######## design 1 ########
Design 1, clock wires, drivers and flops:
(4 px per um)
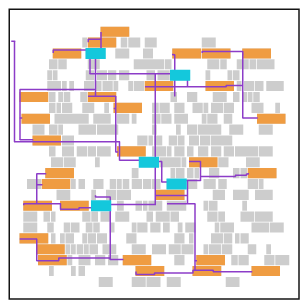

`src/rtl/vend_pkg.sv`:
```
// Shared types and constants for the vending dispenser: FSM states, product codes
// and the product-to-motor decode.
package vend_pkg;

  typedef enum logic [2:0] {
    S_IDLE,
    S_MOTOR,
    S_PAY_PULSE,
    S_PAY_WAIT,
    S_DONE,
    S_FAULT
  } state_t;

  localparam logic [1:0] PROD_A    = 2'b00;
  localparam logic [1:0] PROD_B    = 2'b01;
  localparam logic [1:0] PROD_C    = 2'b10;
  localparam logic [1:0] PROD_NONE = 2'b11;

  localparam int unsigned CHANGE_W = 3;

  // One-hot spiral motor select; PROD_NONE drives no motor.
  function automatic logic [2:0] prod_onehot(input logic [1:0] p);
    case (p)
      PROD_A:  return 3'b001;
      PROD_B:  return 3'b010;
      PROD_C:  return 3'b100;
      default: return 3'b000;
    endcase
  endfunction

endpackage

```
`src/rtl/vend_timeout_ctr.sv`:
```
// Loadable down-counter with synchronous clear; expired_c flags a count of zero.
module vend_timeout_ctr #(
  parameter int unsigned W = 11
) (
  input  logic         clk,
  input  logic         clr,
  input  logic         load,
  input  logic         en,
  input  logic [W-1:0] load_val,
  output logic         expired_c
);

  logic [W-1:0] cnt;

  always_ff @(posedge clk) begin
    if (clr) begin
      cnt <= '0;
    end else if (load) begin
      cnt <= load_val;
    end else if (en && (cnt != '0)) begin
      cnt <= cnt - W'(1);
    end
  end

  assign expired_c = (cnt == '0);

endmodule

```
`src/rtl/vend_dispenser.sv`:
```
// Vending output controller: drives the product spiral motor, then pays change one
// coin at a time through the hopper, reporting busy/done/fault/overrun.
module vend_dispenser
  import vend_pkg::*;
#(
  parameter int unsigned MOTOR_TIMEOUT  = 1000,
  parameter int unsigned HOPPER_TIMEOUT = 200,
  parameter int unsigned PULSE_LEN      = 4
) (
  input  logic                clk,
  input  logic                rst,
  input  logic                vend_valid,
  input  logic [1:0]          productout,
  input  logic [CHANGE_W-1:0] change,
  input  logic                motor_done,
  input  logic                hopper_ack,
  input  logic                fault_clr,
  output logic [2:0]          motor_en,
  output logic                coin_eject,
  output logic                busy,
  output logic                done,
  output logic                fault,
  output logic                overrun
);

  localparam int unsigned MAX_TO  = (MOTOR_TIMEOUT > HOPPER_TIMEOUT) ? MOTOR_TIMEOUT : HOPPER_TIMEOUT;
  localparam int unsigned CNT_W   = $clog2(MAX_TO) + 1;
  localparam int unsigned PULSE_W = $clog2(PULSE_LEN) + 1;

  state_t              state;
  logic [1:0]          prod;
  logic [CHANGE_W-1:0] coins;
  logic [PULSE_W-1:0]  pulse_cnt;

  logic             to_en_c;
  logic             to_load_c;
  logic [CNT_W-1:0] to_val_c;
  logic             to_expired_c;

  // The timer counts only in MOTOR/PAY_WAIT and is reloaded in every other state,
  // so each entry starts fresh; the reload value depends on which wait comes next.
  assign to_en_c   = (state == S_MOTOR) || (state == S_PAY_WAIT);
  assign to_load_c = !to_en_c;
  assign to_val_c  = (state == S_PAY_PULSE) ? CNT_W'(HOPPER_TIMEOUT - 1)
                                            : CNT_W'(MOTOR_TIMEOUT - 1);

  vend_timeout_ctr #(.W(CNT_W)) u_timeout (
    .clk       (clk),
    .clr       (rst),
    .load      (to_load_c),
    .en        (to_en_c),
    .load_val  (to_val_c),
    .expired_c (to_expired_c)
  );

  always_ff @(posedge clk) begin
    if (rst) begin
      state      <= S_IDLE;
      prod       <= '0;
      coins      <= '0;
      pulse_cnt  <= '0;
      motor_en   <= '0;
      coin_eject <= 1'b0;
      busy       <= 1'b0;
      done       <= 1'b0;
      fault      <= 1'b0;
      overrun    <= 1'b0;
    end else begin
      done    <= 1'b0;
      overrun <= vend_valid && (state != S_IDLE);
      case (state)
        S_IDLE: begin
          if (vend_valid) begin
            prod  <= productout;
            coins <= change;
            busy  <= 1'b1;
            if (productout != PROD_NONE) begin
              state    <= S_MOTOR;
              motor_en <= prod_onehot(productout);
            end else if (change != '0) begin
              state      <= S_PAY_PULSE;
              coin_eject <= 1'b1;
              pulse_cnt  <= '0;
            end else begin
              state <= S_DONE;
              done  <= 1'b1;
            end
          end
        end
        S_MOTOR: begin
          // motor_done takes priority over a simultaneous timeout
          if (motor_done) begin
            motor_en <= '0;
            if (coins != '0) begin
              state      <= S_PAY_PULSE;
              coin_eject <= 1'b1;
              pulse_cnt  <= '0;
            end else begin
              state <= S_DONE;
              done  <= 1'b1;
            end
          end else if (to_expired_c) begin
            motor_en <= '0;
            state    <= S_FAULT;
            fault    <= 1'b1;
          end else begin
            motor_en <= prod_onehot(prod);
          end
        end
        S_PAY_PULSE: begin
          if (pulse_cnt == PULSE_W'(PULSE_LEN - 1)) begin
            coin_eject <= 1'b0;
            state      <= S_PAY_WAIT;
          end else begin
            pulse_cnt <= pulse_cnt + PULSE_W'(1);
          end
        end
        S_PAY_WAIT: begin
          if (hopper_ack) begin
            if (coins != '0) begin
              coins <= coins - CHANGE_W'(1);
            end
            if (coins <= CHANGE_W'(1)) begin
              state <= S_DONE;
              done  <= 1'b1;
            end else begin
              state      <= S_PAY_PULSE;
              coin_eject <= 1'b1;
              pulse_cnt  <= '0;
            end
          end else if (to_expired_c) begin
            state <= S_FAULT;
            fault <= 1'b1;
          end
        end
        S_DONE: begin
          state <= S_IDLE;
          busy  <= 1'b0;
        end
        S_FAULT: begin
          if (fault_clr) begin
            state <= S_IDLE;
            fault <= 1'b0;
            busy  <= 1'b0;
          end
        end
        default: begin
          state <= S_IDLE;
        end
      endcase
    end
  end

endmodule
```
`config.mk`:
```
export PLATFORM = sky130hd
export DESIGN_NAME = vend_dispenser
export DESIGN_NICKNAME = d
export VERILOG_FILES = /design/src/rtl/vend_pkg.sv /design/src/rtl/vend_timeout_ctr.sv /design/src/rtl/vend_dispenser.sv
export SDC_FILE = /design/constraint.sdc
export NUM_CORES = 1
export LEC_CHECK = 0
export CORE_MARGIN = 2
export CORE_UTILIZATION = 40
export DETAILED_ROUTE_END_ITERATION = 8
export GPL_TIMING_DRIVEN = 1
export PLACE_DENSITY = 0.56
export SLEW_MARGIN = 20
export SYNTH_ARGS = -nofsm -noshare
export SYNTH_HDL_FRONTEND = slang
export SYNTH_SLANG_ARGS = --single-unit
```
`constraint.sdc`:
```
create_clock -name clk -period 1.85 [get_ports clk]
set_clock_uncertainty 0.05 [all_clocks]
set_input_delay 0.37 -clock clk [delete_from_list [all_inputs] [get_ports clk]]
set_output_delay 0.37 -clock clk [all_outputs]
set_load 0.02 [all_outputs]
```
######## design 2 ########
==> src/rtl/memwb_stage.sv <==
// -----------------------------------------------------------------------------
// memwb_stage - memory / writeback stage of the 5-stage RV32I pipeline.
//
// Runs the load/store handshake with data memory, places store data on the
// correct byte lanes, sizes and extends load data, selects the writeback
// result and registers it into the W outputs that feed the register file.
// MemStall is combinational so the upstream stages freeze in the same cycle
// that an access is still waiting for mem_ready.
//
// Optional build macro: MEMWB_CHECK_EN
//   When defined, misaligned halfword/word accesses are not issued and a
//   saturating wait counter forces completion after TIMEOUT_CYCLES wait
//   cycles. Both events set the sticky mem_err flag. When undefined, mem_err
//   is tied low and an access may wait indefinitely.
// -----------------------------------------------------------------------------
module memwb_stage #(
  parameter int TIMEOUT_CYCLES = 255
) (
  input  logic        clk,
  input  logic        rst_n,
  // memory-stage control and data
  input  logic        RegWriteM,
  input  logic [1:0]  ResultSrcM,
  input  logic        MemWriteM,
  input  logic [2:0]  funct3M,
  input  logic [31:0] ALUResultM,
  input  logic [31:0] WriteDataM,
  input  logic [4:0]  RdM,
  input  logic [31:0] inc_PCM,
  // data memory interface
  output logic        mem_req,
  output logic        mem_we,
  output logic [31:0] mem_addr,
  output logic [31:0] mem_wdata,
  output logic [3:0]  mem_wstrb,
  input  logic [31:0] mem_rdata,
  input  logic        mem_ready,
  // pipeline control
  output logic        MemStall,
  // writeback outputs
  output logic        RegWriteW,
  output logic [4:0]  RdW,
  output logic [31:0] ResultW,
  output logic        mem_err
);

  // The wait counter is 8 bits wide, so the limit must fit in it.
  if (TIMEOUT_CYCLES < 1 || TIMEOUT_CYCLES > 255) begin : g_bad_timeout
    $error("memwb_stage: TIMEOUT_CYCLES must be in 1..255");
  end

  typedef enum logic {
    S_IDLE = 1'b0,
    S_WAIT = 1'b1
  } state_t;

  // funct3 encodings for loads and stores
  localparam logic [2:0] F3_B  = 3'b000;
  localparam logic [2:0] F3_H  = 3'b001;
  localparam logic [2:0] F3_W  = 3'b010;
  localparam logic [2:0] F3_BU = 3'b100;
  localparam logic [2:0] F3_HU = 3'b101;

  state_t      state_q, state_d;
  logic        reg_write_q, reg_write_d;
  logic [4:0]  rd_q, rd_d;
  logic [31:0] result_q, result_d;

  logic        is_load;
  logic        access;
  logic        in_wait;
  logic [1:0]  off;
  logic        misaligned;
  logic        timeout;
  logic        req_live;
  logic        issue;
  logic        stall;
  logic        bubble;
  logic [3:0]  strb;
  logic [31:0] wdata;
  logic [7:0]  load_byte;
  logic [15:0] load_half;
  logic [31:0] load_data;
  logic [31:0] sel_result;

  assign is_load = (ResultSrcM == 2'b01);
  assign access  = is_load | MemWriteM;
  assign in_wait = (state_q == S_WAIT);
  assign off     = ALUResultM[1:0];

`ifdef MEMWB_CHECK_EN
  localparam logic [7:0] TimeoutLimit = 8'(TIMEOUT_CYCLES);

  logic [7:0] wait_cnt_q, wait_cnt_d;
  logic       err_q;

  // A new access is refused when its address is not naturally aligned.
  assign misaligned = access & ~in_wait &
                      ((((funct3M == F3_H) | (funct3M == F3_HU)) & off[0]) |
                       ((funct3M == F3_W) & (off != 2'b00)));
  assign timeout    = in_wait & (wait_cnt_q >= TimeoutLimit);
`else
  assign misaligned = 1'b0;
  assign timeout    = 1'b0;
`endif

  // Once in WAIT the request stays up until completion, independent of the
  // M inputs (which upstream holds stable anyway).
  assign req_live = (access & ~misaligned) | in_wait;
  assign issue    = req_live & ~timeout;
  assign stall    = issue & ~mem_ready;
  assign bubble   = stall | misaligned | timeout;

  // Store byte-lane strobes and replicated write data.
  always_comb begin
    // NOTE: every combinational output gets a default first so no path leaves
    // it unassigned and no latch is inferred.
    strb  = 4'b1111;
    wdata = WriteDataM;
    case (funct3M)
      F3_B: begin
        strb  = 4'b0001 << off;
        wdata = {4{WriteDataM[7:0]}};
      end
      F3_H: begin
        strb  = off[1] ? 4'b1100 : 4'b0011;
        wdata = {2{WriteDataM[15:0]}};
      end
      default: begin
        strb  = 4'b1111;
        wdata = WriteDataM;
      end
    endcase
  end

  // Memory-side outputs; request and strobes are forced low during reset.
  assign mem_req   = rst_n & issue;
  assign mem_we    = rst_n & issue & MemWriteM;
  assign mem_wstrb = mem_we ? strb : 4'b0000;
  assign mem_addr  = {ALUResultM[31:2], 2'b00};
  assign mem_wdata = wdata;
  assign MemStall  = rst_n & stall;

  // Load data lane extraction and sign/zero extension.
  assign load_byte = mem_rdata[{off, 3'b000} +: 8];
  assign load_half = off[1] ? mem_rdata[31:16] : mem_rdata[15:0];

  always_comb begin
    load_data = mem_rdata;
    case (funct3M)
      F3_B:    load_data = {{24{load_byte[7]}}, load_byte};
      F3_BU:   load_data = {24'h000000, load_byte};
      F3_H:    load_data = {{16{load_half[15]}}, load_half};
      F3_HU:   load_data = {16'h0000, load_half};
      default: load_data = mem_rdata;
    endcase
  end

  // Writeback result select.
  always_comb begin
    sel_result = ALUResultM;
    case (ResultSrcM)
      2'b01:   sel_result = load_data;
      2'b10:   sel_result = inc_PCM;
      default: sel_result = ALUResultM;
    endcase
  end

  // Next W-register contents: M values on completion, a bubble otherwise.
  always_comb begin
    reg_write_d = RegWriteM;
    rd_d        = RdM;
    result_d    = sel_result;
    if (bubble) begin
      reg_write_d = 1'b0;
      rd_d        = 5'd0;
      result_d    = result_q;
    end
  end

  // FSM: stay in WAIT exactly while an issued access is not yet ready.
  assign state_d = stall ? S_WAIT : S_IDLE;

  // State and writeback register update.
  always_ff @(posedge clk or negedge rst_n) begin
    if (!rst_n) begin
      state_q     <= S_IDLE;
      reg_write_q <= 1'b0;
      rd_q        <= 5'd0;
      result_q    <= 32'd0;
    end else begin
      // NOTE: sequential state uses non-blocking assignments so every
      // register samples pre-edge values regardless of statement order.
      state_q     <= state_d;
      reg_write_q <= reg_write_d;
      rd_q        <= rd_d;
      result_q    <= result_d;
    end
  end

`ifdef MEMWB_CHECK_EN
  // Wait counter: starts at 1 on entering WAIT, saturates at the limit.
  always_comb begin
    wait_cnt_d = 8'd0;
    if (state_d == S_WAIT) begin
      if (!in_wait)
        wait_cnt_d = 8'd1;
      else if (wait_cnt_q >= TimeoutLimit)
        wait_cnt_d = wait_cnt_q;
      else
        wait_cnt_d = wait_cnt_q + 8'd1;
    end
  end

  // Wait counter register and sticky error flag.
  always_ff @(posedge clk or negedge rst_n) begin
    if (!rst_n) begin
      wait_cnt_q <= 8'd0;
      err_q      <= 1'b0;
    end else begin
      wait_cnt_q <= wait_cnt_d;
      if (misaligned | timeout)
        err_q <= 1'b1;
    end
  end

  assign mem_err = err_q;
`else
  assign mem_err = 1'b0;
`endif

  assign RegWriteW = reg_write_q;
  assign RdW       = rd_q;
  assign ResultW   = result_q;

endmodule

==> config.mk <==
export PLATFORM = sky130hd
export DESIGN_NAME = memwb_stage
export DESIGN_NICKNAME = d
export VERILOG_FILES = /design/src/rtl/memwb_stage.sv
export SDC_FILE = /design/constraint.sdc
export NUM_CORES = 1
export LEC_CHECK = 0
export ABC_AREA = 0
export CAP_MARGIN = 20
export CELL_PAD_IN_SITES_DETAIL_PLACEMENT = 1
export CELL_PAD_IN_SITES_GLOBAL_PLACEMENT = 2
export CORE_MARGIN = 3
export CORE_UTILIZATION = 17
export DETAILED_ROUTE_END_ITERATION = 8
export PLACE_DENSITY_LB_ADDON = 0.1
export SYNTH_ARGS = -nofsm -noshare
export SYNTH_HDL_FRONTEND = slang
export SYNTH_SLANG_ARGS = --single-unit
==> constraint.sdc <==
create_clock -name clk -period 1.9 [get_ports clk]
set_input_delay 0.19 -clock clk [delete_from_list [all_inputs] [get_ports clk]]
set_output_delay 0.19 -clock clk [all_outputs]
set_load 0.03 [all_outputs]
Design 2, clock wires, drivers and flops:
(2 px per um)
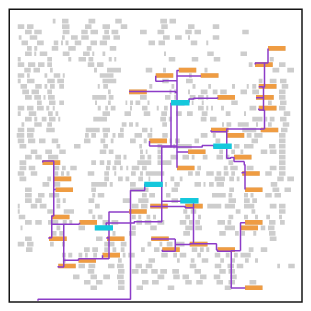
[flip-flops] orange | count: 39
[clock wires] purple | length: 807 um
[clock drivers] cyan | count: 5
routed clock nets	6
flops lie	spread over the die
Clock net power: 882 uW
Skew-Pair Late Insertion Delay: 0.29 ns
Clk pwr share: 22.7%
Post-Route Skew: 0.00685 ns

Design 2, where the registers sit:
(2 px per um) Other sequential cells in the stronger gray, the rest of the logic in the fainter gray.
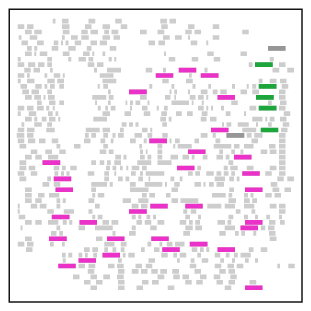
name in the netlist	color	flops
ResultW	magenta	32
RdW	green	5
Seq area share: 15.2%
final core utilization: 33.9%
Power Sequential: 1010 uW
register area: 976 um2

==> impl_metrics.yaml, design 2 <==
# implementation run metrics
final_layout:
  layout-drive-gt1-share_pct: 22.6
  mostFrequentLayoutCells: "216 x clkdlybuf4s50_1, 55 x buf_4, 48 x o22ai_1"
  inverters: 17
  area_delta_synth_final_pct: 93.8
  comb_area_um2: 1910
  clock_buffers: 6
  flops: 39
  antenna_cells: 0
sta:
  fin_crit_ns: 1.83
  tns_ns: 0
outcome:
  outcome: "finished clean"
worst_setup_path:
  crit_family: "buffers and inverters"
  critPathArrivalTime_ns: 1.64
  path_cells: "clkdlybuf4s50_1, nor3_2, buf_6, buf_4, mux2_2, buf_2"
clock_tree:
  ctsHoldBuffers: 1
detailed_routing:
  wl_per_cell_um: 20.5
power:
  combPwrFrac_pct: 51.2
yosys:
  ys_sh_mux_pct: 10.9
floorplanning:
  die_w_um: 146
[design 2: synth_stat cells (3+ instances only)]
cell       count  area (um2)
a211oi_1       3        22.5
inv_1         16        60.1
clkbuf_1      26        97.6
a221oi_1      25         219
o21bai_1       7        52.6
o221ai_1       8        70.1
buf_4         41         308
a21oi_1       23         115
nand2_1       11        41.3
buf_2          7        35.0
mux2i_1        9        90.1
o2111ai_1      5        43.8
dfrtp_1       39         976
nor2b_1       12        75.1
a32o_1         5        50.1
nor2_1        13        48.8
o21ai_0       10        50.1
nor3_1        25         125
o22ai_1       48         300
mux2_2        22         248
Design 1, signal wires on met3:
(4 px per um) Cells faint in the background.
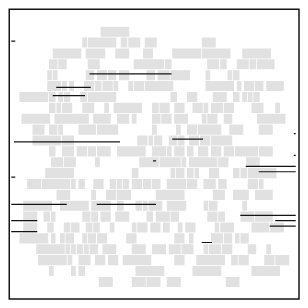
wire length on this layer	161 um
main direction	horizontal
wirelength, routed: 4.67 mm
met3 Usage GRT: 4.86%
vias: 1780

Notes on 'clock wires, drivers and flops' of design 1 above:
[clock drivers] cyan | count: 5
[flip-flops] orange | count: 30
[clock wires] purple | length: 486 um
routed clock nets	6
flops lie	spread over the die
Clock net power: 556 uW
Skew-Pair Late Insertion Delay: 0.28 ns

==> impl_metrics.yaml, design 1 <==
# implementation run metrics
outcome:
  outcome: "finished clean"
yosys:
  synth-adder-area-share_pct: 4.73
  ys_warn_count: 0
  syn_area_per_cell_um2: 8.20
  yosys_area_um2: 1850
  synth_top_area_share_pct: 32.4
sta:
  layout_setup_ws_ns: 0.0747
  setup_viol: 0
  finalMaxSlewViolations: 0
placement:
  io_buffer_count: 18
  dpl_worst_slack_ns: -0.243
worst_hold_path:
  hold_path_end: "fault$_SDFFE_PP0P_"
final_layout:
  n_all_buffers: 45
  clock_buffers: 7
  n_fill_cell: 426
detailed_routing:
  wl_met1_mm: 2.44
power:
  top_power_group: "sequential cells"
  pg_comb_uw: 555
  p_seq_share_pct: 40.5
worst_setup_path:
  worstPathRequired_ns: 2.00
  path_depth: 5
  cp-startpoint: "motor_done"
  crit_path_end: "state[1]$_SDFFE_PP0P_"
  crit_type: "in -> reg"
floorplanning:
  tap_cells: 52
==> design 1: sequential cells by signal (all words and copies together), names as in the netlist, 2 cells and up <==
name,cells
u_timeout.cnt,11
pulse_cnt,3
state,3
prod,2
coins,3
motor_en,3
==> design 1: cells in the final DEF (no fill, tap or decap), types with 6 or more instances in the layout <==
master and count:
a21oi_1 16, a31oi_1 8, buf_4 27, clkbuf_8 6, clkdlybuf4s50_1 18, dfxtp_1 30
ha_1 7, inv_1 14, nand2_1 15, nor2_1 22, o21ai_0 13

==> screenshots <==
Routing congestion.
shot_01.png
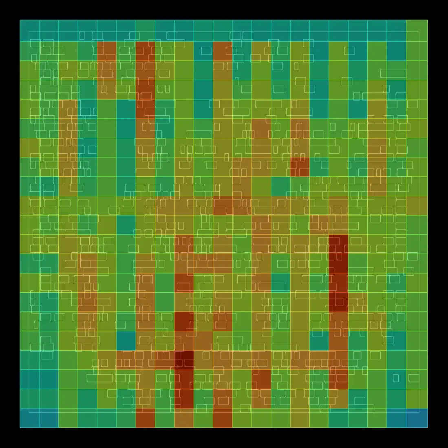
shot_02.png
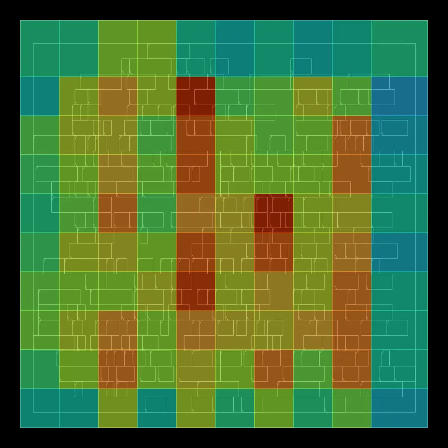
shot_01.png is design 2.
shot_02.png is design 1.
Of these, highest track usage: shot_02.png
Of these, highest utilization: shot_02.png


######## design 3 ########
Design 3, routing congestion:
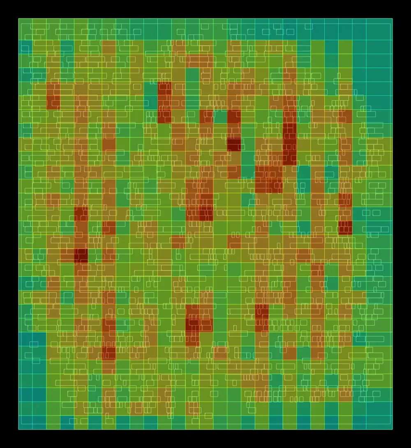

$ cat src/rtl/output_lif_integrator_pkg.sv
// Shared encodings for the output-layer LIF integrator.
// Optional build macro: LIF_LEAK_EN (adds the membrane leak term).
package snn_out_pkg;

    typedef enum logic [1:0] {
        SYS_IDLE     = 2'b00,
        SYS_SAMPLE   = 2'b01,
        SYS_COMPLETE = 2'b10,
        SYS_UART     = 2'b11
    } sys_state_e;

    localparam int NUM_CLASSES = 4;
    localparam int CLS_H = 0;
    localparam int CLS_U = 1;
    localparam int CLS_S = 2;
    localparam int CLS_T = 3;

    typedef enum logic [1:0] {
        ST_WAIT  = 2'b00,
        ST_FETCH = 2'b01,
        ST_DRAIN = 2'b10,
        ST_INTEG = 2'b11
    } lif_state_e;

endpackage

$ cat src/rtl/output_lif_integrator_if.sv
// Timestep handshake, weight ROM port and class potential outputs.
interface output_lif_integrator_if #(
    parameter int N_IN   = 64,
    parameter int W_BITS = 4
);
    localparam int A_BITS = $clog2(N_IN);

    logic [1:0]          system_state;
    logic                step_valid;
    logic                step_ready;
    logic [N_IN-1:0]     spike_in;
    logic [A_BITS-1:0]   weight_addr;
    logic [4*W_BITS-1:0] weight_data;
    logic                step_done;
    logic [2:0]          potential1_h, potential1_u, potential1_s, potential1_t;
    logic [2:0]          potential2_h, potential2_u, potential2_s, potential2_t;

    modport master (
        output system_state, step_valid, spike_in, weight_data,
        input  step_ready, weight_addr, step_done,
        input  potential1_h, potential1_u, potential1_s, potential1_t,
        input  potential2_h, potential2_u, potential2_s, potential2_t
    );

    modport slave (
        input  system_state, step_valid, spike_in, weight_data,
        output step_ready, weight_addr, step_done,
        output potential1_h, potential1_u, potential1_s, potential1_t,
        output potential2_h, potential2_u, potential2_s, potential2_t
    );

endinterface

$ cat src/rtl/output_lif_integrator_lane.sv
// One output class: weight-sum accumulator, membrane, fire counter, level quantiser.
// Optional build macro: LIF_LEAK_EN (subtract V >>> LEAK_SHIFT each timestep).
module output_lif_lane #(
    parameter int W_BITS     = 4,
    parameter int V_BITS     = 12,
    parameter int SUM_BITS   = 11,
    parameter int THRESH     = 256,
    parameter int LEAK_SHIFT = 4
) (
    input  logic                     clk,
    input  logic                     rst,
    input  logic                     clear_sum,
    input  logic                     acc_en,
    input  logic signed [W_BITS-1:0] weight,
    input  logic                     integ,
    input  logic                     abort,
    output logic [2:0]               count,
    output logic [2:0]               level
);
`ifdef LIF_LEAK_EN
    localparam bit LEAK_ON = 1'b1;
`else
    localparam bit LEAK_ON = 1'b0;
`endif
    localparam int EXT     = ((V_BITS > SUM_BITS) ? V_BITS : SUM_BITS) + 2;
    localparam int Q_SHIFT = $clog2(THRESH) - 3;
    localparam logic signed [EXT-1:0]    V_MAX = EXT'(2**(V_BITS-1) - 1);
    localparam logic signed [EXT-1:0]    V_MIN = -V_MAX - EXT'(1);
    localparam logic signed [V_BITS-1:0] THR   = V_BITS'(THRESH);

    logic signed [SUM_BITS-1:0] sum;
    logic signed [V_BITS-1:0]   v, v_new, leak;
    logic signed [EXT-1:0]      v_ext;
    logic                       fire;
    logic [2:0]                 level_new;

    // Candidate membrane value, fire decision and quantised level for this step.
    always_comb begin
        leak  = LEAK_ON ? (v >>> LEAK_SHIFT) : '0;
        v_ext = EXT'(v) - EXT'(leak) + EXT'(sum);
        if (v_ext > V_MAX) begin
            v_new = V_MAX[V_BITS-1:0];
        end else if (v_ext < V_MIN) begin
            v_new = V_MIN[V_BITS-1:0];
        end else begin
            v_new = v_ext[V_BITS-1:0];
        end
        fire = (v_new >= THR);
        if (v_new[V_BITS-1] || (v_new == '0)) begin
            level_new = 3'd0;
        end else if (v_new >= THR) begin
            level_new = 3'd7;
        end else begin
            level_new = v_new[Q_SHIFT+2:Q_SHIFT];
        end
    end

    // Accumulate, integrate and fire; an IDLE abort wipes the class state.
    always_ff @(posedge clk or posedge rst) begin
        if (rst) begin
            sum   <= '0;
            v     <= '0;
            count <= 3'd0;
            level <= 3'd0;
        end else if (abort) begin
            sum   <= '0;
            v     <= '0;
            count <= 3'd0;
            level <= 3'd0;
        end else begin
            if (clear_sum) begin
                sum <= '0;
            end else if (acc_en) begin
                sum <= sum + SUM_BITS'(weight);
            end
            if (integ) begin
                if (fire) begin
                    v     <= '0;
                    count <= (count == 3'd7) ? 3'd7 : count + 3'd1;
                    level <= 3'd0;
                end else begin
                    v     <= v_new;
                    level <= level_new;
                end
            end
        end
    end

endmodule

$ cat src/rtl/output_lif_integrator.sv
// Output-layer LIF stage: shared controller plus four class lanes (h,u,s,t).
// Optional build macro: LIF_LEAK_EN (enables membrane leak in every lane).
module output_lif_integrator
    import snn_out_pkg::*;
#(
    parameter int N_IN       = 64,
    parameter int W_BITS     = 4,
    parameter int V_BITS     = 12,
    parameter int THRESH     = 256,
    parameter int LEAK_SHIFT = 4
) (
    input  logic clk,
    input  logic rst,
    output_lif_integrator_if.slave bus
);
    localparam int A_BITS   = $clog2(N_IN);
    localparam int SUM_BITS = W_BITS + A_BITS + 1;

    lif_state_e        state, state_nxt;
    logic [N_IN-1:0]   spikes;
    logic [A_BITS-1:0] addr, acc_idx;
    logic              acc_valid, acc_en;
    logic              sys_idle, sys_sample, accept, integ, step_done;
    logic [2:0]        p1 [NUM_CLASSES];
    logic [2:0]        p2 [NUM_CLASSES];

    assign sys_idle       = (bus.system_state == SYS_IDLE);
    assign sys_sample     = (bus.system_state == SYS_SAMPLE);
    // Ready is masked by rst so nothing can be accepted while reset is held.
    assign bus.step_ready = (state == ST_WAIT) && sys_sample && !rst;
    assign accept         = bus.step_ready && bus.step_valid;
    assign integ          = (state == ST_INTEG) && !sys_idle;
    assign acc_en         = acc_valid && spikes[acc_idx];

    // Step sequencing; IDLE forces a return to WAIT from any state.
    always_comb begin
        state_nxt = state;
        if (sys_idle) begin
            state_nxt = ST_WAIT;
        end else begin
            case (state)
                ST_WAIT:  if (accept) state_nxt = ST_FETCH;
                ST_FETCH: if (addr == A_BITS'(N_IN - 1)) state_nxt = ST_DRAIN;
                ST_DRAIN: state_nxt = ST_INTEG;
                ST_INTEG: state_nxt = ST_WAIT;
                default:  state_nxt = ST_WAIT;
            endcase
        end
    end

    // FSM state register.
    always_ff @(posedge clk or posedge rst) begin
        if (rst) state <= ST_WAIT;
        else     state <= state_nxt;
    end

    // Spike latch, ROM address walk, one-cycle ROM delay tracking, done pulse.
    always_ff @(posedge clk or posedge rst) begin
        if (rst) begin
            spikes    <= '0;
            addr      <= '0;
            acc_idx   <= '0;
            acc_valid <= 1'b0;
            step_done <= 1'b0;
        end else begin
            step_done <= integ;
            acc_valid <= (state == ST_FETCH) && !sys_idle;
            acc_idx   <= addr;
            if (accept) spikes <= bus.spike_in;
            if ((state == ST_FETCH) && (state_nxt == ST_FETCH)) addr <= addr + A_BITS'(1);
            else                                                 addr <= '0;
        end
    end

    for (genvar c = 0; c < NUM_CLASSES; c++) begin : g_lane
        output_lif_lane #(
            .W_BITS(W_BITS), .V_BITS(V_BITS), .SUM_BITS(SUM_BITS),
            .THRESH(THRESH), .LEAK_SHIFT(LEAK_SHIFT)
        ) u_lane (
            .clk(clk),
            .rst(rst),
            .clear_sum(accept),
            .acc_en(acc_en),
            .weight(bus.weight_data[(NUM_CLASSES-c)*W_BITS-1 -: W_BITS]),
            .integ(integ),
            .abort(sys_idle),
            .count(p1[c]),
            .level(p2[c])
        );
    end

    assign bus.weight_addr  = addr;
    assign bus.step_done    = step_done;
    assign bus.potential1_h = p1[CLS_H];
    assign bus.potential1_u = p1[CLS_U];
    assign bus.potential1_s = p1[CLS_S];
    assign bus.potential1_t = p1[CLS_T];
    assign bus.potential2_h = p2[CLS_H];
    assign bus.potential2_u = p2[CLS_U];
    assign bus.potential2_s = p2[CLS_S];
    assign bus.potential2_t = p2[CLS_T];

endmodule

$ cat src/flat_wrapper.sv
// flat-port wrapper written by rule: the top's interface ports become plain ports
module output_lif_integrator_flat import snn_out_pkg::*;
#(
    parameter int N_IN       = 64,
    parameter int W_BITS     = 4,
    parameter int V_BITS     = 12,
    parameter int THRESH     = 256,
    parameter int LEAK_SHIFT = 4
)
  (clk, rst, bus_system_state, bus_step_valid, bus_spike_in, bus_weight_data, bus_step_ready, bus_weight_addr, bus_step_done, bus_potential1_h, bus_potential1_u, bus_potential1_s, bus_potential1_t, bus_potential2_h, bus_potential2_u, bus_potential2_s, bus_potential2_t);
  output_lif_integrator_if #(.N_IN(N_IN), .W_BITS(W_BITS)) bus_i ();
  input  logic clk;
  input  logic rst;
  input wire logic [$bits(bus_i.system_state)-1:0] bus_system_state;
  input wire logic [$bits(bus_i.step_valid)-1:0] bus_step_valid;
  input wire logic [$bits(bus_i.spike_in)-1:0] bus_spike_in;
  input wire logic [$bits(bus_i.weight_data)-1:0] bus_weight_data;
  output wire logic [$bits(bus_i.step_ready)-1:0] bus_step_ready;
  output wire logic [$bits(bus_i.weight_addr)-1:0] bus_weight_addr;
  output wire logic [$bits(bus_i.step_done)-1:0] bus_step_done;
  output wire logic [$bits(bus_i.potential1_h)-1:0] bus_potential1_h;
  output wire logic [$bits(bus_i.potential1_u)-1:0] bus_potential1_u;
  output wire logic [$bits(bus_i.potential1_s)-1:0] bus_potential1_s;
  output wire logic [$bits(bus_i.potential1_t)-1:0] bus_potential1_t;
  output wire logic [$bits(bus_i.potential2_h)-1:0] bus_potential2_h;
  output wire logic [$bits(bus_i.potential2_u)-1:0] bus_potential2_u;
  output wire logic [$bits(bus_i.potential2_s)-1:0] bus_potential2_s;
  output wire logic [$bits(bus_i.potential2_t)-1:0] bus_potential2_t;
  assign bus_i.system_state = bus_system_state;
  assign bus_i.step_valid = bus_step_valid;
  assign bus_i.spike_in = bus_spike_in;
  assign bus_i.weight_data = bus_weight_data;
  assign bus_step_ready = bus_i.step_ready;
  assign bus_weight_addr = bus_i.weight_addr;
  assign bus_step_done = bus_i.step_done;
  assign bus_potential1_h = bus_i.potential1_h;
  assign bus_potential1_u = bus_i.potential1_u;
  assign bus_potential1_s = bus_i.potential1_s;
  assign bus_potential1_t = bus_i.potential1_t;
  assign bus_potential2_h = bus_i.potential2_h;
  assign bus_potential2_u = bus_i.potential2_u;
  assign bus_potential2_s = bus_i.potential2_s;
  assign bus_potential2_t = bus_i.potential2_t;
  output_lif_integrator #(.N_IN(N_IN), .W_BITS(W_BITS), .V_BITS(V_BITS), .THRESH(THRESH), .LEAK_SHIFT(LEAK_SHIFT)) u_core (.clk(clk), .rst(rst), .bus(bus_i));
endmodule
$ cat config.mk
export PLATFORM = sky130hd
export DESIGN_NAME = output_lif_integrator_flat
export DESIGN_NICKNAME = d
export VERILOG_FILES = /design/src/rtl/output_lif_integrator_pkg.sv /design/src/rtl/output_lif_integrator_if.sv /design/src/rtl/output_lif_integrator_lane.sv /design/src/rtl/output_lif_integrator.sv /design/src/flat_wrapper.sv
export SDC_FILE = /design/constraint.sdc
export NUM_CORES = 1
export LEC_CHECK = 0
export CAP_MARGIN = 0
export CELL_PAD_IN_SITES_DETAIL_PLACEMENT = 0
export CELL_PAD_IN_SITES_GLOBAL_PLACEMENT = 1
export CORE_ASPECT_RATIO = 1.1
export CORE_UTILIZATION = 35
export DETAILED_ROUTE_END_ITERATION = 8
export PLACE_DENSITY_LB_ADDON = 0.08
export SLEW_MARGIN = 20
export SYNTH_ARGS = -nofsm -noshare
export SYNTH_HDL_FRONTEND = slang
export SYNTH_SLANG_ARGS = --single-unit
$ cat constraint.sdc
create_clock -name clk -period 6.97 [get_ports clk]
set_input_delay 0.697 -clock clk [delete_from_list [all_inputs] [get_ports clk]]
set_output_delay 0.697 -clock clk [all_outputs]
set_load 0.01 [all_outputs]
######## design 4 ########
File: src/rtl/alu_multicycle.sv
// rtl/alu_multicycle.sv - handshaked ALU with single-cycle ops and a sequential restoring divider
// Results are registered and held until the consumer takes them; division takes WIDTH+1 cycles.
module alu_multicycle #(
  parameter int WIDTH = 16
) (
  input  logic             clk,
  input  logic             RST,
  input  logic             in_valid,
  output logic             in_ready,
  input  logic [WIDTH-1:0] A,
  input  logic [WIDTH-1:0] B,
  input  logic [3:0]       ALU_FUN,
  output logic             out_valid,
  input  logic             out_ready,
  output logic [WIDTH-1:0] result,
  output logic [3:0]       class_flag,
  output logic             ovf,
  output logic             zero,
  output logic             dz
);

  localparam int CW = $clog2(WIDTH) + 1;

  typedef enum logic [1:0] {S_IDLE, S_DIV, S_FIX} state_t;

  state_t           r_state, w_state_nxt;
  logic [CW-1:0]    r_cnt;
  logic [WIDTH-1:0] r_rem, r_quo, r_dvs;
  logic             r_neg, r_dovf;
  logic             r_out_valid;
  logic [WIDTH-1:0] r_result;
  logic [3:0]       r_class;
  logic             r_ovf, r_zero, r_dz;

  logic             w_accept, w_is_div, w_b_zero, w_load_idle, w_start_div;
  logic [WIDTH-1:0] w_sum, w_diff, w_res, w_a_mag, w_b_mag, w_trial, w_div_q;
  logic [2*WIDTH-1:0] w_prod;
  logic [WIDTH:0]   w_rem_sh;
  logic             w_ovf, w_ge;
  logic [3:0]       w_class;

  assign in_ready    = (r_state == S_IDLE) && (!r_out_valid || out_ready);
  assign w_accept    = in_valid && in_ready;
  assign w_is_div    = (ALU_FUN == 4'h3);
  assign w_b_zero    = (B == '0);
  assign w_load_idle = w_accept && (!w_is_div || w_b_zero);
  assign w_start_div = w_accept && w_is_div && !w_b_zero;

  assign w_sum   = A + B;
  assign w_diff  = A - B;
  assign w_prod  = {{WIDTH{A[WIDTH-1]}}, A} * {{WIDTH{B[WIDTH-1]}}, B};
  assign w_class = 4'b0001 << ALU_FUN[3:2];

  always_comb begin
    w_res = '0;
    w_ovf = 1'b0;
    case (ALU_FUN)
      4'h0: begin
        w_res = w_sum;
        w_ovf = (A[WIDTH-1] == B[WIDTH-1]) && (w_sum[WIDTH-1] != A[WIDTH-1]);
      end
      4'h1: begin
        w_res = w_diff;
        w_ovf = (A[WIDTH-1] != B[WIDTH-1]) && (w_diff[WIDTH-1] != A[WIDTH-1]);
      end
      4'h2: begin
        w_res = w_prod[WIDTH-1:0];
        // product fits only if the upper half is a sign extension of bit WIDTH-1
        w_ovf = (|w_prod[2*WIDTH-1:WIDTH-1]) && !(&w_prod[2*WIDTH-1:WIDTH-1]);
      end
      4'h4: w_res = A & B;
      4'h5: w_res = A | B;
      4'h6: w_res = ~(A & B);
      4'h7: w_res = ~(A | B);
      4'h9: w_res = (A == B) ? WIDTH'(1) : '0;
      4'hA: w_res = ($signed(A) > $signed(B)) ? WIDTH'(2) : '0;
      4'hB: w_res = ($signed(A) < $signed(B)) ? WIDTH'(3) : '0;
      4'hC: w_res = A >> 1;
      4'hD: w_res = A << 1;
      4'hE: w_res = B >> 1;
      4'hF: w_res = B << 1;
      default: w_res = '0;
    endcase
  end

  // Magnitude of the most-negative value is representable as an unsigned WIDTH-bit number.
  assign w_a_mag  = A[WIDTH-1] ? (~A + 1'b1) : A;
  assign w_b_mag  = B[WIDTH-1] ? (~B + 1'b1) : B;
  assign w_rem_sh = {r_rem, r_quo[WIDTH-1]};
  assign w_ge     = (w_rem_sh >= {1'b0, r_dvs});
  assign w_trial  = w_rem_sh[WIDTH-1:0] - r_dvs;
  assign w_div_q  = r_neg ? (~r_quo + 1'b1) : r_quo;

  always_comb begin
    w_state_nxt = r_state;
    case (r_state)
      S_IDLE:  if (w_start_div) w_state_nxt = S_DIV;
      S_DIV:   if (r_cnt == CW'(WIDTH - 1)) w_state_nxt = S_FIX;
      S_FIX:   w_state_nxt = S_IDLE;
      default: w_state_nxt = S_IDLE;
    endcase
  end

  always_ff @(posedge clk or posedge RST) begin
    if (RST) r_state <= S_IDLE;
    else     r_state <= w_state_nxt;
  end

  always_ff @(posedge clk or posedge RST) begin
    if (RST) begin
      r_cnt  <= '0;
      r_rem  <= '0;
      r_quo  <= '0;
      r_dvs  <= '0;
      r_neg  <= 1'b0;
      r_dovf <= 1'b0;
    end else if (w_start_div) begin
      r_cnt  <= '0;
      r_rem  <= '0;
      r_quo  <= w_a_mag;
      r_dvs  <= w_b_mag;
      r_neg  <= A[WIDTH-1] ^ B[WIDTH-1];
      r_dovf <= (A == {1'b1, {(WIDTH-1){1'b0}}}) && (B == '1);
    end else if (r_state == S_DIV) begin
      r_cnt <= r_cnt + 1'b1;
      r_rem <= w_ge ? w_trial : w_rem_sh[WIDTH-1:0];
      r_quo <= {r_quo[WIDTH-2:0], w_ge};
    end
  end

  always_ff @(posedge clk or posedge RST) begin
    if (RST) begin
      r_out_valid <= 1'b0;
      r_result    <= '0;
      r_class     <= '0;
      r_ovf       <= 1'b0;
      r_zero      <= 1'b0;
      r_dz        <= 1'b0;
    end else if (w_load_idle) begin
      r_out_valid <= 1'b1;
      r_result    <= w_res;
      r_class     <= w_class;
      r_ovf       <= w_ovf;
      r_zero      <= (w_res == '0);
      r_dz        <= w_is_div;
    end else if (r_state == S_FIX) begin
      r_out_valid <= 1'b1;
      r_result    <= w_div_q;
      r_class     <= 4'b0001;
      r_ovf       <= r_dovf;
      r_zero      <= (w_div_q == '0);
      r_dz        <= 1'b0;
    end else if (out_ready) begin
      r_out_valid <= 1'b0;
    end
  end

  assign out_valid  = r_out_valid;
  assign result     = r_result;
  assign class_flag = r_class;
  assign ovf        = r_ovf;
  assign zero       = r_zero;
  assign dz         = r_dz;

endmodule

File: config.mk
export PLATFORM = sky130hd
export DESIGN_NAME = alu_multicycle
export DESIGN_NICKNAME = d
export VERILOG_FILES = /design/src/rtl/alu_multicycle.sv
export SDC_FILE = /design/constraint.sdc
export NUM_CORES = 1
export LEC_CHECK = 0
export CORE_MARGIN = 8
export CORE_UTILIZATION = 58
export CTS_CLUSTER_DIAMETER = 30
export CTS_CLUSTER_SIZE = 8
export DETAILED_ROUTE_END_ITERATION = 10
export GPL_TIMING_DRIVEN = 0
export PLACE_DENSITY_LB_ADDON = 0.05
export SYNTH_ARGS = -nofsm -noshare
export SYNTH_HDL_FRONTEND = slang
export SYNTH_SLANG_ARGS = --single-unit
File: constraint.sdc
create_clock -name clk -period 6.35 [get_ports clk]
set_input_delay 1.27 -clock clk [delete_from_list [all_inputs] [get_ports clk]]
set_output_delay 1.27 -clock clk [all_outputs]
set_load 0.05 [all_outputs]
######## design 5 ########
`src/rtl/cpu_step_ctrl.sv`:
```
// ---------------------------------------------------------------------------
// cpu_step_ctrl
//
// Run/step sequencer for the board-level MIPS core. It turns the run/quick
// switches and a raw step push-button into a single-cycle clock-enable pulse
// (cpu_tick) on the 100 MHz board clock. The core advances exactly one cycle
// per pulse. Supported modes:
//   - free-running at a slow or quick rate
//   - single-step on a debounced button press
//   - breakpoint on the low byte of the PC
//
// cpu_tick is a plain one-cycle enable with no return path. The core must
// consume it on the edge that follows the cycle in which it is high. There is
// no backpressure.
//
// Parameters:
//   DEB_CYCLES  consecutive stable cycles needed to accept a button level
//   SLOW_DIV    tick period in cycles when quick=0 (>= 4)
//   FAST_DIV    tick period in cycles when quick=1 (>= 4)
//
// Ports:
//   CLK100MHZ  in   1  board clock, the only clock in the block
//   reset      in   1  synchronous, active-low
//   run        in   1  run switch (level)
//   quick      in   1  selects FAST_DIV over SLOW_DIV, sampled at load time
//   step_btn   in   1  raw asynchronous step button
//   bp_en      in   1  breakpoint enable
//   bp_addr    in   8  breakpoint PC low byte
//   pclow      in   8  core PC[7:0]
//   memwrite   in   2  core memory-write strobe
//   cpu_tick   out  1  core clock-enable, one cycle per advance
//   state      out  2  FSM state: IDLE=0, RUN=1, STEP_REL=2, BREAK=3
//   tick_cnt   out  8  count of issued ticks, wraps 255->0
//
// Build option:
//   CPU_WR_HOLD_EN  When defined, a RUN tick followed by memwrite != 0 in
//                   the next cycle stretches the period started by that tick
//                   to 2x. This holds the store on the display for longer.
//                   When undefined, memwrite is ignored.
// ---------------------------------------------------------------------------
module cpu_step_ctrl #(
    parameter int DEB_CYCLES = 1_000_000,
    parameter int SLOW_DIV   = 250_000_000,
    parameter int FAST_DIV   = 62_500_000
) (
    input  logic       CLK100MHZ,
    input  logic       reset,
    input  logic       run,
    input  logic       quick,
    input  logic       step_btn,
    input  logic       bp_en,
    input  logic [7:0] bp_addr,
    input  logic [7:0] pclow,
    input  logic [1:0] memwrite,
    output logic       cpu_tick,
    output logic [1:0] state,
    output logic [7:0] tick_cnt
);

    typedef enum logic [1:0] {
        S_IDLE     = 2'd0,
        S_RUN      = 2'd1,
        S_STEP_REL = 2'd2,
        S_BREAK    = 2'd3
    } state_t;

    localparam logic [31:0] DEB_LAST = 32'(DEB_CYCLES - 1);
    localparam logic [31:0] SLOW_LD  = 32'(SLOW_DIV - 1);
    localparam logic [31:0] FAST_LD  = 32'(FAST_DIV - 1);

    // -----------------------------------------------------------------------
    // Button path: 2-FF synchronizer, debounce counter, rising-edge detect
    // -----------------------------------------------------------------------
    logic        sync1;
    logic        sync2;
    logic        btn_db;
    logic        btn_db_q;
    logic [31:0] deb_cnt;
    logic        press;

    always_ff @(posedge CLK100MHZ) begin
        if (!reset) begin
            sync1    <= 1'b0;
            sync2    <= 1'b0;
            btn_db   <= 1'b0;
            btn_db_q <= 1'b0;
            deb_cnt  <= '0;
        end else begin
            sync1    <= step_btn;
            sync2    <= sync1;
            btn_db_q <= btn_db;
            // The count only runs while the synchronized level disagrees
            // with the accepted level. Any agreement (a bounce) restarts it.
            if (sync2 == btn_db) begin
                deb_cnt <= '0;
            end else if (deb_cnt == DEB_LAST) begin
                btn_db  <= sync2;
                deb_cnt <= '0;
            end else begin
                deb_cnt <= deb_cnt + 32'd1;
            end
        end
    end

    assign press = btn_db & ~btn_db_q;

    // -----------------------------------------------------------------------
    // FSM, divider and tick generation
    // -----------------------------------------------------------------------
    state_t      st;
    state_t      st_n;
    logic        tick_n;
    logic        run_tick_n;
    logic [31:0] div_cnt;
    logic [31:0] div_n;
    // rtick_q1 is high alongside cpu_tick for RUN ticks. rtick_q2 is high one
    // cycle later, once the core has advanced and pclow/memwrite reflect the
    // ticked instruction.
    logic        rtick_q1;
    logic        rtick_q2;
    logic        bp_hit;

`ifdef CPU_WR_HOLD_EN
    // Period loaded at the last divider load, used to stretch it once.
    logic [31:0] cur_per;
    logic [31:0] per_n;
`else
    logic        unused_memwrite;
    assign unused_memwrite = ^memwrite;
`endif

    assign bp_hit = rtick_q2 && bp_en && (pclow == bp_addr);

    always_comb begin
        st_n       = st;
        tick_n     = 1'b0;
        run_tick_n = 1'b0;
        div_n      = div_cnt;
`ifdef CPU_WR_HOLD_EN
        per_n      = cur_per;
`endif
        case (st)
            S_IDLE: begin
                // A press wins over the run switch.
                if (press) begin
                    tick_n = 1'b1;
                    st_n   = S_STEP_REL;
                end else if (run) begin
                    st_n  = S_RUN;
                    div_n = quick ? FAST_LD : SLOW_LD;
`ifdef CPU_WR_HOLD_EN
                    per_n = quick ? 32'(FAST_DIV) : 32'(SLOW_DIV);
`endif
                end
            end
            S_RUN: begin
                // Leaving RUN suppresses a tick even at terminal count.
                if (!run) begin
                    st_n = S_IDLE;
                end else if (bp_hit) begin
                    st_n = S_BREAK;
                end else if (div_cnt == '0) begin
                    tick_n     = 1'b1;
                    run_tick_n = 1'b1;
                    div_n      = quick ? FAST_LD : SLOW_LD;
`ifdef CPU_WR_HOLD_EN
                    per_n      = quick ? 32'(FAST_DIV) : 32'(SLOW_DIV);
`endif
                end else begin
                    div_n = div_cnt - 32'd1;
`ifdef CPU_WR_HOLD_EN
                    // A store follows the tick, so add one more period to
                    // the count in progress. Only this period is stretched.
                    if (rtick_q2 && (memwrite != 2'b00)) begin
                        div_n = div_cnt - 32'd1 + cur_per;
                    end
`endif
                end
            end
            S_STEP_REL: begin
                if (!btn_db) begin
                    st_n = S_IDLE;
                end
            end
            S_BREAK: begin
                // Step/continue. If run is still set, IDLE resumes RUN
                // after the button is released.
                if (press) begin
                    tick_n = 1'b1;
                    st_n   = S_STEP_REL;
                end else if (!run) begin
                    st_n = S_IDLE;
                end
            end
            default: begin
                st_n = S_IDLE;
            end
        endcase
    end

    always_ff @(posedge CLK100MHZ) begin
        if (!reset) begin
            st       <= S_IDLE;
            cpu_tick <= 1'b0;
            tick_cnt <= 8'd0;
            div_cnt  <= '0;
            rtick_q1 <= 1'b0;
            rtick_q2 <= 1'b0;
`ifdef CPU_WR_HOLD_EN
            cur_per  <= '0;
`endif
        end else begin
            st       <= st_n;
            cpu_tick <= tick_n;
            tick_cnt <= tick_cnt + {7'd0, tick_n};
            div_cnt  <= div_n;
            rtick_q1 <= run_tick_n;
            rtick_q2 <= rtick_q1;
`ifdef CPU_WR_HOLD_EN
            cur_per  <= per_n;
`endif
        end
    end

    assign state = st;

endmodule
```
`config.mk`:
```
export PLATFORM = sky130hd
export DESIGN_NAME = cpu_step_ctrl
export DESIGN_NICKNAME = d
export VERILOG_FILES = /design/src/rtl/cpu_step_ctrl.sv
export SDC_FILE = /design/constraint.sdc
export NUM_CORES = 1
export LEC_CHECK = 0
export ABC_AREA = 1
export CAP_MARGIN = 5
export CORE_UTILIZATION = 45
export CTS_CLUSTER_DIAMETER = 100
export DETAILED_ROUTE_END_ITERATION = 10
export GPL_TIMING_DRIVEN = 0
export PLACE_DENSITY = 0.73
export RECOVER_POWER = 100
export SLEW_MARGIN = 20
export SYNTH_ARGS = -nofsm -noshare
export SYNTH_HDL_FRONTEND = slang
export SYNTH_SLANG_ARGS = --single-unit
```
`constraint.sdc`:
```
create_clock -name CLK100MHZ -period 2.9 [get_ports CLK100MHZ]
set_input_delay 0.58 -clock CLK100MHZ [delete_from_list [all_inputs] [get_ports CLK100MHZ]]
set_output_delay 0.58 -clock CLK100MHZ [all_outputs]
set_load 0.02 [all_outputs]
```
Design 4, where the registers sit:
(1.5 px per um) Other sequential cells in the stronger gray, the rest of the logic in the fainter gray.
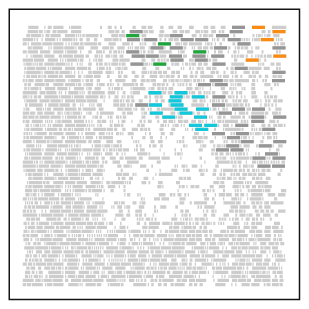
name in the netlist	color	flops
class_flag	green	4
r_cnt	orange	5
r_quo	cyan	16
final core utilization: 72.4%
register area: 2030 um2
Seq area share: 9.13%

==> impl_metrics.yaml, design 4 <==
# implementation run metrics
yosys:
  top_area_cell: "fa_1"
  common_cells: "306 x inv_1, 269 x nand2_1, 265 x fa_1"
  ys.flops: 81
  synth_top_area_share_pct: 29.4
placement:
  io_buffer_count: 62
sta:
  finalMaxSlewViolations: 0
  fmax_mhz: 131
  skew_ns: 0.00966
  layout_setup_ws_ns: -1.26
  setup_viol: 8
final_layout:
  buf_share_pct: 12.7
  layout-drive-gt1-share_pct: 19.0
  comb_area_share_pct: 68.6
worst_setup_path:
  worstPathRequired_ns: 6.56
  r2r_start: "r_dvs[1]$_DFFE_PP0P_"
  critPathCaptureType: "flip-flop"
global_route:
  grt_pass1_vias: 18100
  grt_pass1_wl_mm: 106
detailed_routing:
  drtAntennaViolNets: 0
  route.detailed.drc: 0
outcome:
  outcome: "finished, violations left"
  failed_checks: "setup timing"
## design 4: through the flow
| stage | instances | TNS, ns | hold WS [ns] | instance area, um2 |
|---|---|---|---|---|
| floorplan | 2111 | -1.48 | 0.449 | 18400 |
| global placement | 2569 | -19.84 | 0.467 | 19500 |
| detailed placement | 2570 | -20.67 | 0.476 | 19500 |
| CTS | 2661 | -4.27 | 0.491 | 21600 |
| global route | 2702 | -6.31 | 0.510 | 22200 |
| finish | 2703 | -5.65 | 0.493 | 22200 |
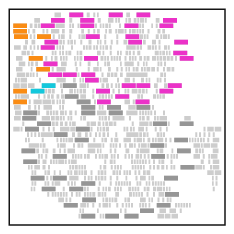
Design 5: where the registers sit
(2 px per um) Other sequential cells in the stronger gray, the rest of the logic in the fainter gray.
name in the netlist	color	flops
deb_cnt	magenta	32
state	cyan	2
tick_cnt	orange	8
register area: 1620 um2
Seq area share: 28.7%
final core utilization: 52.4%

==> impl_metrics.yaml, design 5 <==
# implementation run metrics
sta:
  fin_hold_ws_ns: 0.447
worst_setup_path:
  crit_family: "simple AND/OR/NAND/NOR gates"
  critPathCaptureType: "flip-flop"
clock_tree:
  cts_made_buffers: 9
yosys:
  async_flop_share_pct: 0
  synth-simple-area-share_pct: 44.2
  yosys_area_um2: 4980
  ys_warn_count: 0
detailed_routing:
  dr.pass1.iters: 5
global_route:
  grt_max_degree: 16
final_layout:
  mostFrequentLayoutCells: "248 x nand2_1, 150 x nor2_1, 101 x inv_1"
worst_hold_path:
  min_path_type: "reg -> reg"
outcome:
  outcome: "finished clean"
job:
  drv_cap: 0
## design 5: through the flow
stage                     std cells  util (%)
after detailed placement        987      50.6
after global placement          987      50.6
after CTS                      1003      52.6
final                          1003      52.4
after global routing           1003      52.4
after floorplan                 816         -
Design 3, where the registers sit:
(1.5 px per um) Other sequential cells in the stronger gray, the rest of the logic in the fainter gray.
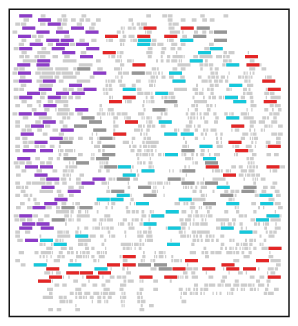
name in the netlist	color	flops
u_core.spikes	purple	64
u_core.g_lane.u_lane.v	cyan	48
u_core.g_lane.u_lane.sum	red	44
register area: 4900 um2
Seq area share: 32.4%

Design 3, signal wires by layer:
(1.5 px per um)
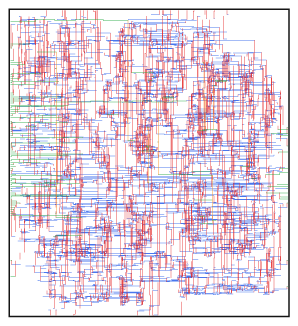
layer	color	wire length
metal 4	orange	418 um
metal 1	blue	15600 um
metal 2	red	15500 um
metal 3	green	1450 um
vias: 9994
All-Layer GR Usage: 18.3%

## Picture notes: 'routing congestion' of design 3
layer with the highest usage: met2
met3 Usage GRT: 4.49%
GR Util met1: 24.0%
routed len/inst: 17.5 um

==> impl_metrics.yaml, design 3 <==
# implementation run metrics
placement:
  io_buffer_count: 116
  dp.final_hpwl_mm: 24.0
  place_area_um2: 14600
detailed_routing:
  wl_met2_mm: 15.5
  drt_iter0_markers: 496
  routed_wl_mm: 32.9
outcome:
  outcome: "finished clean"
yosys:
  ys_sh_aoi_pct: 17.4
  async_flop_share_pct: 100
  xor_share_pct: 4.19
  ys_sh_mux_pct: 12.9
  syn_inst: 1281
clock_tree:
  cts_tree: "done"
  path_clk_slew_ns: 0.08
sta:
  finalMaxSlewViolations: 0
  grt_setup_unrepaired: "no"
worst_setup_path:
  slowest_stage: "dfrtp_1"
  cp_slowest_stage_delay_ns: 0.88
  r2r_start: "u_core.acc_idx[0]$_DFF_PP0_"
global_route:
  grt_pass1_vias: 10200
  grt.overflow.total: 0
final_layout:
  flops: 196
floorplanning:
  die_h_um: 204
## design 3: through the flow
stage,std cells,setup slack [ns]
6_report,1879,3.04
5_1_grt,1879,2.74
4_1_cts,1879,2.98
3_5_place_dp,1847,3.02
3_3_place_gp,1847,3.06
2_1_floorplan,1281,0.407

######## design 6 ########
## src/rtl/fifo_wr_arbiter.sv

```systemverilog
// Round-robin burst arbiter sharing one synchronous FIFO write port among N producers.
// Define WR_ARB_STATS_EN to add per-requester accepted-word counters on grant_cnt_o.
module fifo_wr_arbiter #(
    parameter int N         = 4,
    parameter int DW        = 8,
    parameter int MAX_BURST = 4
) (
    input  logic              clk_i,
    input  logic              rst_i,
    input  logic [N-1:0]      req_i,
    input  logic [N*DW-1:0]   data_i,
    output logic [N-1:0]      ready_o,
    output logic [N-1:0]      grant_o,
    output logic              busy_o,
    input  logic              fifo_full_i,
    output logic              fifo_wr_en_o,
    output logic [DW-1:0]     fifo_d_in_o
`ifdef WR_ARB_STATS_EN
    ,
    output logic [N*16-1:0]   grant_cnt_o
`endif
);

    localparam int OW  = (N > 1) ? $clog2(N) : 1;
    localparam int BCW = $clog2(MAX_BURST) + 1;

    typedef enum logic [0:0] {
        ST_IDLE  = 1'b0,
        ST_BURST = 1'b1
    } state_e;

    function automatic logic [N-1:0] onehot(input logic [OW-1:0] idx);
        logic [N-1:0] v;
        v      = '0;
        v[idx] = 1'b1;
        return v;
    endfunction

    state_e          state_q;
    logic [N-1:0]    grant_q;
    logic            busy_q;
    logic [OW-1:0]   owner_q;
    logic [OW-1:0]   rr_ptr_q;
    logic [BCW-1:0]  burst_cnt_q;

    logic [OW-1:0]   rr_ptr_d;
    logic [BCW-1:0]  burst_cnt_d;
    logic            pick_found_s;
    logic [OW-1:0]   pick_idx_s;
    logic [OW-1:0]   cand_s;
    logic            owner_req_s;
    logic            accept_s;
    logic            burst_last_s;
    logic [DW-1:0]   data_arr_s [N];

    genvar g;
    generate
        for (g = 0; g < N; g++) begin : g_unpack
            assign data_arr_s[g] = data_i[g*DW +: DW];
        end
    endgenerate

    // Round-robin search: first requester at or after rr_ptr_q, wrapping modulo N.
    always_comb begin
        pick_found_s = 1'b0;
        pick_idx_s   = '0;
        cand_s       = '0;
        for (int k = 0; k < N; k++) begin
            cand_s = OW'((int'(rr_ptr_q) + k) % N);
            if (!pick_found_s && req_i[cand_s]) begin
                pick_found_s = 1'b1;
                pick_idx_s   = cand_s;
            end else begin
                pick_found_s = pick_found_s;
            end
        end
    end

    // Zero-cycle write path from the owning producer to the FIFO, blocked in reset.
    always_comb begin
        owner_req_s  = req_i[owner_q];
        accept_s     = 1'b0;
        ready_o      = '0;
        fifo_wr_en_o = 1'b0;
        fifo_d_in_o  = '0;
        if (!rst_i && (state_q == ST_BURST)) begin
            accept_s     = owner_req_s & ~fifo_full_i;
            ready_o      = accept_s ? onehot(owner_q) : '0;
            fifo_wr_en_o = accept_s;
            fifo_d_in_o  = data_arr_s[owner_q];
        end else begin
            accept_s     = 1'b0;
        end
    end

    assign burst_last_s = (burst_cnt_q == BCW'(MAX_BURST - 1));
    assign burst_cnt_d  = burst_cnt_q + BCW'(1);
    assign rr_ptr_d     = (owner_q == OW'(N - 1)) ? '0 : owner_q + OW'(1);

    // Arbitration FSM; grant and busy are registered, exit always passes through IDLE.
    always_ff @(posedge clk_i) begin
        if (rst_i) begin
            state_q     <= ST_IDLE;
            grant_q     <= '0;
            busy_q      <= 1'b0;
            owner_q     <= '0;
            rr_ptr_q    <= '0;
            burst_cnt_q <= '0;
        end else begin
            case (state_q)
                ST_IDLE: begin
                    if (pick_found_s) begin
                        state_q     <= ST_BURST;
                        grant_q     <= onehot(pick_idx_s);
                        busy_q      <= 1'b1;
                        owner_q     <= pick_idx_s;
                        burst_cnt_q <= '0;
                    end else begin
                        state_q     <= ST_IDLE;
                    end
                end
                ST_BURST: begin
                    if (!owner_req_s || (accept_s && burst_last_s)) begin
                        state_q     <= ST_IDLE;
                        grant_q     <= '0;
                        busy_q      <= 1'b0;
                        rr_ptr_q    <= rr_ptr_d;
                    end else if (accept_s) begin
                        burst_cnt_q <= burst_cnt_d;
                    end else begin
                        burst_cnt_q <= burst_cnt_q;
                    end
                end
                default: begin
                    state_q <= ST_IDLE;
                    grant_q <= '0;
                    busy_q  <= 1'b0;
                end
            endcase
        end
    end

    assign grant_o = grant_q;
    assign busy_o  = busy_q;

`ifdef WR_ARB_STATS_EN
    logic [15:0] stat_cnt_q [N];

    generate
        for (g = 0; g < N; g++) begin : g_stats
            // Saturating count of words accepted from requester g.
            always_ff @(posedge clk_i) begin
                if (rst_i) begin
                    stat_cnt_q[g] <= 16'h0000;
                end else if (accept_s && (owner_q == OW'(g)) && (stat_cnt_q[g] != 16'hFFFF)) begin
                    stat_cnt_q[g] <= stat_cnt_q[g] + 16'h0001;
                end else begin
                    stat_cnt_q[g] <= stat_cnt_q[g];
                end
            end
            assign grant_cnt_o[g*16 +: 16] = stat_cnt_q[g];
        end
    endgenerate
`endif

endmodule
```

## config.mk

```make
export PLATFORM = sky130hd
export DESIGN_NAME = fifo_wr_arbiter
export DESIGN_NICKNAME = d
export VERILOG_FILES = /design/src/rtl/fifo_wr_arbiter.sv
export SDC_FILE = /design/constraint.sdc
export NUM_CORES = 1
export LEC_CHECK = 0
export CAP_MARGIN = 20
export CORE_MARGIN = 2
export CORE_UTILIZATION = 27
export CTS_BUF_LIST = sky130_fd_sc_hd__clkbuf_8 sky130_fd_sc_hd__clkbuf_16
export DETAILED_ROUTE_END_ITERATION = 10
export DONT_BUFFER_PORTS = 1
export GPL_TIMING_DRIVEN = 0
export HOLD_SLACK_MARGIN = 0.06
export PLACE_DENSITY_LB_ADDON = 0.25
export SYNTH_ARGS = -nofsm -noshare
export SYNTH_HDL_FRONTEND = slang
export SYNTH_SLANG_ARGS = --single-unit
```

## constraint.sdc

```tcl
create_clock -name clk_i -period 2.6 [get_ports clk_i]
set_input_delay 0.26 -clock clk_i [delete_from_list [all_inputs] [get_ports clk_i]]
set_output_delay 0.26 -clock clk_i [all_outputs]
set_load 0.05 [all_outputs]
```

######## design 7 ########
File: src/rtl/uart_tx_mmio.sv
// uart_tx_mmio: memory-mapped 8N1 UART transmitter on the core's data-memory bus.
//
// Stores to TX_DATA_ADDR push Write_Data_i[7:0] into a small FIFO. The FSM drains
// the FIFO and serializes each byte on Tx_o: one start bit, eight data bits LSB
// first, then one stop bit, each held for BAUD_DIV clocks. Frames run back to back
// while the FIFO has data. A store that finds the FIFO full is dropped and sets a
// sticky overflow flag. Writing bit 2 of STATUS_ADDR clears that flag.
//
// Ports:
//   clk           system clock, rising edge
//   reset         asynchronous active-low reset
//   Mem_Write_i   store strobe
//   Mem_Read_i    load strobe
//   Address_i     byte address from the ALU
//   Write_Data_i  store data (rs2)
//   Read_Data_o   combinational STATUS readback; 0 for any other access
//                 [0] busy, [1] full, [2] overflow, [3] empty, [12:8] FIFO count
//   Tx_o          serial line, idle high
module uart_tx_mmio #(
  parameter int unsigned BAUD_DIV     = 434,
  parameter int unsigned FIFO_DEPTH   = 8,
  parameter logic [31:0] TX_DATA_ADDR = 32'h1001_0100,
  parameter logic [31:0] STATUS_ADDR  = 32'h1001_0104
) (
  input  logic        clk,
  input  logic        reset,
  input  logic        Mem_Write_i,
  input  logic        Mem_Read_i,
  input  logic [31:0] Address_i,
  input  logic [31:0] Write_Data_i,
  output logic [31:0] Read_Data_o,
  output logic        Tx_o
);

  localparam int unsigned BW = (BAUD_DIV > 1) ? $clog2(BAUD_DIV) : 1;
  localparam int unsigned PW = (FIFO_DEPTH > 1) ? $clog2(FIFO_DEPTH) : 1;
  localparam int unsigned CW = PW + 1;

  localparam logic [BW-1:0] BaudLast  = BW'(BAUD_DIV - 1);
  localparam logic [BW-1:0] BaudOne   = BW'(1);
  localparam logic [CW-1:0] CountFull = CW'(FIFO_DEPTH);
  localparam logic [CW-1:0] CountOne  = CW'(1);
  localparam logic [PW-1:0] PtrOne    = PW'(1);

  typedef enum logic [1:0] {
    StIdle,
    StStart,
    StData,
    StStop
  } state_e;

  // ---------------------------------------------------------------------------
  // Registers
  // ---------------------------------------------------------------------------
  state_e          state_q, state_d;
  logic [BW-1:0]   baud_q, baud_d;
  logic [2:0]      bit_idx_q, bit_idx_d;
  logic [7:0]      shift_q, shift_d;
  logic            tx_q, tx_d;
  logic [PW-1:0]   wr_ptr_q, wr_ptr_d;
  logic [PW-1:0]   rd_ptr_q, rd_ptr_d;
  logic [CW-1:0]   count_q, count_d;
  logic            overflow_q, overflow_d;
  logic [7:0]      fifo_mem [FIFO_DEPTH];

  // ---------------------------------------------------------------------------
  // Bus decode
  // ---------------------------------------------------------------------------
  logic tx_sel, st_sel;
  logic push_req, push, pop;
  logic ovf_clear;
  logic fifo_empty, fifo_full;
  logic baud_tc;
  logic [7:0] fifo_head;

  assign tx_sel     = (Address_i == TX_DATA_ADDR);
  assign st_sel     = (Address_i == STATUS_ADDR);
  assign push_req   = Mem_Write_i & tx_sel;
  assign ovf_clear  = Mem_Write_i & st_sel & Write_Data_i[2];
  assign fifo_empty = (count_q == '0);
  assign fifo_full  = (count_q == CountFull);
  assign baud_tc    = (baud_q == BaudLast);
  assign fifo_head  = fifo_mem[rd_ptr_q];

  // A full FIFO still accepts a store when the FSM pops in the same cycle.
  assign push = push_req & (~fifo_full | pop);

  // Only the low byte and bit 2 of the store data carry meaning.
  logic unused_wdata;
  assign unused_wdata = ^{Write_Data_i[31:8]};

  // ---------------------------------------------------------------------------
  // Transmit FSM
  // ---------------------------------------------------------------------------
  always_comb begin
    state_d   = state_q;
    baud_d    = baud_q;
    bit_idx_d = bit_idx_q;
    shift_d   = shift_q;
    pop       = 1'b0;

    unique case (state_q)
      StIdle: begin
        // Pop decision uses the registered count, so a byte stored into an empty
        // FIFO is only seen one cycle later.
        if (!fifo_empty) begin
          pop       = 1'b1;
          shift_d   = fifo_head;
          bit_idx_d = 3'd0;
          baud_d    = '0;
          state_d   = StStart;
        end
      end

      StStart: begin
        baud_d = baud_tc ? '0 : baud_q + BaudOne;
        if (baud_tc) begin
          state_d = StData;
        end
      end

      StData: begin
        baud_d = baud_tc ? '0 : baud_q + BaudOne;
        if (baud_tc) begin
          shift_d   = shift_q >> 1;
          bit_idx_d = bit_idx_q + 3'd1;
          if (bit_idx_q == 3'd7) begin
            state_d = StStop;
          end
        end
      end

      StStop: begin
        baud_d = baud_tc ? '0 : baud_q + BaudOne;
        if (baud_tc) begin
          if (!fifo_empty) begin
            // Chain straight into the next start bit with no idle gap.
            pop       = 1'b1;
            shift_d   = fifo_head;
            bit_idx_d = 3'd0;
            state_d   = StStart;
          end else begin
            state_d = StIdle;
          end
        end
      end

      default: begin
        state_d = StIdle;
        baud_d  = '0;
      end
    endcase
  end

  // Line level is registered from the next state so Tx_o is glitch-free and
  // changes exactly on the edge that enters each bit period.
  always_comb begin
    tx_d = 1'b1;
    if (state_d == StStart) begin
      tx_d = 1'b0;
    end else if (state_d == StData) begin
      tx_d = shift_d[0];
    end
  end

  // ---------------------------------------------------------------------------
  // FIFO bookkeeping and sticky overflow
  // ---------------------------------------------------------------------------
  always_comb begin
    wr_ptr_d   = push ? wr_ptr_q + PtrOne : wr_ptr_q;
    rd_ptr_d   = pop ? rd_ptr_q + PtrOne : rd_ptr_q;
    count_d    = count_q;
    overflow_d = overflow_q;

    unique case ({push, pop})
      2'b10:   count_d = count_q + CountOne;
      2'b01:   count_d = count_q - CountOne;
      default: count_d = count_q;
    endcase

    if (push_req && !push) begin
      overflow_d = 1'b1;
    end else if (ovf_clear) begin
      overflow_d = 1'b0;
    end
  end

  always_ff @(posedge clk or negedge reset) begin
    if (!reset) begin
      state_q    <= StIdle;
      baud_q     <= '0;
      bit_idx_q  <= 3'd0;
      shift_q    <= 8'h00;
      tx_q       <= 1'b1;
      wr_ptr_q   <= '0;
      rd_ptr_q   <= '0;
      count_q    <= '0;
      overflow_q <= 1'b0;
    end else begin
      state_q    <= state_d;
      baud_q     <= baud_d;
      bit_idx_q  <= bit_idx_d;
      shift_q    <= shift_d;
      tx_q       <= tx_d;
      wr_ptr_q   <= wr_ptr_d;
      rd_ptr_q   <= rd_ptr_d;
      count_q    <= count_d;
      overflow_q <= overflow_d;
    end
  end

  // Storage needs no reset; occupancy is tracked by the pointers and count.
  always_ff @(posedge clk) begin
    if (push) begin
      fifo_mem[wr_ptr_q] <= Write_Data_i[7:0];
    end
  end

  assign Tx_o = tx_q;

  // ---------------------------------------------------------------------------
  // Status readback
  // ---------------------------------------------------------------------------
  always_comb begin
    Read_Data_o = '0;
    if (Mem_Read_i && st_sel) begin
      Read_Data_o[0]      = ~fifo_empty | (state_q != StIdle);
      Read_Data_o[1]      = fifo_full;
      Read_Data_o[2]      = overflow_q;
      Read_Data_o[3]      = fifo_empty;
      Read_Data_o[8 +: 5] = 5'(count_q);
    end
  end

endmodule

File: config.mk
export PLATFORM = sky130hd
export DESIGN_NAME = uart_tx_mmio
export DESIGN_NICKNAME = d
export VERILOG_FILES = /design/src/rtl/uart_tx_mmio.sv
export SDC_FILE = /design/constraint.sdc
export NUM_CORES = 1
export LEC_CHECK = 0
export ABC_AREA = 0
export CORE_AREA = 3 3 122 124
export DETAILED_ROUTE_END_ITERATION = 8
export DIE_AREA = 0 0 125 127
export PLACE_DENSITY = 0.62
export SETUP_SLACK_MARGIN = 0.2
export SLEW_MARGIN = 20
export SYNTH_ARGS = -nofsm -noshare
export SYNTH_HDL_FRONTEND = slang
export SYNTH_SLANG_ARGS = --single-unit
export TNS_END_PERCENT = 30
File: constraint.sdc
create_clock -name clk -period 5.3 [get_ports clk]
set_clock_uncertainty 0.2 [all_clocks]
set_input_delay 1.59 -clock clk [delete_from_list [all_inputs] [get_ports clk]]
set_output_delay 1.59 -clock clk [all_outputs]
set_load 0.02 [all_outputs]
######## design 8 ########
File: config.mk
export PLATFORM = sky130hd
export DESIGN_NAME = sigmoid_vec_ctrl
export DESIGN_NICKNAME = d
export VERILOG_FILES = /design/src/rtl/sigmoid_vec_ctrl.sv
export SDC_FILE = /design/constraint.sdc
export NUM_CORES = 1
export LEC_CHECK = 0
export CORE_UTILIZATION = 50
export DETAILED_ROUTE_END_ITERATION = 16
export PLACE_DENSITY = 0.81
export SKIP_LAST_GASP = 1
export SLEW_MARGIN = 10
export SYNTH_ARGS = -nofsm -noshare
export SYNTH_HDL_FRONTEND = slang
export SYNTH_SLANG_ARGS = --single-unit
File: constraint.sdc
create_clock -name clk -period 3.4 [get_ports clk]
set_input_delay 0.51 -clock clk [delete_from_list [all_inputs] [get_ports clk]]
set_output_delay 0.51 -clock clk [all_outputs]
set_load 0.01 [all_outputs]
File: src/rtl/sigmoid_vec_ctrl.sv
// Requester side of the sigmoidfn cs_s/rdy_s handshake: streams a buffered
// vector of Q3.12 pre-activations through sigmoidfn and collects the results.
module sigmoid_vec_ctrl #(
   parameter int N_ELEM  = 8,
   parameter int AW      = 3,
   parameter int TIMEOUT = 64
) (
   input  logic          clk,
   input  logic          rst,
   input  logic          wr_en,
   input  logic [AW-1:0] wr_addr,
   input  logic [15:0]   wr_data,
   input  logic          start,
   input  logic [AW-1:0] rd_addr,
   output logic [15:0]   rd_data,
   output logic          busy,
   output logic          done,
   output logic          err,
   output logic          cs_s,
   output logic [15:0]   y,
   input  logic [15:0]   Out,
   input  logic          rdy_s
);

   localparam int CW = $clog2(TIMEOUT + 1);

   typedef enum logic [1:0] {IDLE, REQ, GAP, DONE} state_t;

   state_t          state_q, state_d;
   logic [AW-1:0]   idx_q, idx_d;
   logic [CW-1:0]   cnt_q, cnt_d;
   logic            err_q, err_d;
   logic [15:0]     rd_data_q;
   logic [15:0]     inbuf_q [0:(1<<AW)-1];
   logic [15:0]     res_q   [0:(1<<AW)-1];
   logic            last_elem;
   logic            timeout_hit;
   logic            run_active;

   assign last_elem   = (idx_q == AW'(N_ELEM - 1));
   assign timeout_hit = (cnt_q == CW'(TIMEOUT - 1));
   assign run_active  = (state_q == REQ) || (state_q == GAP);

   always_ff @(posedge clk) begin
      if (rst) begin
         state_q <= IDLE;
         idx_q   <= '0;
         cnt_q   <= '0;
         err_q   <= 1'b0;
      end else begin
         state_q <= state_d;
         idx_q   <= idx_d;
         cnt_q   <= cnt_d;
         err_q   <= err_d;
      end
   end

   // A rdy_s arriving on the last allowed REQ cycle takes priority over the timeout.
   always_comb begin
      state_d = state_q;
      case (state_q)
         IDLE:    if (start) state_d = REQ;
         REQ: begin
            if (rdy_s)            state_d = last_elem ? DONE : GAP;
            else if (timeout_hit) state_d = DONE;
         end
         GAP:     state_d = REQ;
         DONE:    state_d = IDLE;
         default: state_d = IDLE;
      endcase
   end

   always_comb begin
      idx_d = idx_q;
      cnt_d = cnt_q;
      err_d = err_q;
      if (state_q == IDLE && start) begin
         idx_d = '0;
         cnt_d = '0;
         err_d = 1'b0;
      end else if (state_q == REQ) begin
         if (rdy_s) begin
            cnt_d = '0;
            if (!last_elem) idx_d = idx_q + AW'(1);
         end else if (timeout_hit) begin
            cnt_d = '0;
            err_d = 1'b1;
         end else begin
            cnt_d = cnt_q + CW'(1);
         end
      end
   end

   always_comb begin
      cs_s    = (state_q == REQ);
      busy    = run_active;
      done    = (state_q == DONE);
      err     = err_q;
      rd_data = rd_data_q;
      y       = (state_q == REQ) ? inbuf_q[idx_q] : 16'h0000;
   end

   // Input buffer is frozen while a run is in flight; results land only on a REQ handshake.
   always_ff @(posedge clk) begin
      if (wr_en && !run_active) inbuf_q[wr_addr] <= wr_data;
      if (state_q == REQ && rdy_s) res_q[idx_q] <= Out;
   end

   always_ff @(posedge clk) begin
      if (rst) rd_data_q <= 16'h0000;
      else     rd_data_q <= res_q[rd_addr];
   end

endmodule

Design 8, signal wires on met3:
(2 px per um) Cells faint in the background.
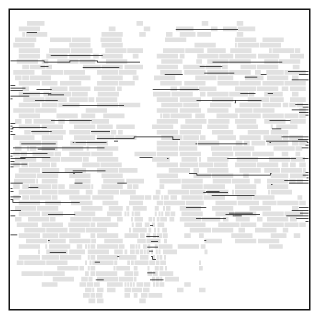
longest straight run	45.5 um
main direction	horizontal
met3 Usage GRT: 3.35%
wirelength, routed: 20.7 mm
vias: 5264

==> impl_metrics.yaml, design 8 <==
# implementation run metrics
outcome:
  outcome: "finished clean"
clock_tree:
  clockBufferDepth: 3
placement:
  dp.final_hpwl_mm: 12.0
  dpl_worst_slack_ns: 0.692
worst_setup_path:
  worstPathRequired_ns: 2.89
  critPathCaptureType: "output pin"
  cp_max_fo: 13
power:
  switching_share_pct: 20.6
worst_hold_path:
  worstHoldStart: "cnt_q[6]$_SDFFE_PP0N_"
  hold_path_end: "cnt_q[6]$_SDFFE_PP0N_"
sta:
  setup_viol: 0
detailed_routing:
  vias_per_cell: 5.79
final_layout:
  inverters: 7
  seq_area_share_pct: 64.7
  mostFrequentLayoutCells: "256 x edfxtp_1, 77 x clkdlybuf4s50_1, 40 x mux4_2"
  antenna_cells: 0
yosys:
  ys.flops: 288
global_route:
  grt_use_met2_pct: 35.0
[design 8: critical path, cell delays in order, from the launching register on]
cell and delay (ns):
dfxtp_2 0.63, buf_4 0.29, mux4_2 0.51, a22o_1 0.27, clkdlybuf4s50_1 0.49
[design 8: cell families after synthesis]
kind of cell	after synthesis	share of synthesized area (%)
multiplexers	66	14.3
buffers and inverters	30	1.83
XOR/XNOR	1	0.0805
AND-OR/OR-AND	52	3.70
flip-flops	288	76.5
AND/OR/NAND/NOR	62	2.78
adder cells (fa/ha/maj)	7	0.805
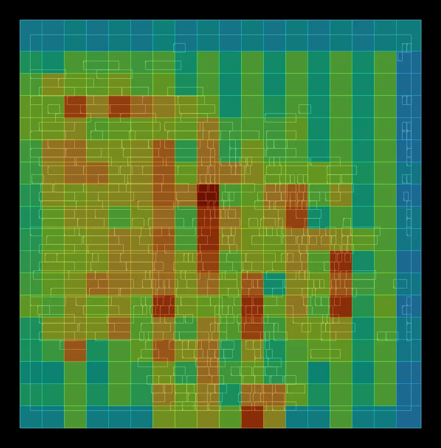
Design 7: routing congestion
met2 Resource Use GR: 22.6%
routed len/inst: 15.6 um
layer with the highest usage: met2
met3 Usage GRT: 3.55%
All-Layer GR Usage: 12.9%

==> impl_metrics.yaml, design 7 <==
# implementation run metrics
yosys:
  synth-adder-area-share_pct: 4.07
  edf_count: 64
  top_area_cell: "edfxtp_1"
  logic_family: "simple AND/OR/NAND/NOR gates"
  ys.flops: 98
  syn_inst: 366
  yosysCellCount: 366
  common_cells: "64 x edfxtp_1, 33 x dfrtp_1, 30 x nor2_1"
sta:
  layout_setup_ws_ns: 0.242
  min_period_over_period_pct: 95.4
  fin_crit_ns: 5.06
  tns_ns: 0
clock_tree:
  cts-root-buf: "clkbuf_16"
  cts_made_buffers: 9
detailed_routing:
  vias_per_cell: 4.90
  wl_met2_mm: 4.94
outcome:
  outcome: "finished clean"
global_route:
  grt.overflow.total: 0
worst_hold_path:
  hold_path_end: "bit_idx_q[2]$_DFFE_PN0P_"
job:
  warnings: 58
-- design 7: area by class of cell --
cell class / count / share of cell area [%]
flip-flops and latches: 98 / 47.7
multi-input cells: 249 / 32.2
repair buffers: 68 / 10.9
clock buffers: 9 / 3.87
well taps: 180 / 3.87
clock inverters: 7 / 0.967
inverters: 9 / 0.580
-- design 7: flip-flops by register name (all words and copies together), names as in the netlist, 2 cells and up --
register / count
wr_ptr_q: 3
bit_idx_q: 3
fifo_mem: 64
state_q: 2
count_q: 4
shift_q: 8
rd_ptr_q: 3
baud_q: 9
Design 6, where the registers sit:
(4 px per um) Other sequential cells in the stronger gray, the rest of the logic in the fainter gray.
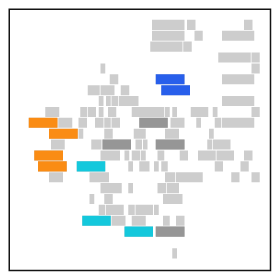
name in the netlist	color	flops
grant_o	orange	4
rr_ptr_q	blue	2
burst_cnt_q	cyan	3
not colored	4
Power Sequential: 250 uW
register area: 260 um2
final core utilization: 30.7%

==> impl_metrics.yaml, design 6 <==
# implementation run metrics
outcome:
  outcome: "finished clean"
worst_setup_path:
  cp_slowest_stage_delay_ns: 0.61
  path_cells: "mux4_2, nor3b_4, and2_1"
  critPathCaptureType: "output pin"
  reg2regPathDepth: 4
detailed_routing:
  vias: 772
  dr.pass1.iters: 4
yosys:
  ys_warn_count: 0
  syn_area_per_cell_um2: 10.0
  fp_nets: 145
  yosysCellCount: 100
  async_flop_share_pct: 0
global_route:
  track_usage_pct: 10.9
  grt_pass1_wl_mm: 3.51
sta:
  fin_hold_ws_ns: 0.342
  grt_setup_unrepaired: "no"
final_layout:
  stdcell_area_um2: 1110
  n_fill_cell: 384
  comb_cells: 78
  area_delta_synth_final_pct: 10.5
  layout_top_cell: "dfxtp_1"
floorplanning:
  ios: 57
  die_area_um2: 4220
worst_hold_path:
  worstHoldStart: "fifo_full_i"
clock_tree:
  cts-htree-levels: 1
power:
  cellPowerDensity_nw_per_um2: 519
-- design 6: report_power, final --
part | internal [uW] | switching [uW]
combinational | 68.0 | 86.0
clock | 104 | 67.4
sequential | 213 | 36.6
total | 385 | 190
-- design 6: cell families (layout without fill, tap and decap cells) --
family	count (synthesis)	in the layout	synth area share, %
buf+inv	9	13	3.50
simple gates	43	43	25.8
compound gates	14	14	10.5
mux	15	15	26.7
fa+ha+maj	6	6	7.49
flops	13	13	26.0

==> layout pictures side by side <==
Signal wires by layer.
picture 1
(2 px per um)
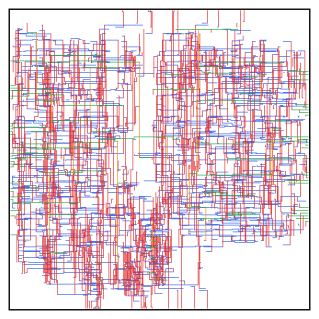
picture 2
(4 px per um)
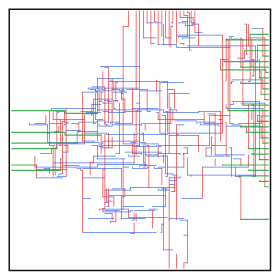
picture 3
(2 px per um)
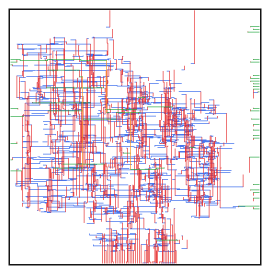
Of these, most wire: picture 1
Of these, largest die: picture 1
design 8 -> picture 1
design 7 -> picture 3
design 6 -> picture 2


######## design 9 ########
Design 9, where the registers sit:
(3 px per um) Other sequential cells in the stronger gray, the rest of the logic in the fainter gray.
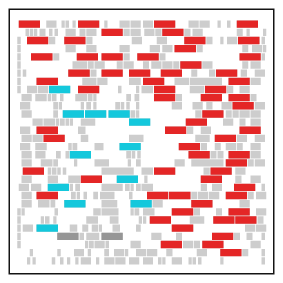

File: src/rtl/ze_9.sv
// ze_9: zero-extension unit for IN_W-bit immediates, with a combinational result and a
// registered result behind a 2-entry skid buffer. Define ZE_9_SIGN_EXT_EN to add a `sext` input.
module ze_9 #(
    parameter int IN_W  = 12,
    parameter int OUT_W = 64
) (
    input  logic             clk,
    input  logic             reset,
    input  logic [IN_W-1:0]  in,
    input  logic             in_valid,
    output logic             in_ready,
`ifdef ZE_9_SIGN_EXT_EN
    input  logic             sext,
`endif
    output logic [OUT_W-1:0] out,
    output logic [OUT_W-1:0] out_q,
    output logic             out_valid,
    input  logic             out_ready
);

    generate
        if (IN_W < 1 || IN_W > OUT_W) begin : g_bad_width
            $error("ze_9: IN_W must be in the range 1..OUT_W");
        end
    endgenerate

    // Fill every bit first, then overlay the field; this also covers IN_W == OUT_W.
    function automatic logic [OUT_W-1:0] extend(input logic [IN_W-1:0] v, input logic sx);
        logic [OUT_W-1:0] r;
        r = {OUT_W{sx & v[IN_W-1]}};
        r[IN_W-1:0] = v;
        return r;
    endfunction

    logic             sext_s;
    logic [OUT_W-1:0] ext_s;
    logic             accept_s;
    logic             pop_s;

`ifdef ZE_9_SIGN_EXT_EN
    assign sext_s = sext;
`else
    assign sext_s = 1'b0;
`endif

    assign ext_s = extend(in, sext_s);
    assign out   = ext_s;

    logic             main_valid_q, main_valid_d;
    logic [OUT_W-1:0] main_data_q,  main_data_d;
    logic             skid_valid_q, skid_valid_d;
    logic [OUT_W-1:0] skid_data_q,  skid_data_d;

    assign in_ready  = ~skid_valid_q;
    assign out_valid = main_valid_q;
    assign out_q     = main_data_q;

    assign accept_s = in_valid & in_ready;
    assign pop_s    = main_valid_q & out_ready;

    // Buffer next-state: main is the head of the queue, skid is the second entry.
    always_comb begin
        main_valid_d = main_valid_q;
        main_data_d  = main_data_q;
        skid_valid_d = skid_valid_q;
        skid_data_d  = skid_data_q;
        if (!main_valid_q) begin
            if (accept_s) begin
                main_valid_d = 1'b1;
                main_data_d  = ext_s;
            end else begin
                main_valid_d = 1'b0;
            end
        end else if (pop_s) begin
            if (skid_valid_q) begin
                // in_ready is low here, so nothing new can arrive this cycle.
                main_data_d  = skid_data_q;
                skid_valid_d = 1'b0;
            end else if (accept_s) begin
                main_data_d  = ext_s;
            end else begin
                main_valid_d = 1'b0;
            end
        end else begin
            if (accept_s) begin
                skid_valid_d = 1'b1;
                skid_data_d  = ext_s;
            end else begin
                skid_valid_d = skid_valid_q;
            end
        end
    end

    // State registers; data keeps its last value when invalidated so out_q holds.
    always_ff @(posedge clk) begin
        if (reset) begin
            main_valid_q <= 1'b0;
            main_data_q  <= {OUT_W{1'b0}};
            skid_valid_q <= 1'b0;
            skid_data_q  <= {OUT_W{1'b0}};
        end else begin
            main_valid_q <= main_valid_d;
            main_data_q  <= main_data_d;
            skid_valid_q <= skid_valid_d;
            skid_data_q  <= skid_data_d;
        end
    end

endmodule

File: config.mk
export PLATFORM = sky130hd
export DESIGN_NAME = ze_9
export DESIGN_NICKNAME = d
export VERILOG_FILES = /design/src/rtl/ze_9.sv
export SDC_FILE = /design/constraint.sdc
export NUM_CORES = 1
export LEC_CHECK = 0
export CAP_MARGIN = 10
export CORE_MARGIN = 2
export CORE_UTILIZATION = 42
export CTS_CLUSTER_DIAMETER = 30
export DETAILED_ROUTE_END_ITERATION = 16
export PLACE_DENSITY_LB_ADDON = 0.08
export SLEW_MARGIN = 20
export SYNTH_ARGS = -nofsm -noshare
export SYNTH_HDL_FRONTEND = slang
export SYNTH_SLANG_ARGS = --single-unit
File: constraint.sdc
create_clock -name clk -period 2.45 [get_ports clk]
set_input_delay 0.49 -clock clk [delete_from_list [all_inputs] [get_ports clk]]
set_output_delay 0.49 -clock clk [all_outputs]
set_load 0.02 [all_outputs]
######## design 10 ########
===== src/rtl/mdu_seq.sv =====
// mdu_seq: sequential RV32M multiply/divide unit.
// Multiply is a shift-add of MUL_STEP multiplier bits per cycle into a 2*XLEN
// product. Divide is restoring, one quotient bit per cycle. Operands are
// stored as magnitudes, and the result sign is applied in a single FIX cycle.
// Optional feature macro: MDU_FAST_PATH_EN. When it is defined, trivial
// operands (divide by zero, signed overflow, or multiply by zero) skip the
// iterations.
//
// Handshake: a transfer happens on a rising edge where valid && ready.
// The input side is accepted only in IDLE (in_ready=1). The output side holds
// out_valid and mdu_out stable until out_ready. flush overrides both sides.
module mdu_seq #(
  parameter int XLEN     = 32,
  parameter int MUL_STEP = 1
) (
  input  logic            clk,
  input  logic            rstn,
  input  logic            flush,
  input  logic            in_valid,
  output logic            in_ready,
  input  logic [XLEN-1:0] in1,
  input  logic [XLEN-1:0] in2,
  input  logic [2:0]      mdu_op,
  output logic            out_valid,
  input  logic            out_ready,
  output logic [XLEN-1:0] mdu_out,
  output logic            busy
);

  localparam int            CW    = $clog2(XLEN) + 1;
  localparam logic [CW-1:0] MUL_N = CW'(XLEN / MUL_STEP);
  localparam logic [CW-1:0] DIV_N = CW'(XLEN);

  typedef enum logic [1:0] {IDLE, CALC, FIX, DONE} state_t;

  state_t state, state_nxt;

  logic [2:0]        op_q;
  logic              neg_q;     // result must be negated in FIX
  logic [XLEN-1:0]   opnd_q;    // |multiplicand| or |divisor|
  logic [XLEN-1:0]   hi_q;      // product high word / partial remainder
  logic [XLEN-1:0]   lo_q;      // multiplier bits / quotient bits
  logic [CW-1:0]     cnt_q;

  // Operand decode at the accept edge.
  logic              accept;
  logic              is_div;
  logic              a_signed, b_signed;
  logic              a_neg, b_neg, b_zero;
  logic [XLEN-1:0]   abs_a, abs_b;
  logic              neg_d;

  // One iteration of each datapath.
  logic [XLEN+MUL_STEP-1:0] mul_sum;
  logic [XLEN:0]            div_shift, div_diff;

  // Final correction.
  logic [2*XLEN-1:0] prod;
  logic [XLEN-1:0]   quo, rem, fix_res;

  assign accept   = (state == IDLE) && in_valid && !flush;
  assign in_ready = (state == IDLE);
  assign out_valid = (state == DONE);
  assign busy     = (state != IDLE);

  // Signedness, magnitudes and result sign for the presented op.
  always_comb begin
    is_div   = mdu_op[2];
    a_signed = (mdu_op == 3'd1) || (mdu_op == 3'd2) || (mdu_op == 3'd4) || (mdu_op == 3'd6);
    b_signed = (mdu_op == 3'd1) || (mdu_op == 3'd4) || (mdu_op == 3'd6);
    a_neg    = a_signed && in1[XLEN-1];
    b_neg    = b_signed && in2[XLEN-1];
    b_zero   = (in2 == '0);
    abs_a    = a_neg ? -in1 : in1;
    abs_b    = b_neg ? -in2 : in2;
    // Divide by zero must give an all-ones quotient even for a negative
    // dividend, so the quotient sign is suppressed in that case.
    if (is_div) neg_d = mdu_op[1] ? a_neg : ((a_neg ^ b_neg) && !b_zero);
    else        neg_d = a_neg ^ b_neg;
  end

  // Single-step multiply and restoring divide on the stored magnitudes.
  always_comb begin
    mul_sum   = {{MUL_STEP{1'b0}}, hi_q}
              + ({{MUL_STEP{1'b0}}, opnd_q} * {{XLEN{1'b0}}, lo_q[MUL_STEP-1:0]});
    div_shift = {hi_q, lo_q[XLEN-1]};
    div_diff  = div_shift - {1'b0, opnd_q};
  end

  // Apply the sign, then select the word for the op.
  always_comb begin
    prod = {hi_q, lo_q};
    if (neg_q) prod = -prod;
    quo = neg_q ? -lo_q : lo_q;
    rem = neg_q ? -hi_q : hi_q;
    if (op_q[2])                fix_res = op_q[1] ? rem : quo;
    else if (op_q[1:0] == 2'b00) fix_res = prod[XLEN-1:0];
    else                        fix_res = prod[2*XLEN-1:XLEN];
  end

  // State register.
  always_ff @(posedge clk or negedge rstn) begin
    if (!rstn) state <= IDLE;
    else       state <= state_nxt;
  end

  // Next state. flush wins over every other input.
  always_comb begin
    state_nxt = state;
    if (flush) begin
      state_nxt = IDLE;
    end else begin
      case (state)
        IDLE:    if (in_valid) state_nxt = CALC;
        CALC:    if (cnt_q == '0) state_nxt = FIX;
        FIX:     state_nxt = DONE;
        DONE:    if (out_ready) state_nxt = IDLE;
        default: state_nxt = IDLE;
      endcase
    end
  end

  // Datapath registers. A zero-count CALC visit costs one edge. This gives
  // the fast path the same two-edge tail as the full iteration path.
  always_ff @(posedge clk or negedge rstn) begin
    if (!rstn) begin
      op_q    <= '0;
      neg_q   <= 1'b0;
      opnd_q  <= '0;
      hi_q    <= '0;
      lo_q    <= '0;
      cnt_q   <= '0;
      mdu_out <= '0;
    end else if (flush) begin
      cnt_q <= '0;
    end else if (accept) begin
      op_q  <= mdu_op;
      neg_q <= neg_d;
      hi_q  <= '0;
      if (is_div) begin
        opnd_q <= abs_b;
        lo_q   <= abs_a;
        cnt_q  <= DIV_N;
      end else begin
        opnd_q <= abs_a;
        lo_q   <= abs_b;
        cnt_q  <= MUL_N;
      end
`ifdef MDU_FAST_PATH_EN
      // Preload the finished magnitudes and skip the iterations.
      if (is_div && b_zero) begin
        hi_q  <= abs_a;
        lo_q  <= '1;
        cnt_q <= '0;
      end else if (is_div && !mdu_op[0] && (in1 == {1'b1, {(XLEN-1){1'b0}}}) && (in2 == '1)) begin
        hi_q  <= '0;
        lo_q  <= abs_a;
        cnt_q <= '0;
      end else if (!is_div && ((in1 == '0) || b_zero)) begin
        hi_q  <= '0;
        lo_q  <= '0;
        cnt_q <= '0;
      end
`endif
    end else if (state == CALC && cnt_q != '0) begin
      cnt_q <= cnt_q - CW'(1);
      if (op_q[2]) begin
        if (!div_diff[XLEN]) begin
          hi_q <= div_diff[XLEN-1:0];
          lo_q <= {lo_q[XLEN-2:0], 1'b1};
        end else begin
          hi_q <= div_shift[XLEN-1:0];
          lo_q <= {lo_q[XLEN-2:0], 1'b0};
        end
      end else begin
        hi_q <= mul_sum[XLEN+MUL_STEP-1:MUL_STEP];
        lo_q <= {mul_sum[MUL_STEP-1:0], lo_q[XLEN-1:MUL_STEP]};
      end
    end else if (state == FIX) begin
      mdu_out <= fix_res;
    end
  end

endmodule


===== config.mk =====
export PLATFORM = sky130hd
export DESIGN_NAME = mdu_seq
export DESIGN_NICKNAME = d
export VERILOG_FILES = /design/src/rtl/mdu_seq.sv
export SDC_FILE = /design/constraint.sdc
export NUM_CORES = 1
export LEC_CHECK = 0
export ABC_AREA = 1
export CAP_MARGIN = 30
export CORE_MARGIN = 5
export CORE_UTILIZATION = 50
export CTS_BUF_LIST = sky130_fd_sc_hd__clkbuf_4 sky130_fd_sc_hd__clkbuf_8 sky130_fd_sc_hd__clkbuf_16
export CTS_CLUSTER_DIAMETER = 120
export CTS_CLUSTER_SIZE = 40
export DETAILED_ROUTE_END_ITERATION = 8
export GPL_TIMING_DRIVEN = 1
export HOLD_SLACK_MARGIN = 0.03
export PLACE_DENSITY_LB_ADDON = 0.1
export SLEW_MARGIN = 15
export SYNTH_ARGS = -nofsm -noshare
export SYNTH_HDL_FRONTEND = slang
export SYNTH_SLANG_ARGS = --single-unit
export TNS_END_PERCENT = 20

===== constraint.sdc =====
create_clock -name clk -period 6 [get_ports clk]
set_input_delay 1.5 -clock clk [delete_from_list [all_inputs] [get_ports clk]]
set_output_delay 1.5 -clock clk [all_outputs]
set_load 0.05 [all_outputs]

######## design 11 ########
--- config.mk ---
export PLATFORM = sky130hd
export DESIGN_NAME = unidade_controle_mc
export DESIGN_NICKNAME = d
export VERILOG_FILES = /design/src/rtl/unidade_controle_mc.sv
export SDC_FILE = /design/constraint.sdc
export NUM_CORES = 1
export LEC_CHECK = 0
export CELL_PAD_IN_SITES_DETAIL_PLACEMENT = 1
export CELL_PAD_IN_SITES_GLOBAL_PLACEMENT = 1
export CORE_AREA = 8 8 77 79
export CTS_CLUSTER_SIZE = 25
export DETAILED_ROUTE_END_ITERATION = 12
export DIE_AREA = 0 0 85 87
export HOLD_SLACK_MARGIN = 0.12
export PLACE_DENSITY_LB_ADDON = 0.1
export SLEW_MARGIN = 20
export SYNTH_ARGS = -nofsm -noshare
export SYNTH_HDL_FRONTEND = slang
export SYNTH_SLANG_ARGS = --single-unit
--- constraint.sdc ---
create_clock -name clk -period 5.35 [get_ports clk]
set_input_delay 0.535 -clock clk [delete_from_list [all_inputs] [get_ports clk]]
set_output_delay 0.535 -clock clk [all_outputs]
set_load 0.01 [all_outputs]
--- src/rtl/unidade_controle_mc.sv ---
// rtl/unidade_controle_mc.sv - multicycle RV64 control FSM with memory handshake, timeout and sticky trap
// Optional macro: UNIDADE_CONTROLE_BRANCH_EXT_EN enables blt/bge/bltu/bgeu.
module unidade_controle_mc #(
    parameter int MEM_TIMEOUT = 15,
    parameter int STATE_W     = 5
) (
    input  logic               clk,
    input  logic               reset,
    input  logic [6:0]         OPcode,
    input  logic [2:0]         func3,
    input  logic [6:0]         func7,
    input  logic               mem_ready,
    input  logic               alu_zero,
    input  logic               alu_lt,
    output logic [STATE_W-1:0] stateout,
    output logic               mem_rd,
    output logic               mem_wr,
    output logic [1:0]         mem_size,
    output logic               LoadIR,
    output logic               PCWrite,
    output logic               RegWrite,
    output logic               LoadRegA,
    output logic               LoadRegB,
    output logic               LoadAOut,
    output logic               LoadMDR,
    output logic [1:0]         MemToReg,
    output logic [1:0]         ALUSrcA,
    output logic [1:0]         ALUSrcB,
    output logic [2:0]         ALUFct,
    output logic [1:0]         PCSource,
    output logic               trap,
    output logic [1:0]         trap_cause
);
    typedef enum logic [STATE_W-1:0] {
        S_INIT   = STATE_W'(0),  S_FETCH  = STATE_W'(1),  S_DECODE = STATE_W'(2),
        S_ADDR   = STATE_W'(3),  S_MEM_RD = STATE_W'(4),  S_MEM_WB = STATE_W'(5),
        S_MEM_WR = STATE_W'(6),  S_EXE_R  = STATE_W'(7),  S_EXE_I  = STATE_W'(8),
        S_WB_ALU = STATE_W'(9),  S_BRANCH = STATE_W'(10), S_JAL    = STATE_W'(11),
        S_JALR   = STATE_W'(12), S_LUI    = STATE_W'(13), S_TRAP   = STATE_W'(15)
    } state_t;

    localparam logic [6:0] OP_R = 7'b0110011, OP_I = 7'b0010011, OP_LD = 7'b0000011,
                           OP_ST = 7'b0100011, OP_BR = 7'b1100011, OP_JAL = 7'b1101111,
                           OP_JALR = 7'b1100111, OP_LUI = 7'b0110111;

    state_t     state, next_state;
    logic [7:0] cnt;
    logic       trap_r;
    logic [1:0] cause_r;
    logic       alu_f3_ok, r_ok, br_ok, taken, timeout;

    assign alu_f3_ok = (func3 == 3'b000) || (func3 == 3'b111) || (func3 == 3'b110) ||
                       (func3 == 3'b100) || (func3 == 3'b010);
    assign r_ok      = ((func7 == 7'b0000000) && alu_f3_ok) ||
                       ((func7 == 7'b0100000) && (func3 == 3'b000));
    assign timeout   = !mem_ready && (cnt == 8'(MEM_TIMEOUT - 1));

`ifdef UNIDADE_CONTROLE_BRANCH_EXT_EN
    assign br_ok = (func3 != 3'b010) && (func3 != 3'b011);
`else
    assign br_ok = (func3[2:1] == 2'b00);
`endif

    // Odd func3 encodings are the inverted sense of the even ones.
    always_comb begin
        taken = 1'b0;
        case (func3[2:1])
            2'b00:   taken = alu_zero ^ func3[0];
            2'b10,
            2'b11:   taken = alu_lt ^ func3[0];
            default: taken = 1'b0;
        endcase
    end

    always_comb begin
        next_state = S_INIT;
        case (state)
            S_INIT:   next_state = S_FETCH;
            S_FETCH:  next_state = mem_ready ? S_DECODE : (timeout ? S_TRAP : S_FETCH);
            S_DECODE: begin
                case (OPcode)
                    OP_R:    next_state = r_ok ? S_EXE_R : S_TRAP;
                    OP_I:    next_state = alu_f3_ok ? S_EXE_I : S_TRAP;
                    OP_LD,
                    OP_ST:   next_state = func3[2] ? S_TRAP : S_ADDR;
                    OP_BR:   next_state = br_ok ? S_BRANCH : S_TRAP;
                    OP_JAL:  next_state = S_JAL;
                    OP_JALR: next_state = (func3 == 3'b000) ? S_JALR : S_TRAP;
                    OP_LUI:  next_state = S_LUI;
                    default: next_state = S_TRAP;
                endcase
            end
            S_ADDR:   next_state = (OPcode == OP_LD) ? S_MEM_RD : S_MEM_WR;
            S_MEM_RD: next_state = mem_ready ? S_MEM_WB : (timeout ? S_TRAP : S_MEM_RD);
            S_MEM_WR: next_state = mem_ready ? S_FETCH : (timeout ? S_TRAP : S_MEM_WR);
            S_EXE_R, S_EXE_I: next_state = S_WB_ALU;
            S_MEM_WB, S_WB_ALU, S_BRANCH, S_JAL, S_JALR, S_LUI: next_state = S_FETCH;
            S_TRAP:   next_state = S_TRAP;
            default:  next_state = S_INIT;
        endcase
    end

    always_ff @(posedge clk) begin
        if (reset) begin
            state   <= S_INIT;
            cnt     <= 8'd0;
            trap_r  <= 1'b0;
            cause_r <= 2'b00;
        end else begin
            state <= next_state;
            // Any state change restarts the wait count for the next memory state.
            if (next_state != state)
                cnt <= 8'd0;
            else if ((state == S_FETCH || state == S_MEM_RD || state == S_MEM_WR) && !mem_ready)
                cnt <= cnt + 8'd1;
            if (next_state == S_TRAP && state != S_TRAP) begin
                trap_r  <= 1'b1;
                cause_r <= (state == S_DECODE) ? 2'b01 : 2'b10;
            end
        end
    end

    assign stateout   = state;
    assign trap       = trap_r;
    assign trap_cause = cause_r;

    always_comb begin
        mem_rd = 1'b0; mem_wr = 1'b0; mem_size = 2'b00;
        LoadIR = 1'b0; PCWrite = 1'b0; RegWrite = 1'b0;
        LoadRegA = 1'b0; LoadRegB = 1'b0; LoadAOut = 1'b0; LoadMDR = 1'b0;
        MemToReg = 2'b00; ALUSrcA = 2'b00; ALUSrcB = 2'b00; ALUFct = 3'b000; PCSource = 2'b00;
        case (state)
            S_FETCH: begin
                mem_rd = 1'b1; ALUSrcB = 2'b01; ALUFct = 3'b001;
                LoadIR = mem_ready; PCWrite = mem_ready;
            end
            S_DECODE: begin
                LoadRegA = 1'b1; LoadRegB = 1'b1; LoadAOut = 1'b1;
                ALUSrcB = 2'b11; ALUFct = 3'b001;
            end
            S_ADDR: begin
                ALUSrcA = 2'b01; ALUSrcB = 2'b10; ALUFct = 3'b001; LoadAOut = 1'b1;
            end
            S_MEM_RD: begin
                mem_rd = 1'b1; mem_size = func3[1:0]; LoadMDR = mem_ready;
            end
            S_MEM_WB: begin
                RegWrite = 1'b1; MemToReg = 2'b01;
            end
            S_MEM_WR: begin
                mem_wr = 1'b1; mem_size = func3[1:0];
            end
            S_EXE_R, S_EXE_I: begin
                ALUSrcA  = 2'b01;
                ALUSrcB  = (state == S_EXE_I) ? 2'b10 : 2'b00;
                LoadAOut = 1'b1;
                case (func3)
                    3'b000:  ALUFct = (state == S_EXE_R && func7 == 7'b0100000) ? 3'b010 : 3'b001;
                    3'b111:  ALUFct = 3'b011;
                    3'b110:  ALUFct = 3'b100;
                    3'b100:  ALUFct = 3'b101;
                    3'b010:  ALUFct = 3'b111;
                    default: ALUFct = 3'b001;
                endcase
            end
            S_WB_ALU: RegWrite = 1'b1;
            S_BRANCH: begin
                ALUSrcA = 2'b01; PCSource = 2'b01; PCWrite = taken;
                ALUFct  = (func3[2:1] == 2'b11) ? 3'b110 : 3'b010;
            end
            S_JAL: begin
                RegWrite = 1'b1; MemToReg = 2'b11; PCWrite = 1'b1; PCSource = 2'b01;
            end
            S_JALR: begin
                ALUSrcA = 2'b01; ALUSrcB = 2'b10; ALUFct = 3'b001; PCSource = 2'b10;
                PCWrite = 1'b1; RegWrite = 1'b1; MemToReg = 2'b11;
            end
            S_LUI: begin
                RegWrite = 1'b1; MemToReg = 2'b10;
            end
            default: ;
        endcase
    end
endmodule

######## design 12 ########
File: src/rtl/tx_arbiter.sv
// Round-robin arbiter letting N byte producers share one uart_tx.
// A grant is held for a whole message and dropped on the last byte or after TIMEOUT idle cycles.
module tx_arbiter #(
    parameter int N       = 3,
    parameter int TIMEOUT = 255
) (
    input  logic           clk,
    input  logic           rst,
    input  logic [N-1:0]   req_en,
    input  logic [8*N-1:0] req_data,
    input  logic [N-1:0]   req_last,
    output logic [N-1:0]   req_ack,
    output logic           tx_en,
    output logic [7:0]     tx_data,
    input  logic           tx_ack,
    output logic [N-1:0]   grant,
    output logic           busy
);

    localparam int IW = $clog2(N);
    localparam int CW = $clog2(TIMEOUT + 1);

    typedef enum logic {IDLE, LOCK} state_t;

    state_t          state;
    logic [IW-1:0]   owner;
    logic [IW-1:0]   pointer;
    logic [CW-1:0]   count;

    logic            sel_found;
    logic [IW-1:0]   sel_idx;
    logic            owner_en;
    logic            owner_last;
    logic            xfer;

    // Next owner: first requester after the last served index, wrapping at N.
    always_comb begin
        int idx;
        sel_found = 1'b0;
        sel_idx   = '0;
        idx       = 0;
        for (int k = 1; k <= N; k++) begin
            idx = (int'(pointer) + k) % N;
            if (!sel_found && req_en[idx]) begin
                sel_found = 1'b1;
                sel_idx   = IW'(idx);
            end
        end
    end

    assign owner_en   = req_en[owner];
    assign owner_last = req_last[owner];
    assign xfer       = (state == LOCK) && owner_en && tx_ack;

    assign busy    = (state == LOCK);
    assign tx_en   = (state == LOCK) && owner_en;
    assign tx_data = (state == LOCK) ? req_data[int'(owner)*8 +: 8] : 8'h00;

    always_comb begin
        req_ack = '0;
        if (xfer) begin
            req_ack[owner] = 1'b1;
        end
    end

    always_ff @(posedge clk or negedge rst) begin
        if (!rst) begin
            state   <= IDLE;
            owner   <= '0;
            pointer <= IW'(N - 1);
            count   <= '0;
            grant   <= '0;
        end else begin
            case (state)
                IDLE: begin
                    if (sel_found) begin
                        state <= LOCK;
                        owner <= sel_idx;
                        grant <= {{(N-1){1'b0}}, 1'b1} << sel_idx;
                        count <= '0;
                    end
                end
                LOCK: begin
                    if (xfer) begin
                        count <= '0;
                        if (owner_last) begin
                            state   <= IDLE;
                            pointer <= owner;
                            grant   <= '0;
                        end
                    end else if (!owner_en) begin
                        // The increment that would reach TIMEOUT releases the grant instead.
                        if (count >= CW'(TIMEOUT - 1)) begin
                            state   <= IDLE;
                            pointer <= owner;
                            grant   <= '0;
                            count   <= CW'(TIMEOUT);
                        end else begin
                            count <= count + 1'b1;
                        end
                    end
                end
                default: begin
                    state <= IDLE;
                    grant <= '0;
                end
            endcase
        end
    end

endmodule

File: config.mk
export PLATFORM = sky130hd
export DESIGN_NAME = tx_arbiter
export DESIGN_NICKNAME = d
export VERILOG_FILES = /design/src/rtl/tx_arbiter.sv
export SDC_FILE = /design/constraint.sdc
export NUM_CORES = 1
export LEC_CHECK = 0
export ABC_CLOCK_PERIOD_IN_PS = 2900
export CAP_MARGIN = 10
export CORE_MARGIN = 4
export CORE_UTILIZATION = 29
export CTS_BUF_LIST = sky130_fd_sc_hd__clkbuf_2 sky130_fd_sc_hd__clkbuf_4 sky130_fd_sc_hd__clkbuf_8
export CTS_CLUSTER_SIZE = 40
export DETAILED_ROUTE_END_ITERATION = 6
export HOLD_SLACK_MARGIN = 0.02
export SLEW_MARGIN = 5
export SYNTH_ARGS = -nofsm -noshare
export SYNTH_HDL_FRONTEND = slang
export SYNTH_SLANG_ARGS = --single-unit
File: constraint.sdc
create_clock -name clk -period 2.9 [get_ports clk]
set_input_delay 0.58 -clock clk [delete_from_list [all_inputs] [get_ports clk]]
set_output_delay 0.58 -clock clk [all_outputs]
set_load 0.02 [all_outputs]
Design 11, routing congestion:
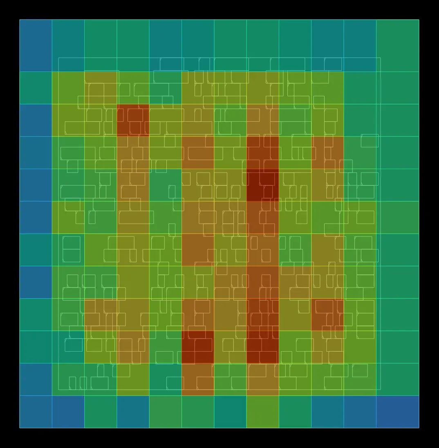
met3 Usage GRT: 3.02%
routed len/inst: 17.0 um
All-Layer GR Usage: 14.8%

==> impl_metrics.yaml, design 11 <==
# implementation run metrics
detailed_routing:
  drt_iter0_markers: 92
  highest_layer: "met4"
job:
  warnings: 27
sta:
  finalMaxSlewViolations: 0
  tns_ns: 0
yosys:
  yosys_area_um2: 1580
clock_tree:
  cts-root-buf: "clkbuf_8"
  path_clk_slew_ns: 0.06
power:
  pg_comb_uw: 348
  p_seq_share_pct: 24.9
  cellPowerDensity_nw_per_um2: 278
  pg_clk_uw: 93.6
worst_setup_path:
  reg2regPathDepth: 7
placement:
  place_area_um2: 2070
outcome:
  outcome: "finished clean"
floorplanning:
  die_area_um2: 7400
  core_area_um2: 4850
design 11: final cells by class:
| class | instances | area, um2 |
|---|---|---|
| clock buffers | 3 | 41.3 |
| repair buffers | 50 | 498 |
| fillers | 628 | 2730 |
| flip-flops and latches | 15 | 300 |
| clock inverters | 1 | 5.00 |
| inverters | 9 | 33.8 |
| multi-input cells | 180 | 1170 |
| well taps | 56 | 70.1 |
design 11: registers in the layout (all words and copies together) (netlist names):
signal and flops:
cnt 8, stateout 4, trap 1, trap_cause 2
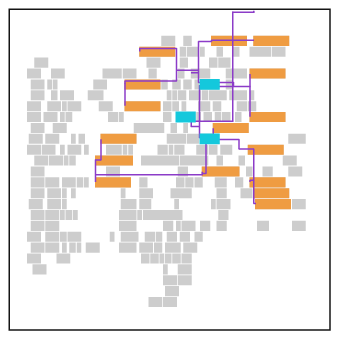
Design 12: clock wires, drivers and flops
(4 px per um)
[flip-flops] orange | count: 16
[clock drivers] cyan | count: 3
[clock wires] purple | length: 247 um
routed clock nets	4
Post-Route Skew: 0.00660 ns
Skew-Pair Late Insertion Delay: 0.25 ns
Clk pwr share: 11.0%
Clock net power: 204 uW

Design 12, signal wires by layer:
(3 px per um)
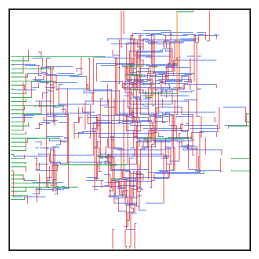
layer	color	wire length
metal 3	green	355 um
metal 1	blue	1810 um
metal 2	red	1860 um
metal 4	orange	40.1 um
All-Layer GR Usage: 13.0%
wirelength, routed: 4.07 mm

==> impl_metrics.yaml, design 12 <==
# implementation run metrics
power:
  ir_drop_mv: 0.439
  switching_share_pct: 45.2
worst_setup_path:
  critPathArrivalTime_ns: 2.20
  path_depth: 5
  cp_slowest_stage_delay_ns: 0.60
outcome:
  outcome: "finished clean"
global_route:
  antenna_found_initial: 0
  met3_usage_pct: 2.82
sta:
  min_period_over_period_pct: 95.8
  worstMarginPinSlew_ns: 0.703
  fin_crit_ns: 2.78
placement:
  io_buffer_count: 48
  globalplace.congestion: 0.862
yosys:
  synth_top_area_share_pct: 25.1
  async_flop_share_pct: 100
  syn-cell-area_um2: 1500
clock_tree:
  cts_made_buffers: 3
detailed_routing:
  wl_met1_mm: 1.81
  wl_per_cell_um: 14.5
  route.detailed.drc: 0
  wl_met2_mm: 1.86
final_layout:
  layout_top_cell: "clkdlybuf4s50_1"
  fin_util_pct: 43.0
worst_hold_path:
  hold-path-cell-count: 1
design 12: layout make-up:
cell class	instances	share of cell area [%]
Multi-Input combinational cell	133	47.8
Timing Repair Buffer	53	24.9
Sequential cell	16	19.3
Tap cell	67	4.02
Clock buffer	4	2.64
Inverter	7	1.26
design 12: registers in the layout (all words and copies together) (netlist names):
| name | count |
|---|---|
| busy | 1 |
| pointer | 2 |
| grant | 3 |
| owner | 2 |
| count | 8 |
design 12: logic make-up after synthesis:
family,Yosys count
AOI/OAI and AO/OA,48
adders and majority gates,6
buffers and inverters,15
DFF,16
muxes,19
and+or+nand+nor,60
Design 10, where the registers sit:
(1.5 px per um) Other sequential cells in the stronger gray, the rest of the logic in the fainter gray.
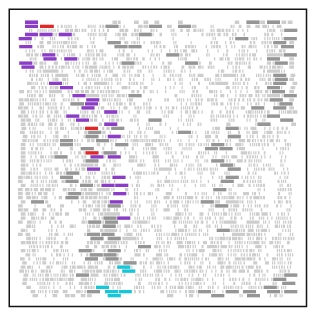
name in the netlist	color	flops
lo_q	purple	32
cnt_q	cyan	6
op_q	red	3
not colored	99
register area: 3510 um2
Power Sequential: 2380 uW

==> impl_metrics.yaml, design 10 <==
# implementation run metrics
detailed_routing:
  wl_per_cell_um: 20.9
global_route:
  grt_max_degree: 70
final_layout:
  comb_area_share_pct: 60.5
  flops: 140
  comb_area_um2: 11800
  layout-drive-gt1-share_pct: 3.73
placement:
  globalplace.congestion: 1.06
worst_setup_path:
  cp-startpoint: "mdu_op[2]"
  cp_max_fo: 23
  crit_type: "in -> reg"
yosys:
  fp_nets: 3273
  ys_sh_aoi_pct: 13.2
clock_tree:
  cts.sinks: 140
floorplanning:
  core_area_um2: 34500
  row_count: 68
  ios: 107
outcome:
  outcome: "finished clean"
sta:
  min_period_over_period_pct: 66.9
  worstMarginPinSlew_ns: 0.919
## design 10: critical path, cell delays in order
cell	delay [ns]
clkdlybuf4s50_1	0.62
a21oi_1	0.21
o21ai_1	0.09
o21ai_1	0.12
nand2_1	0.45
inv_2	0.50
nand2_1	0.11
xnor2_1	0.44
nand2_1	0.10
nand3_1	0.11
o21ai_0	0.08
inv_1	0.06
## design 10: per-layer routing
metal  track usage, %  vias up  wire length, um
met1             51.2     9712            30600
li1                 -    10000                -
met2             57.6     1347            32000
met3             10.7      237             9450
met4             18.5        0             4300
met5                0        -                0
Design 9, signal wires by layer:
(3 px per um)
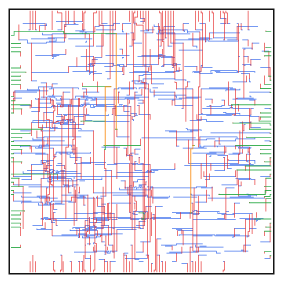
layer	color	wire length
metal 1	blue	2540 um
metal 4	orange	76.9 um
metal 3	green	343 um
metal 2	red	2390 um
vias: 1937
routed len/inst: 11.2 um

## Picture notes: 'where the registers sit' of design 9
name in the netlist	color	flops
skid_data_q	cyan	12
out_q	red	64
not colored	2
final core utilization: 57.8%
register area: 1560 um2
Power Sequential: 1310 uW

==> impl_metrics.yaml, design 9 <==
# implementation run metrics
floorplanning:
  die_w_um: 87.7
global_route:
  grt_pass1_vias: 1708
  met3_usage_pct: 4.15
  grt_max_degree: 53
  busiest_layer: "met2"
final_layout:
  antenna_cells: 0
  seq_area_share_pct: 39.8
  mostFrequentLayoutCells: "93 x clkdlybuf4s50_1, 78 x dfxtp_1, 52 x and2_1, 52 x conb_1, 26 x a21oi_1"
yosys:
  ys_sh_aoi_pct: 10.0
  ys_warn_count: 0
  syn_inst: 295
  ys.flops: 78
  common_cells: "78 x dfxtp_1, 64 x buf_4, 52 x and2_1"
  top_cells_by_area: "dfxtp_1 53%, buf_4 16%, and2_1 11%"
  synth_top_cell_by_count: "dfxtp_1"
outcome:
  outcome: "finished clean"
worst_setup_path:
  reg2regPathDepth: 4
  crit_path_end: "out[5]"
  path_cells: "clkdlybuf4s50_1, clkdlybuf4s50_1"
  timing.rr.end: "out_q[10]$_SDFFE_PP0P_"
  worst-path-buf-inv: 2
sta:
  fin_crit_ns: 2.14
  tns_ns: 0
  fmax_mhz: 468
clock_tree:
  cts-htree-levels: 3
  cts_tree: "done"
  cts-root-buf: "clkbuf_8"
  path_clk_slew_ns: 0.08
design 9: through the flow:
step / cell area (um2) / setup slack (ns)
2_1_floorplan: 3130 / 1.05
3_3_place_gp: 3680 / 0.301
3_5_place_dp: 3680 / 0.286
4_1_cts: 3930 / 0.316
5_1_grt: 3930 / 0.298
6_report: 3930 / 0.314
design 9: power groups by stage:
stage | sequential [uW] | clock [uW] | combinational [uW]
2_1_floorplan | 1360 | 0 | 241
3_3_place_gp | 1340 | 0 | 301
3_5_place_dp | 1340 | 0 | 302
4_1_cts | 1310 | 1180 | 303
5_1_grt | 1310 | 1240 | 325
6_report | 1310 | 1150 | 301


==> gallery <==
Clock wires, drivers and flops.
Plate I
(4 px per um)
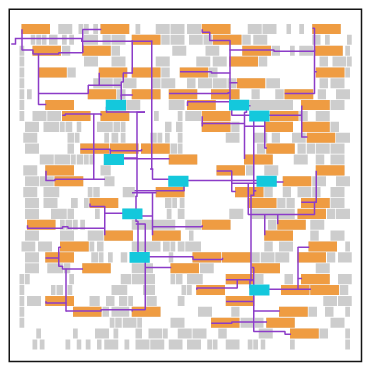
Plate II
(2 px per um)
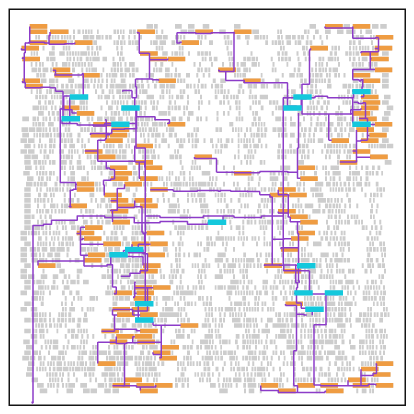
Plate III
(6 px per um)
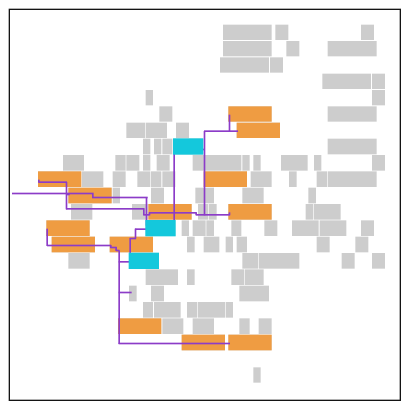
Plate IV
(2 px per um)
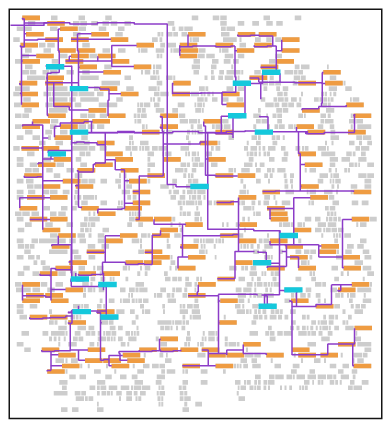
Plate V
(2 px per um)
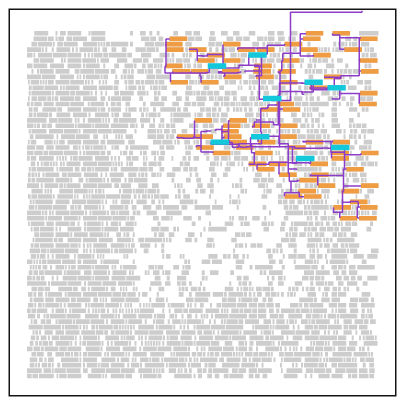
Plate VI
(3 px per um)
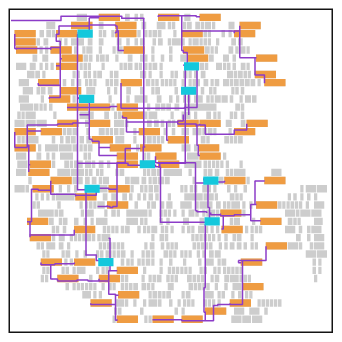
design 10 -> Plate II
design 6 -> Plate III
design 9 -> Plate I
design 4 -> Plate V
design 5 -> Plate VI
design 3 -> Plate IV
The one with the most sequential cells is Plate IV.
The one with the fewest sequential cells is Plate III.

Key to Plate III:
[flip-flops] orange | count: 13
[clock drivers] cyan | count: 3
[clock wires] purple | length: 171 um
routed clock nets	4


==> notes/layouts.md <==
Pictures saved along the way, in no particular order.

Routing congestion.
panel A
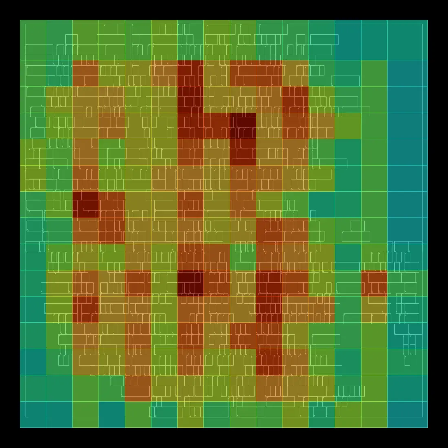
panel B
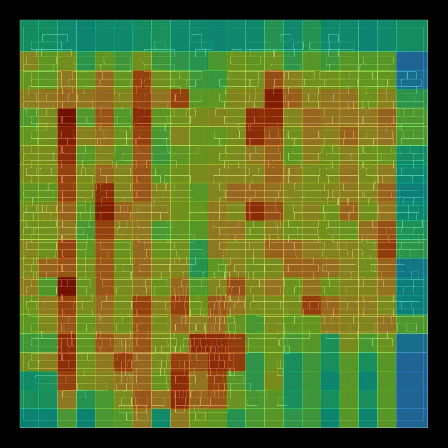
panel C
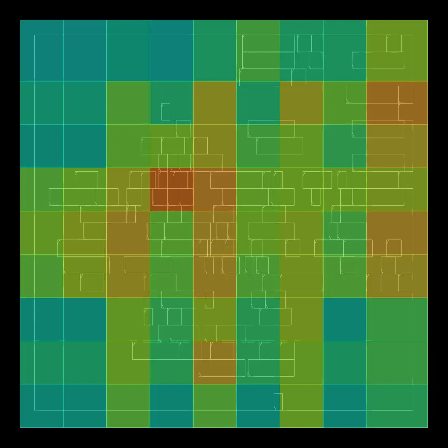
panel D
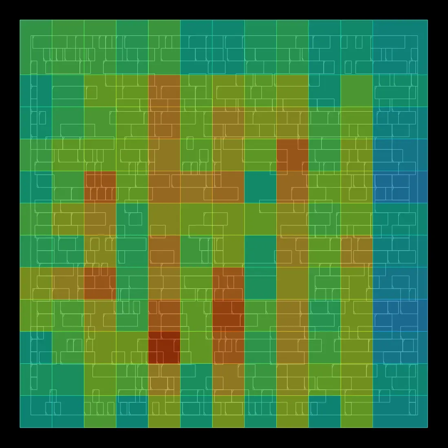
panel E
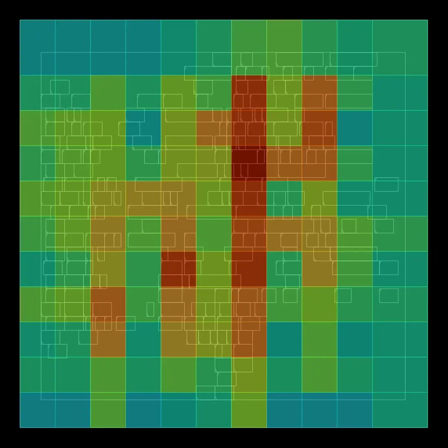
panel F
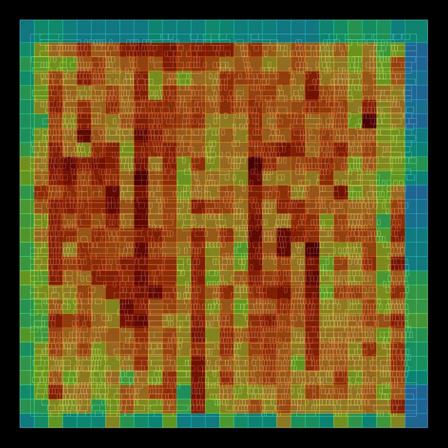
- design 12 = panel E
- design 8 = panel B
- design 6 = panel C
- design 5 = panel A
- design 9 = panel D
- design 10 = panel F
- lowest track usage: panel C

Power and IR drop assume default switching activity.
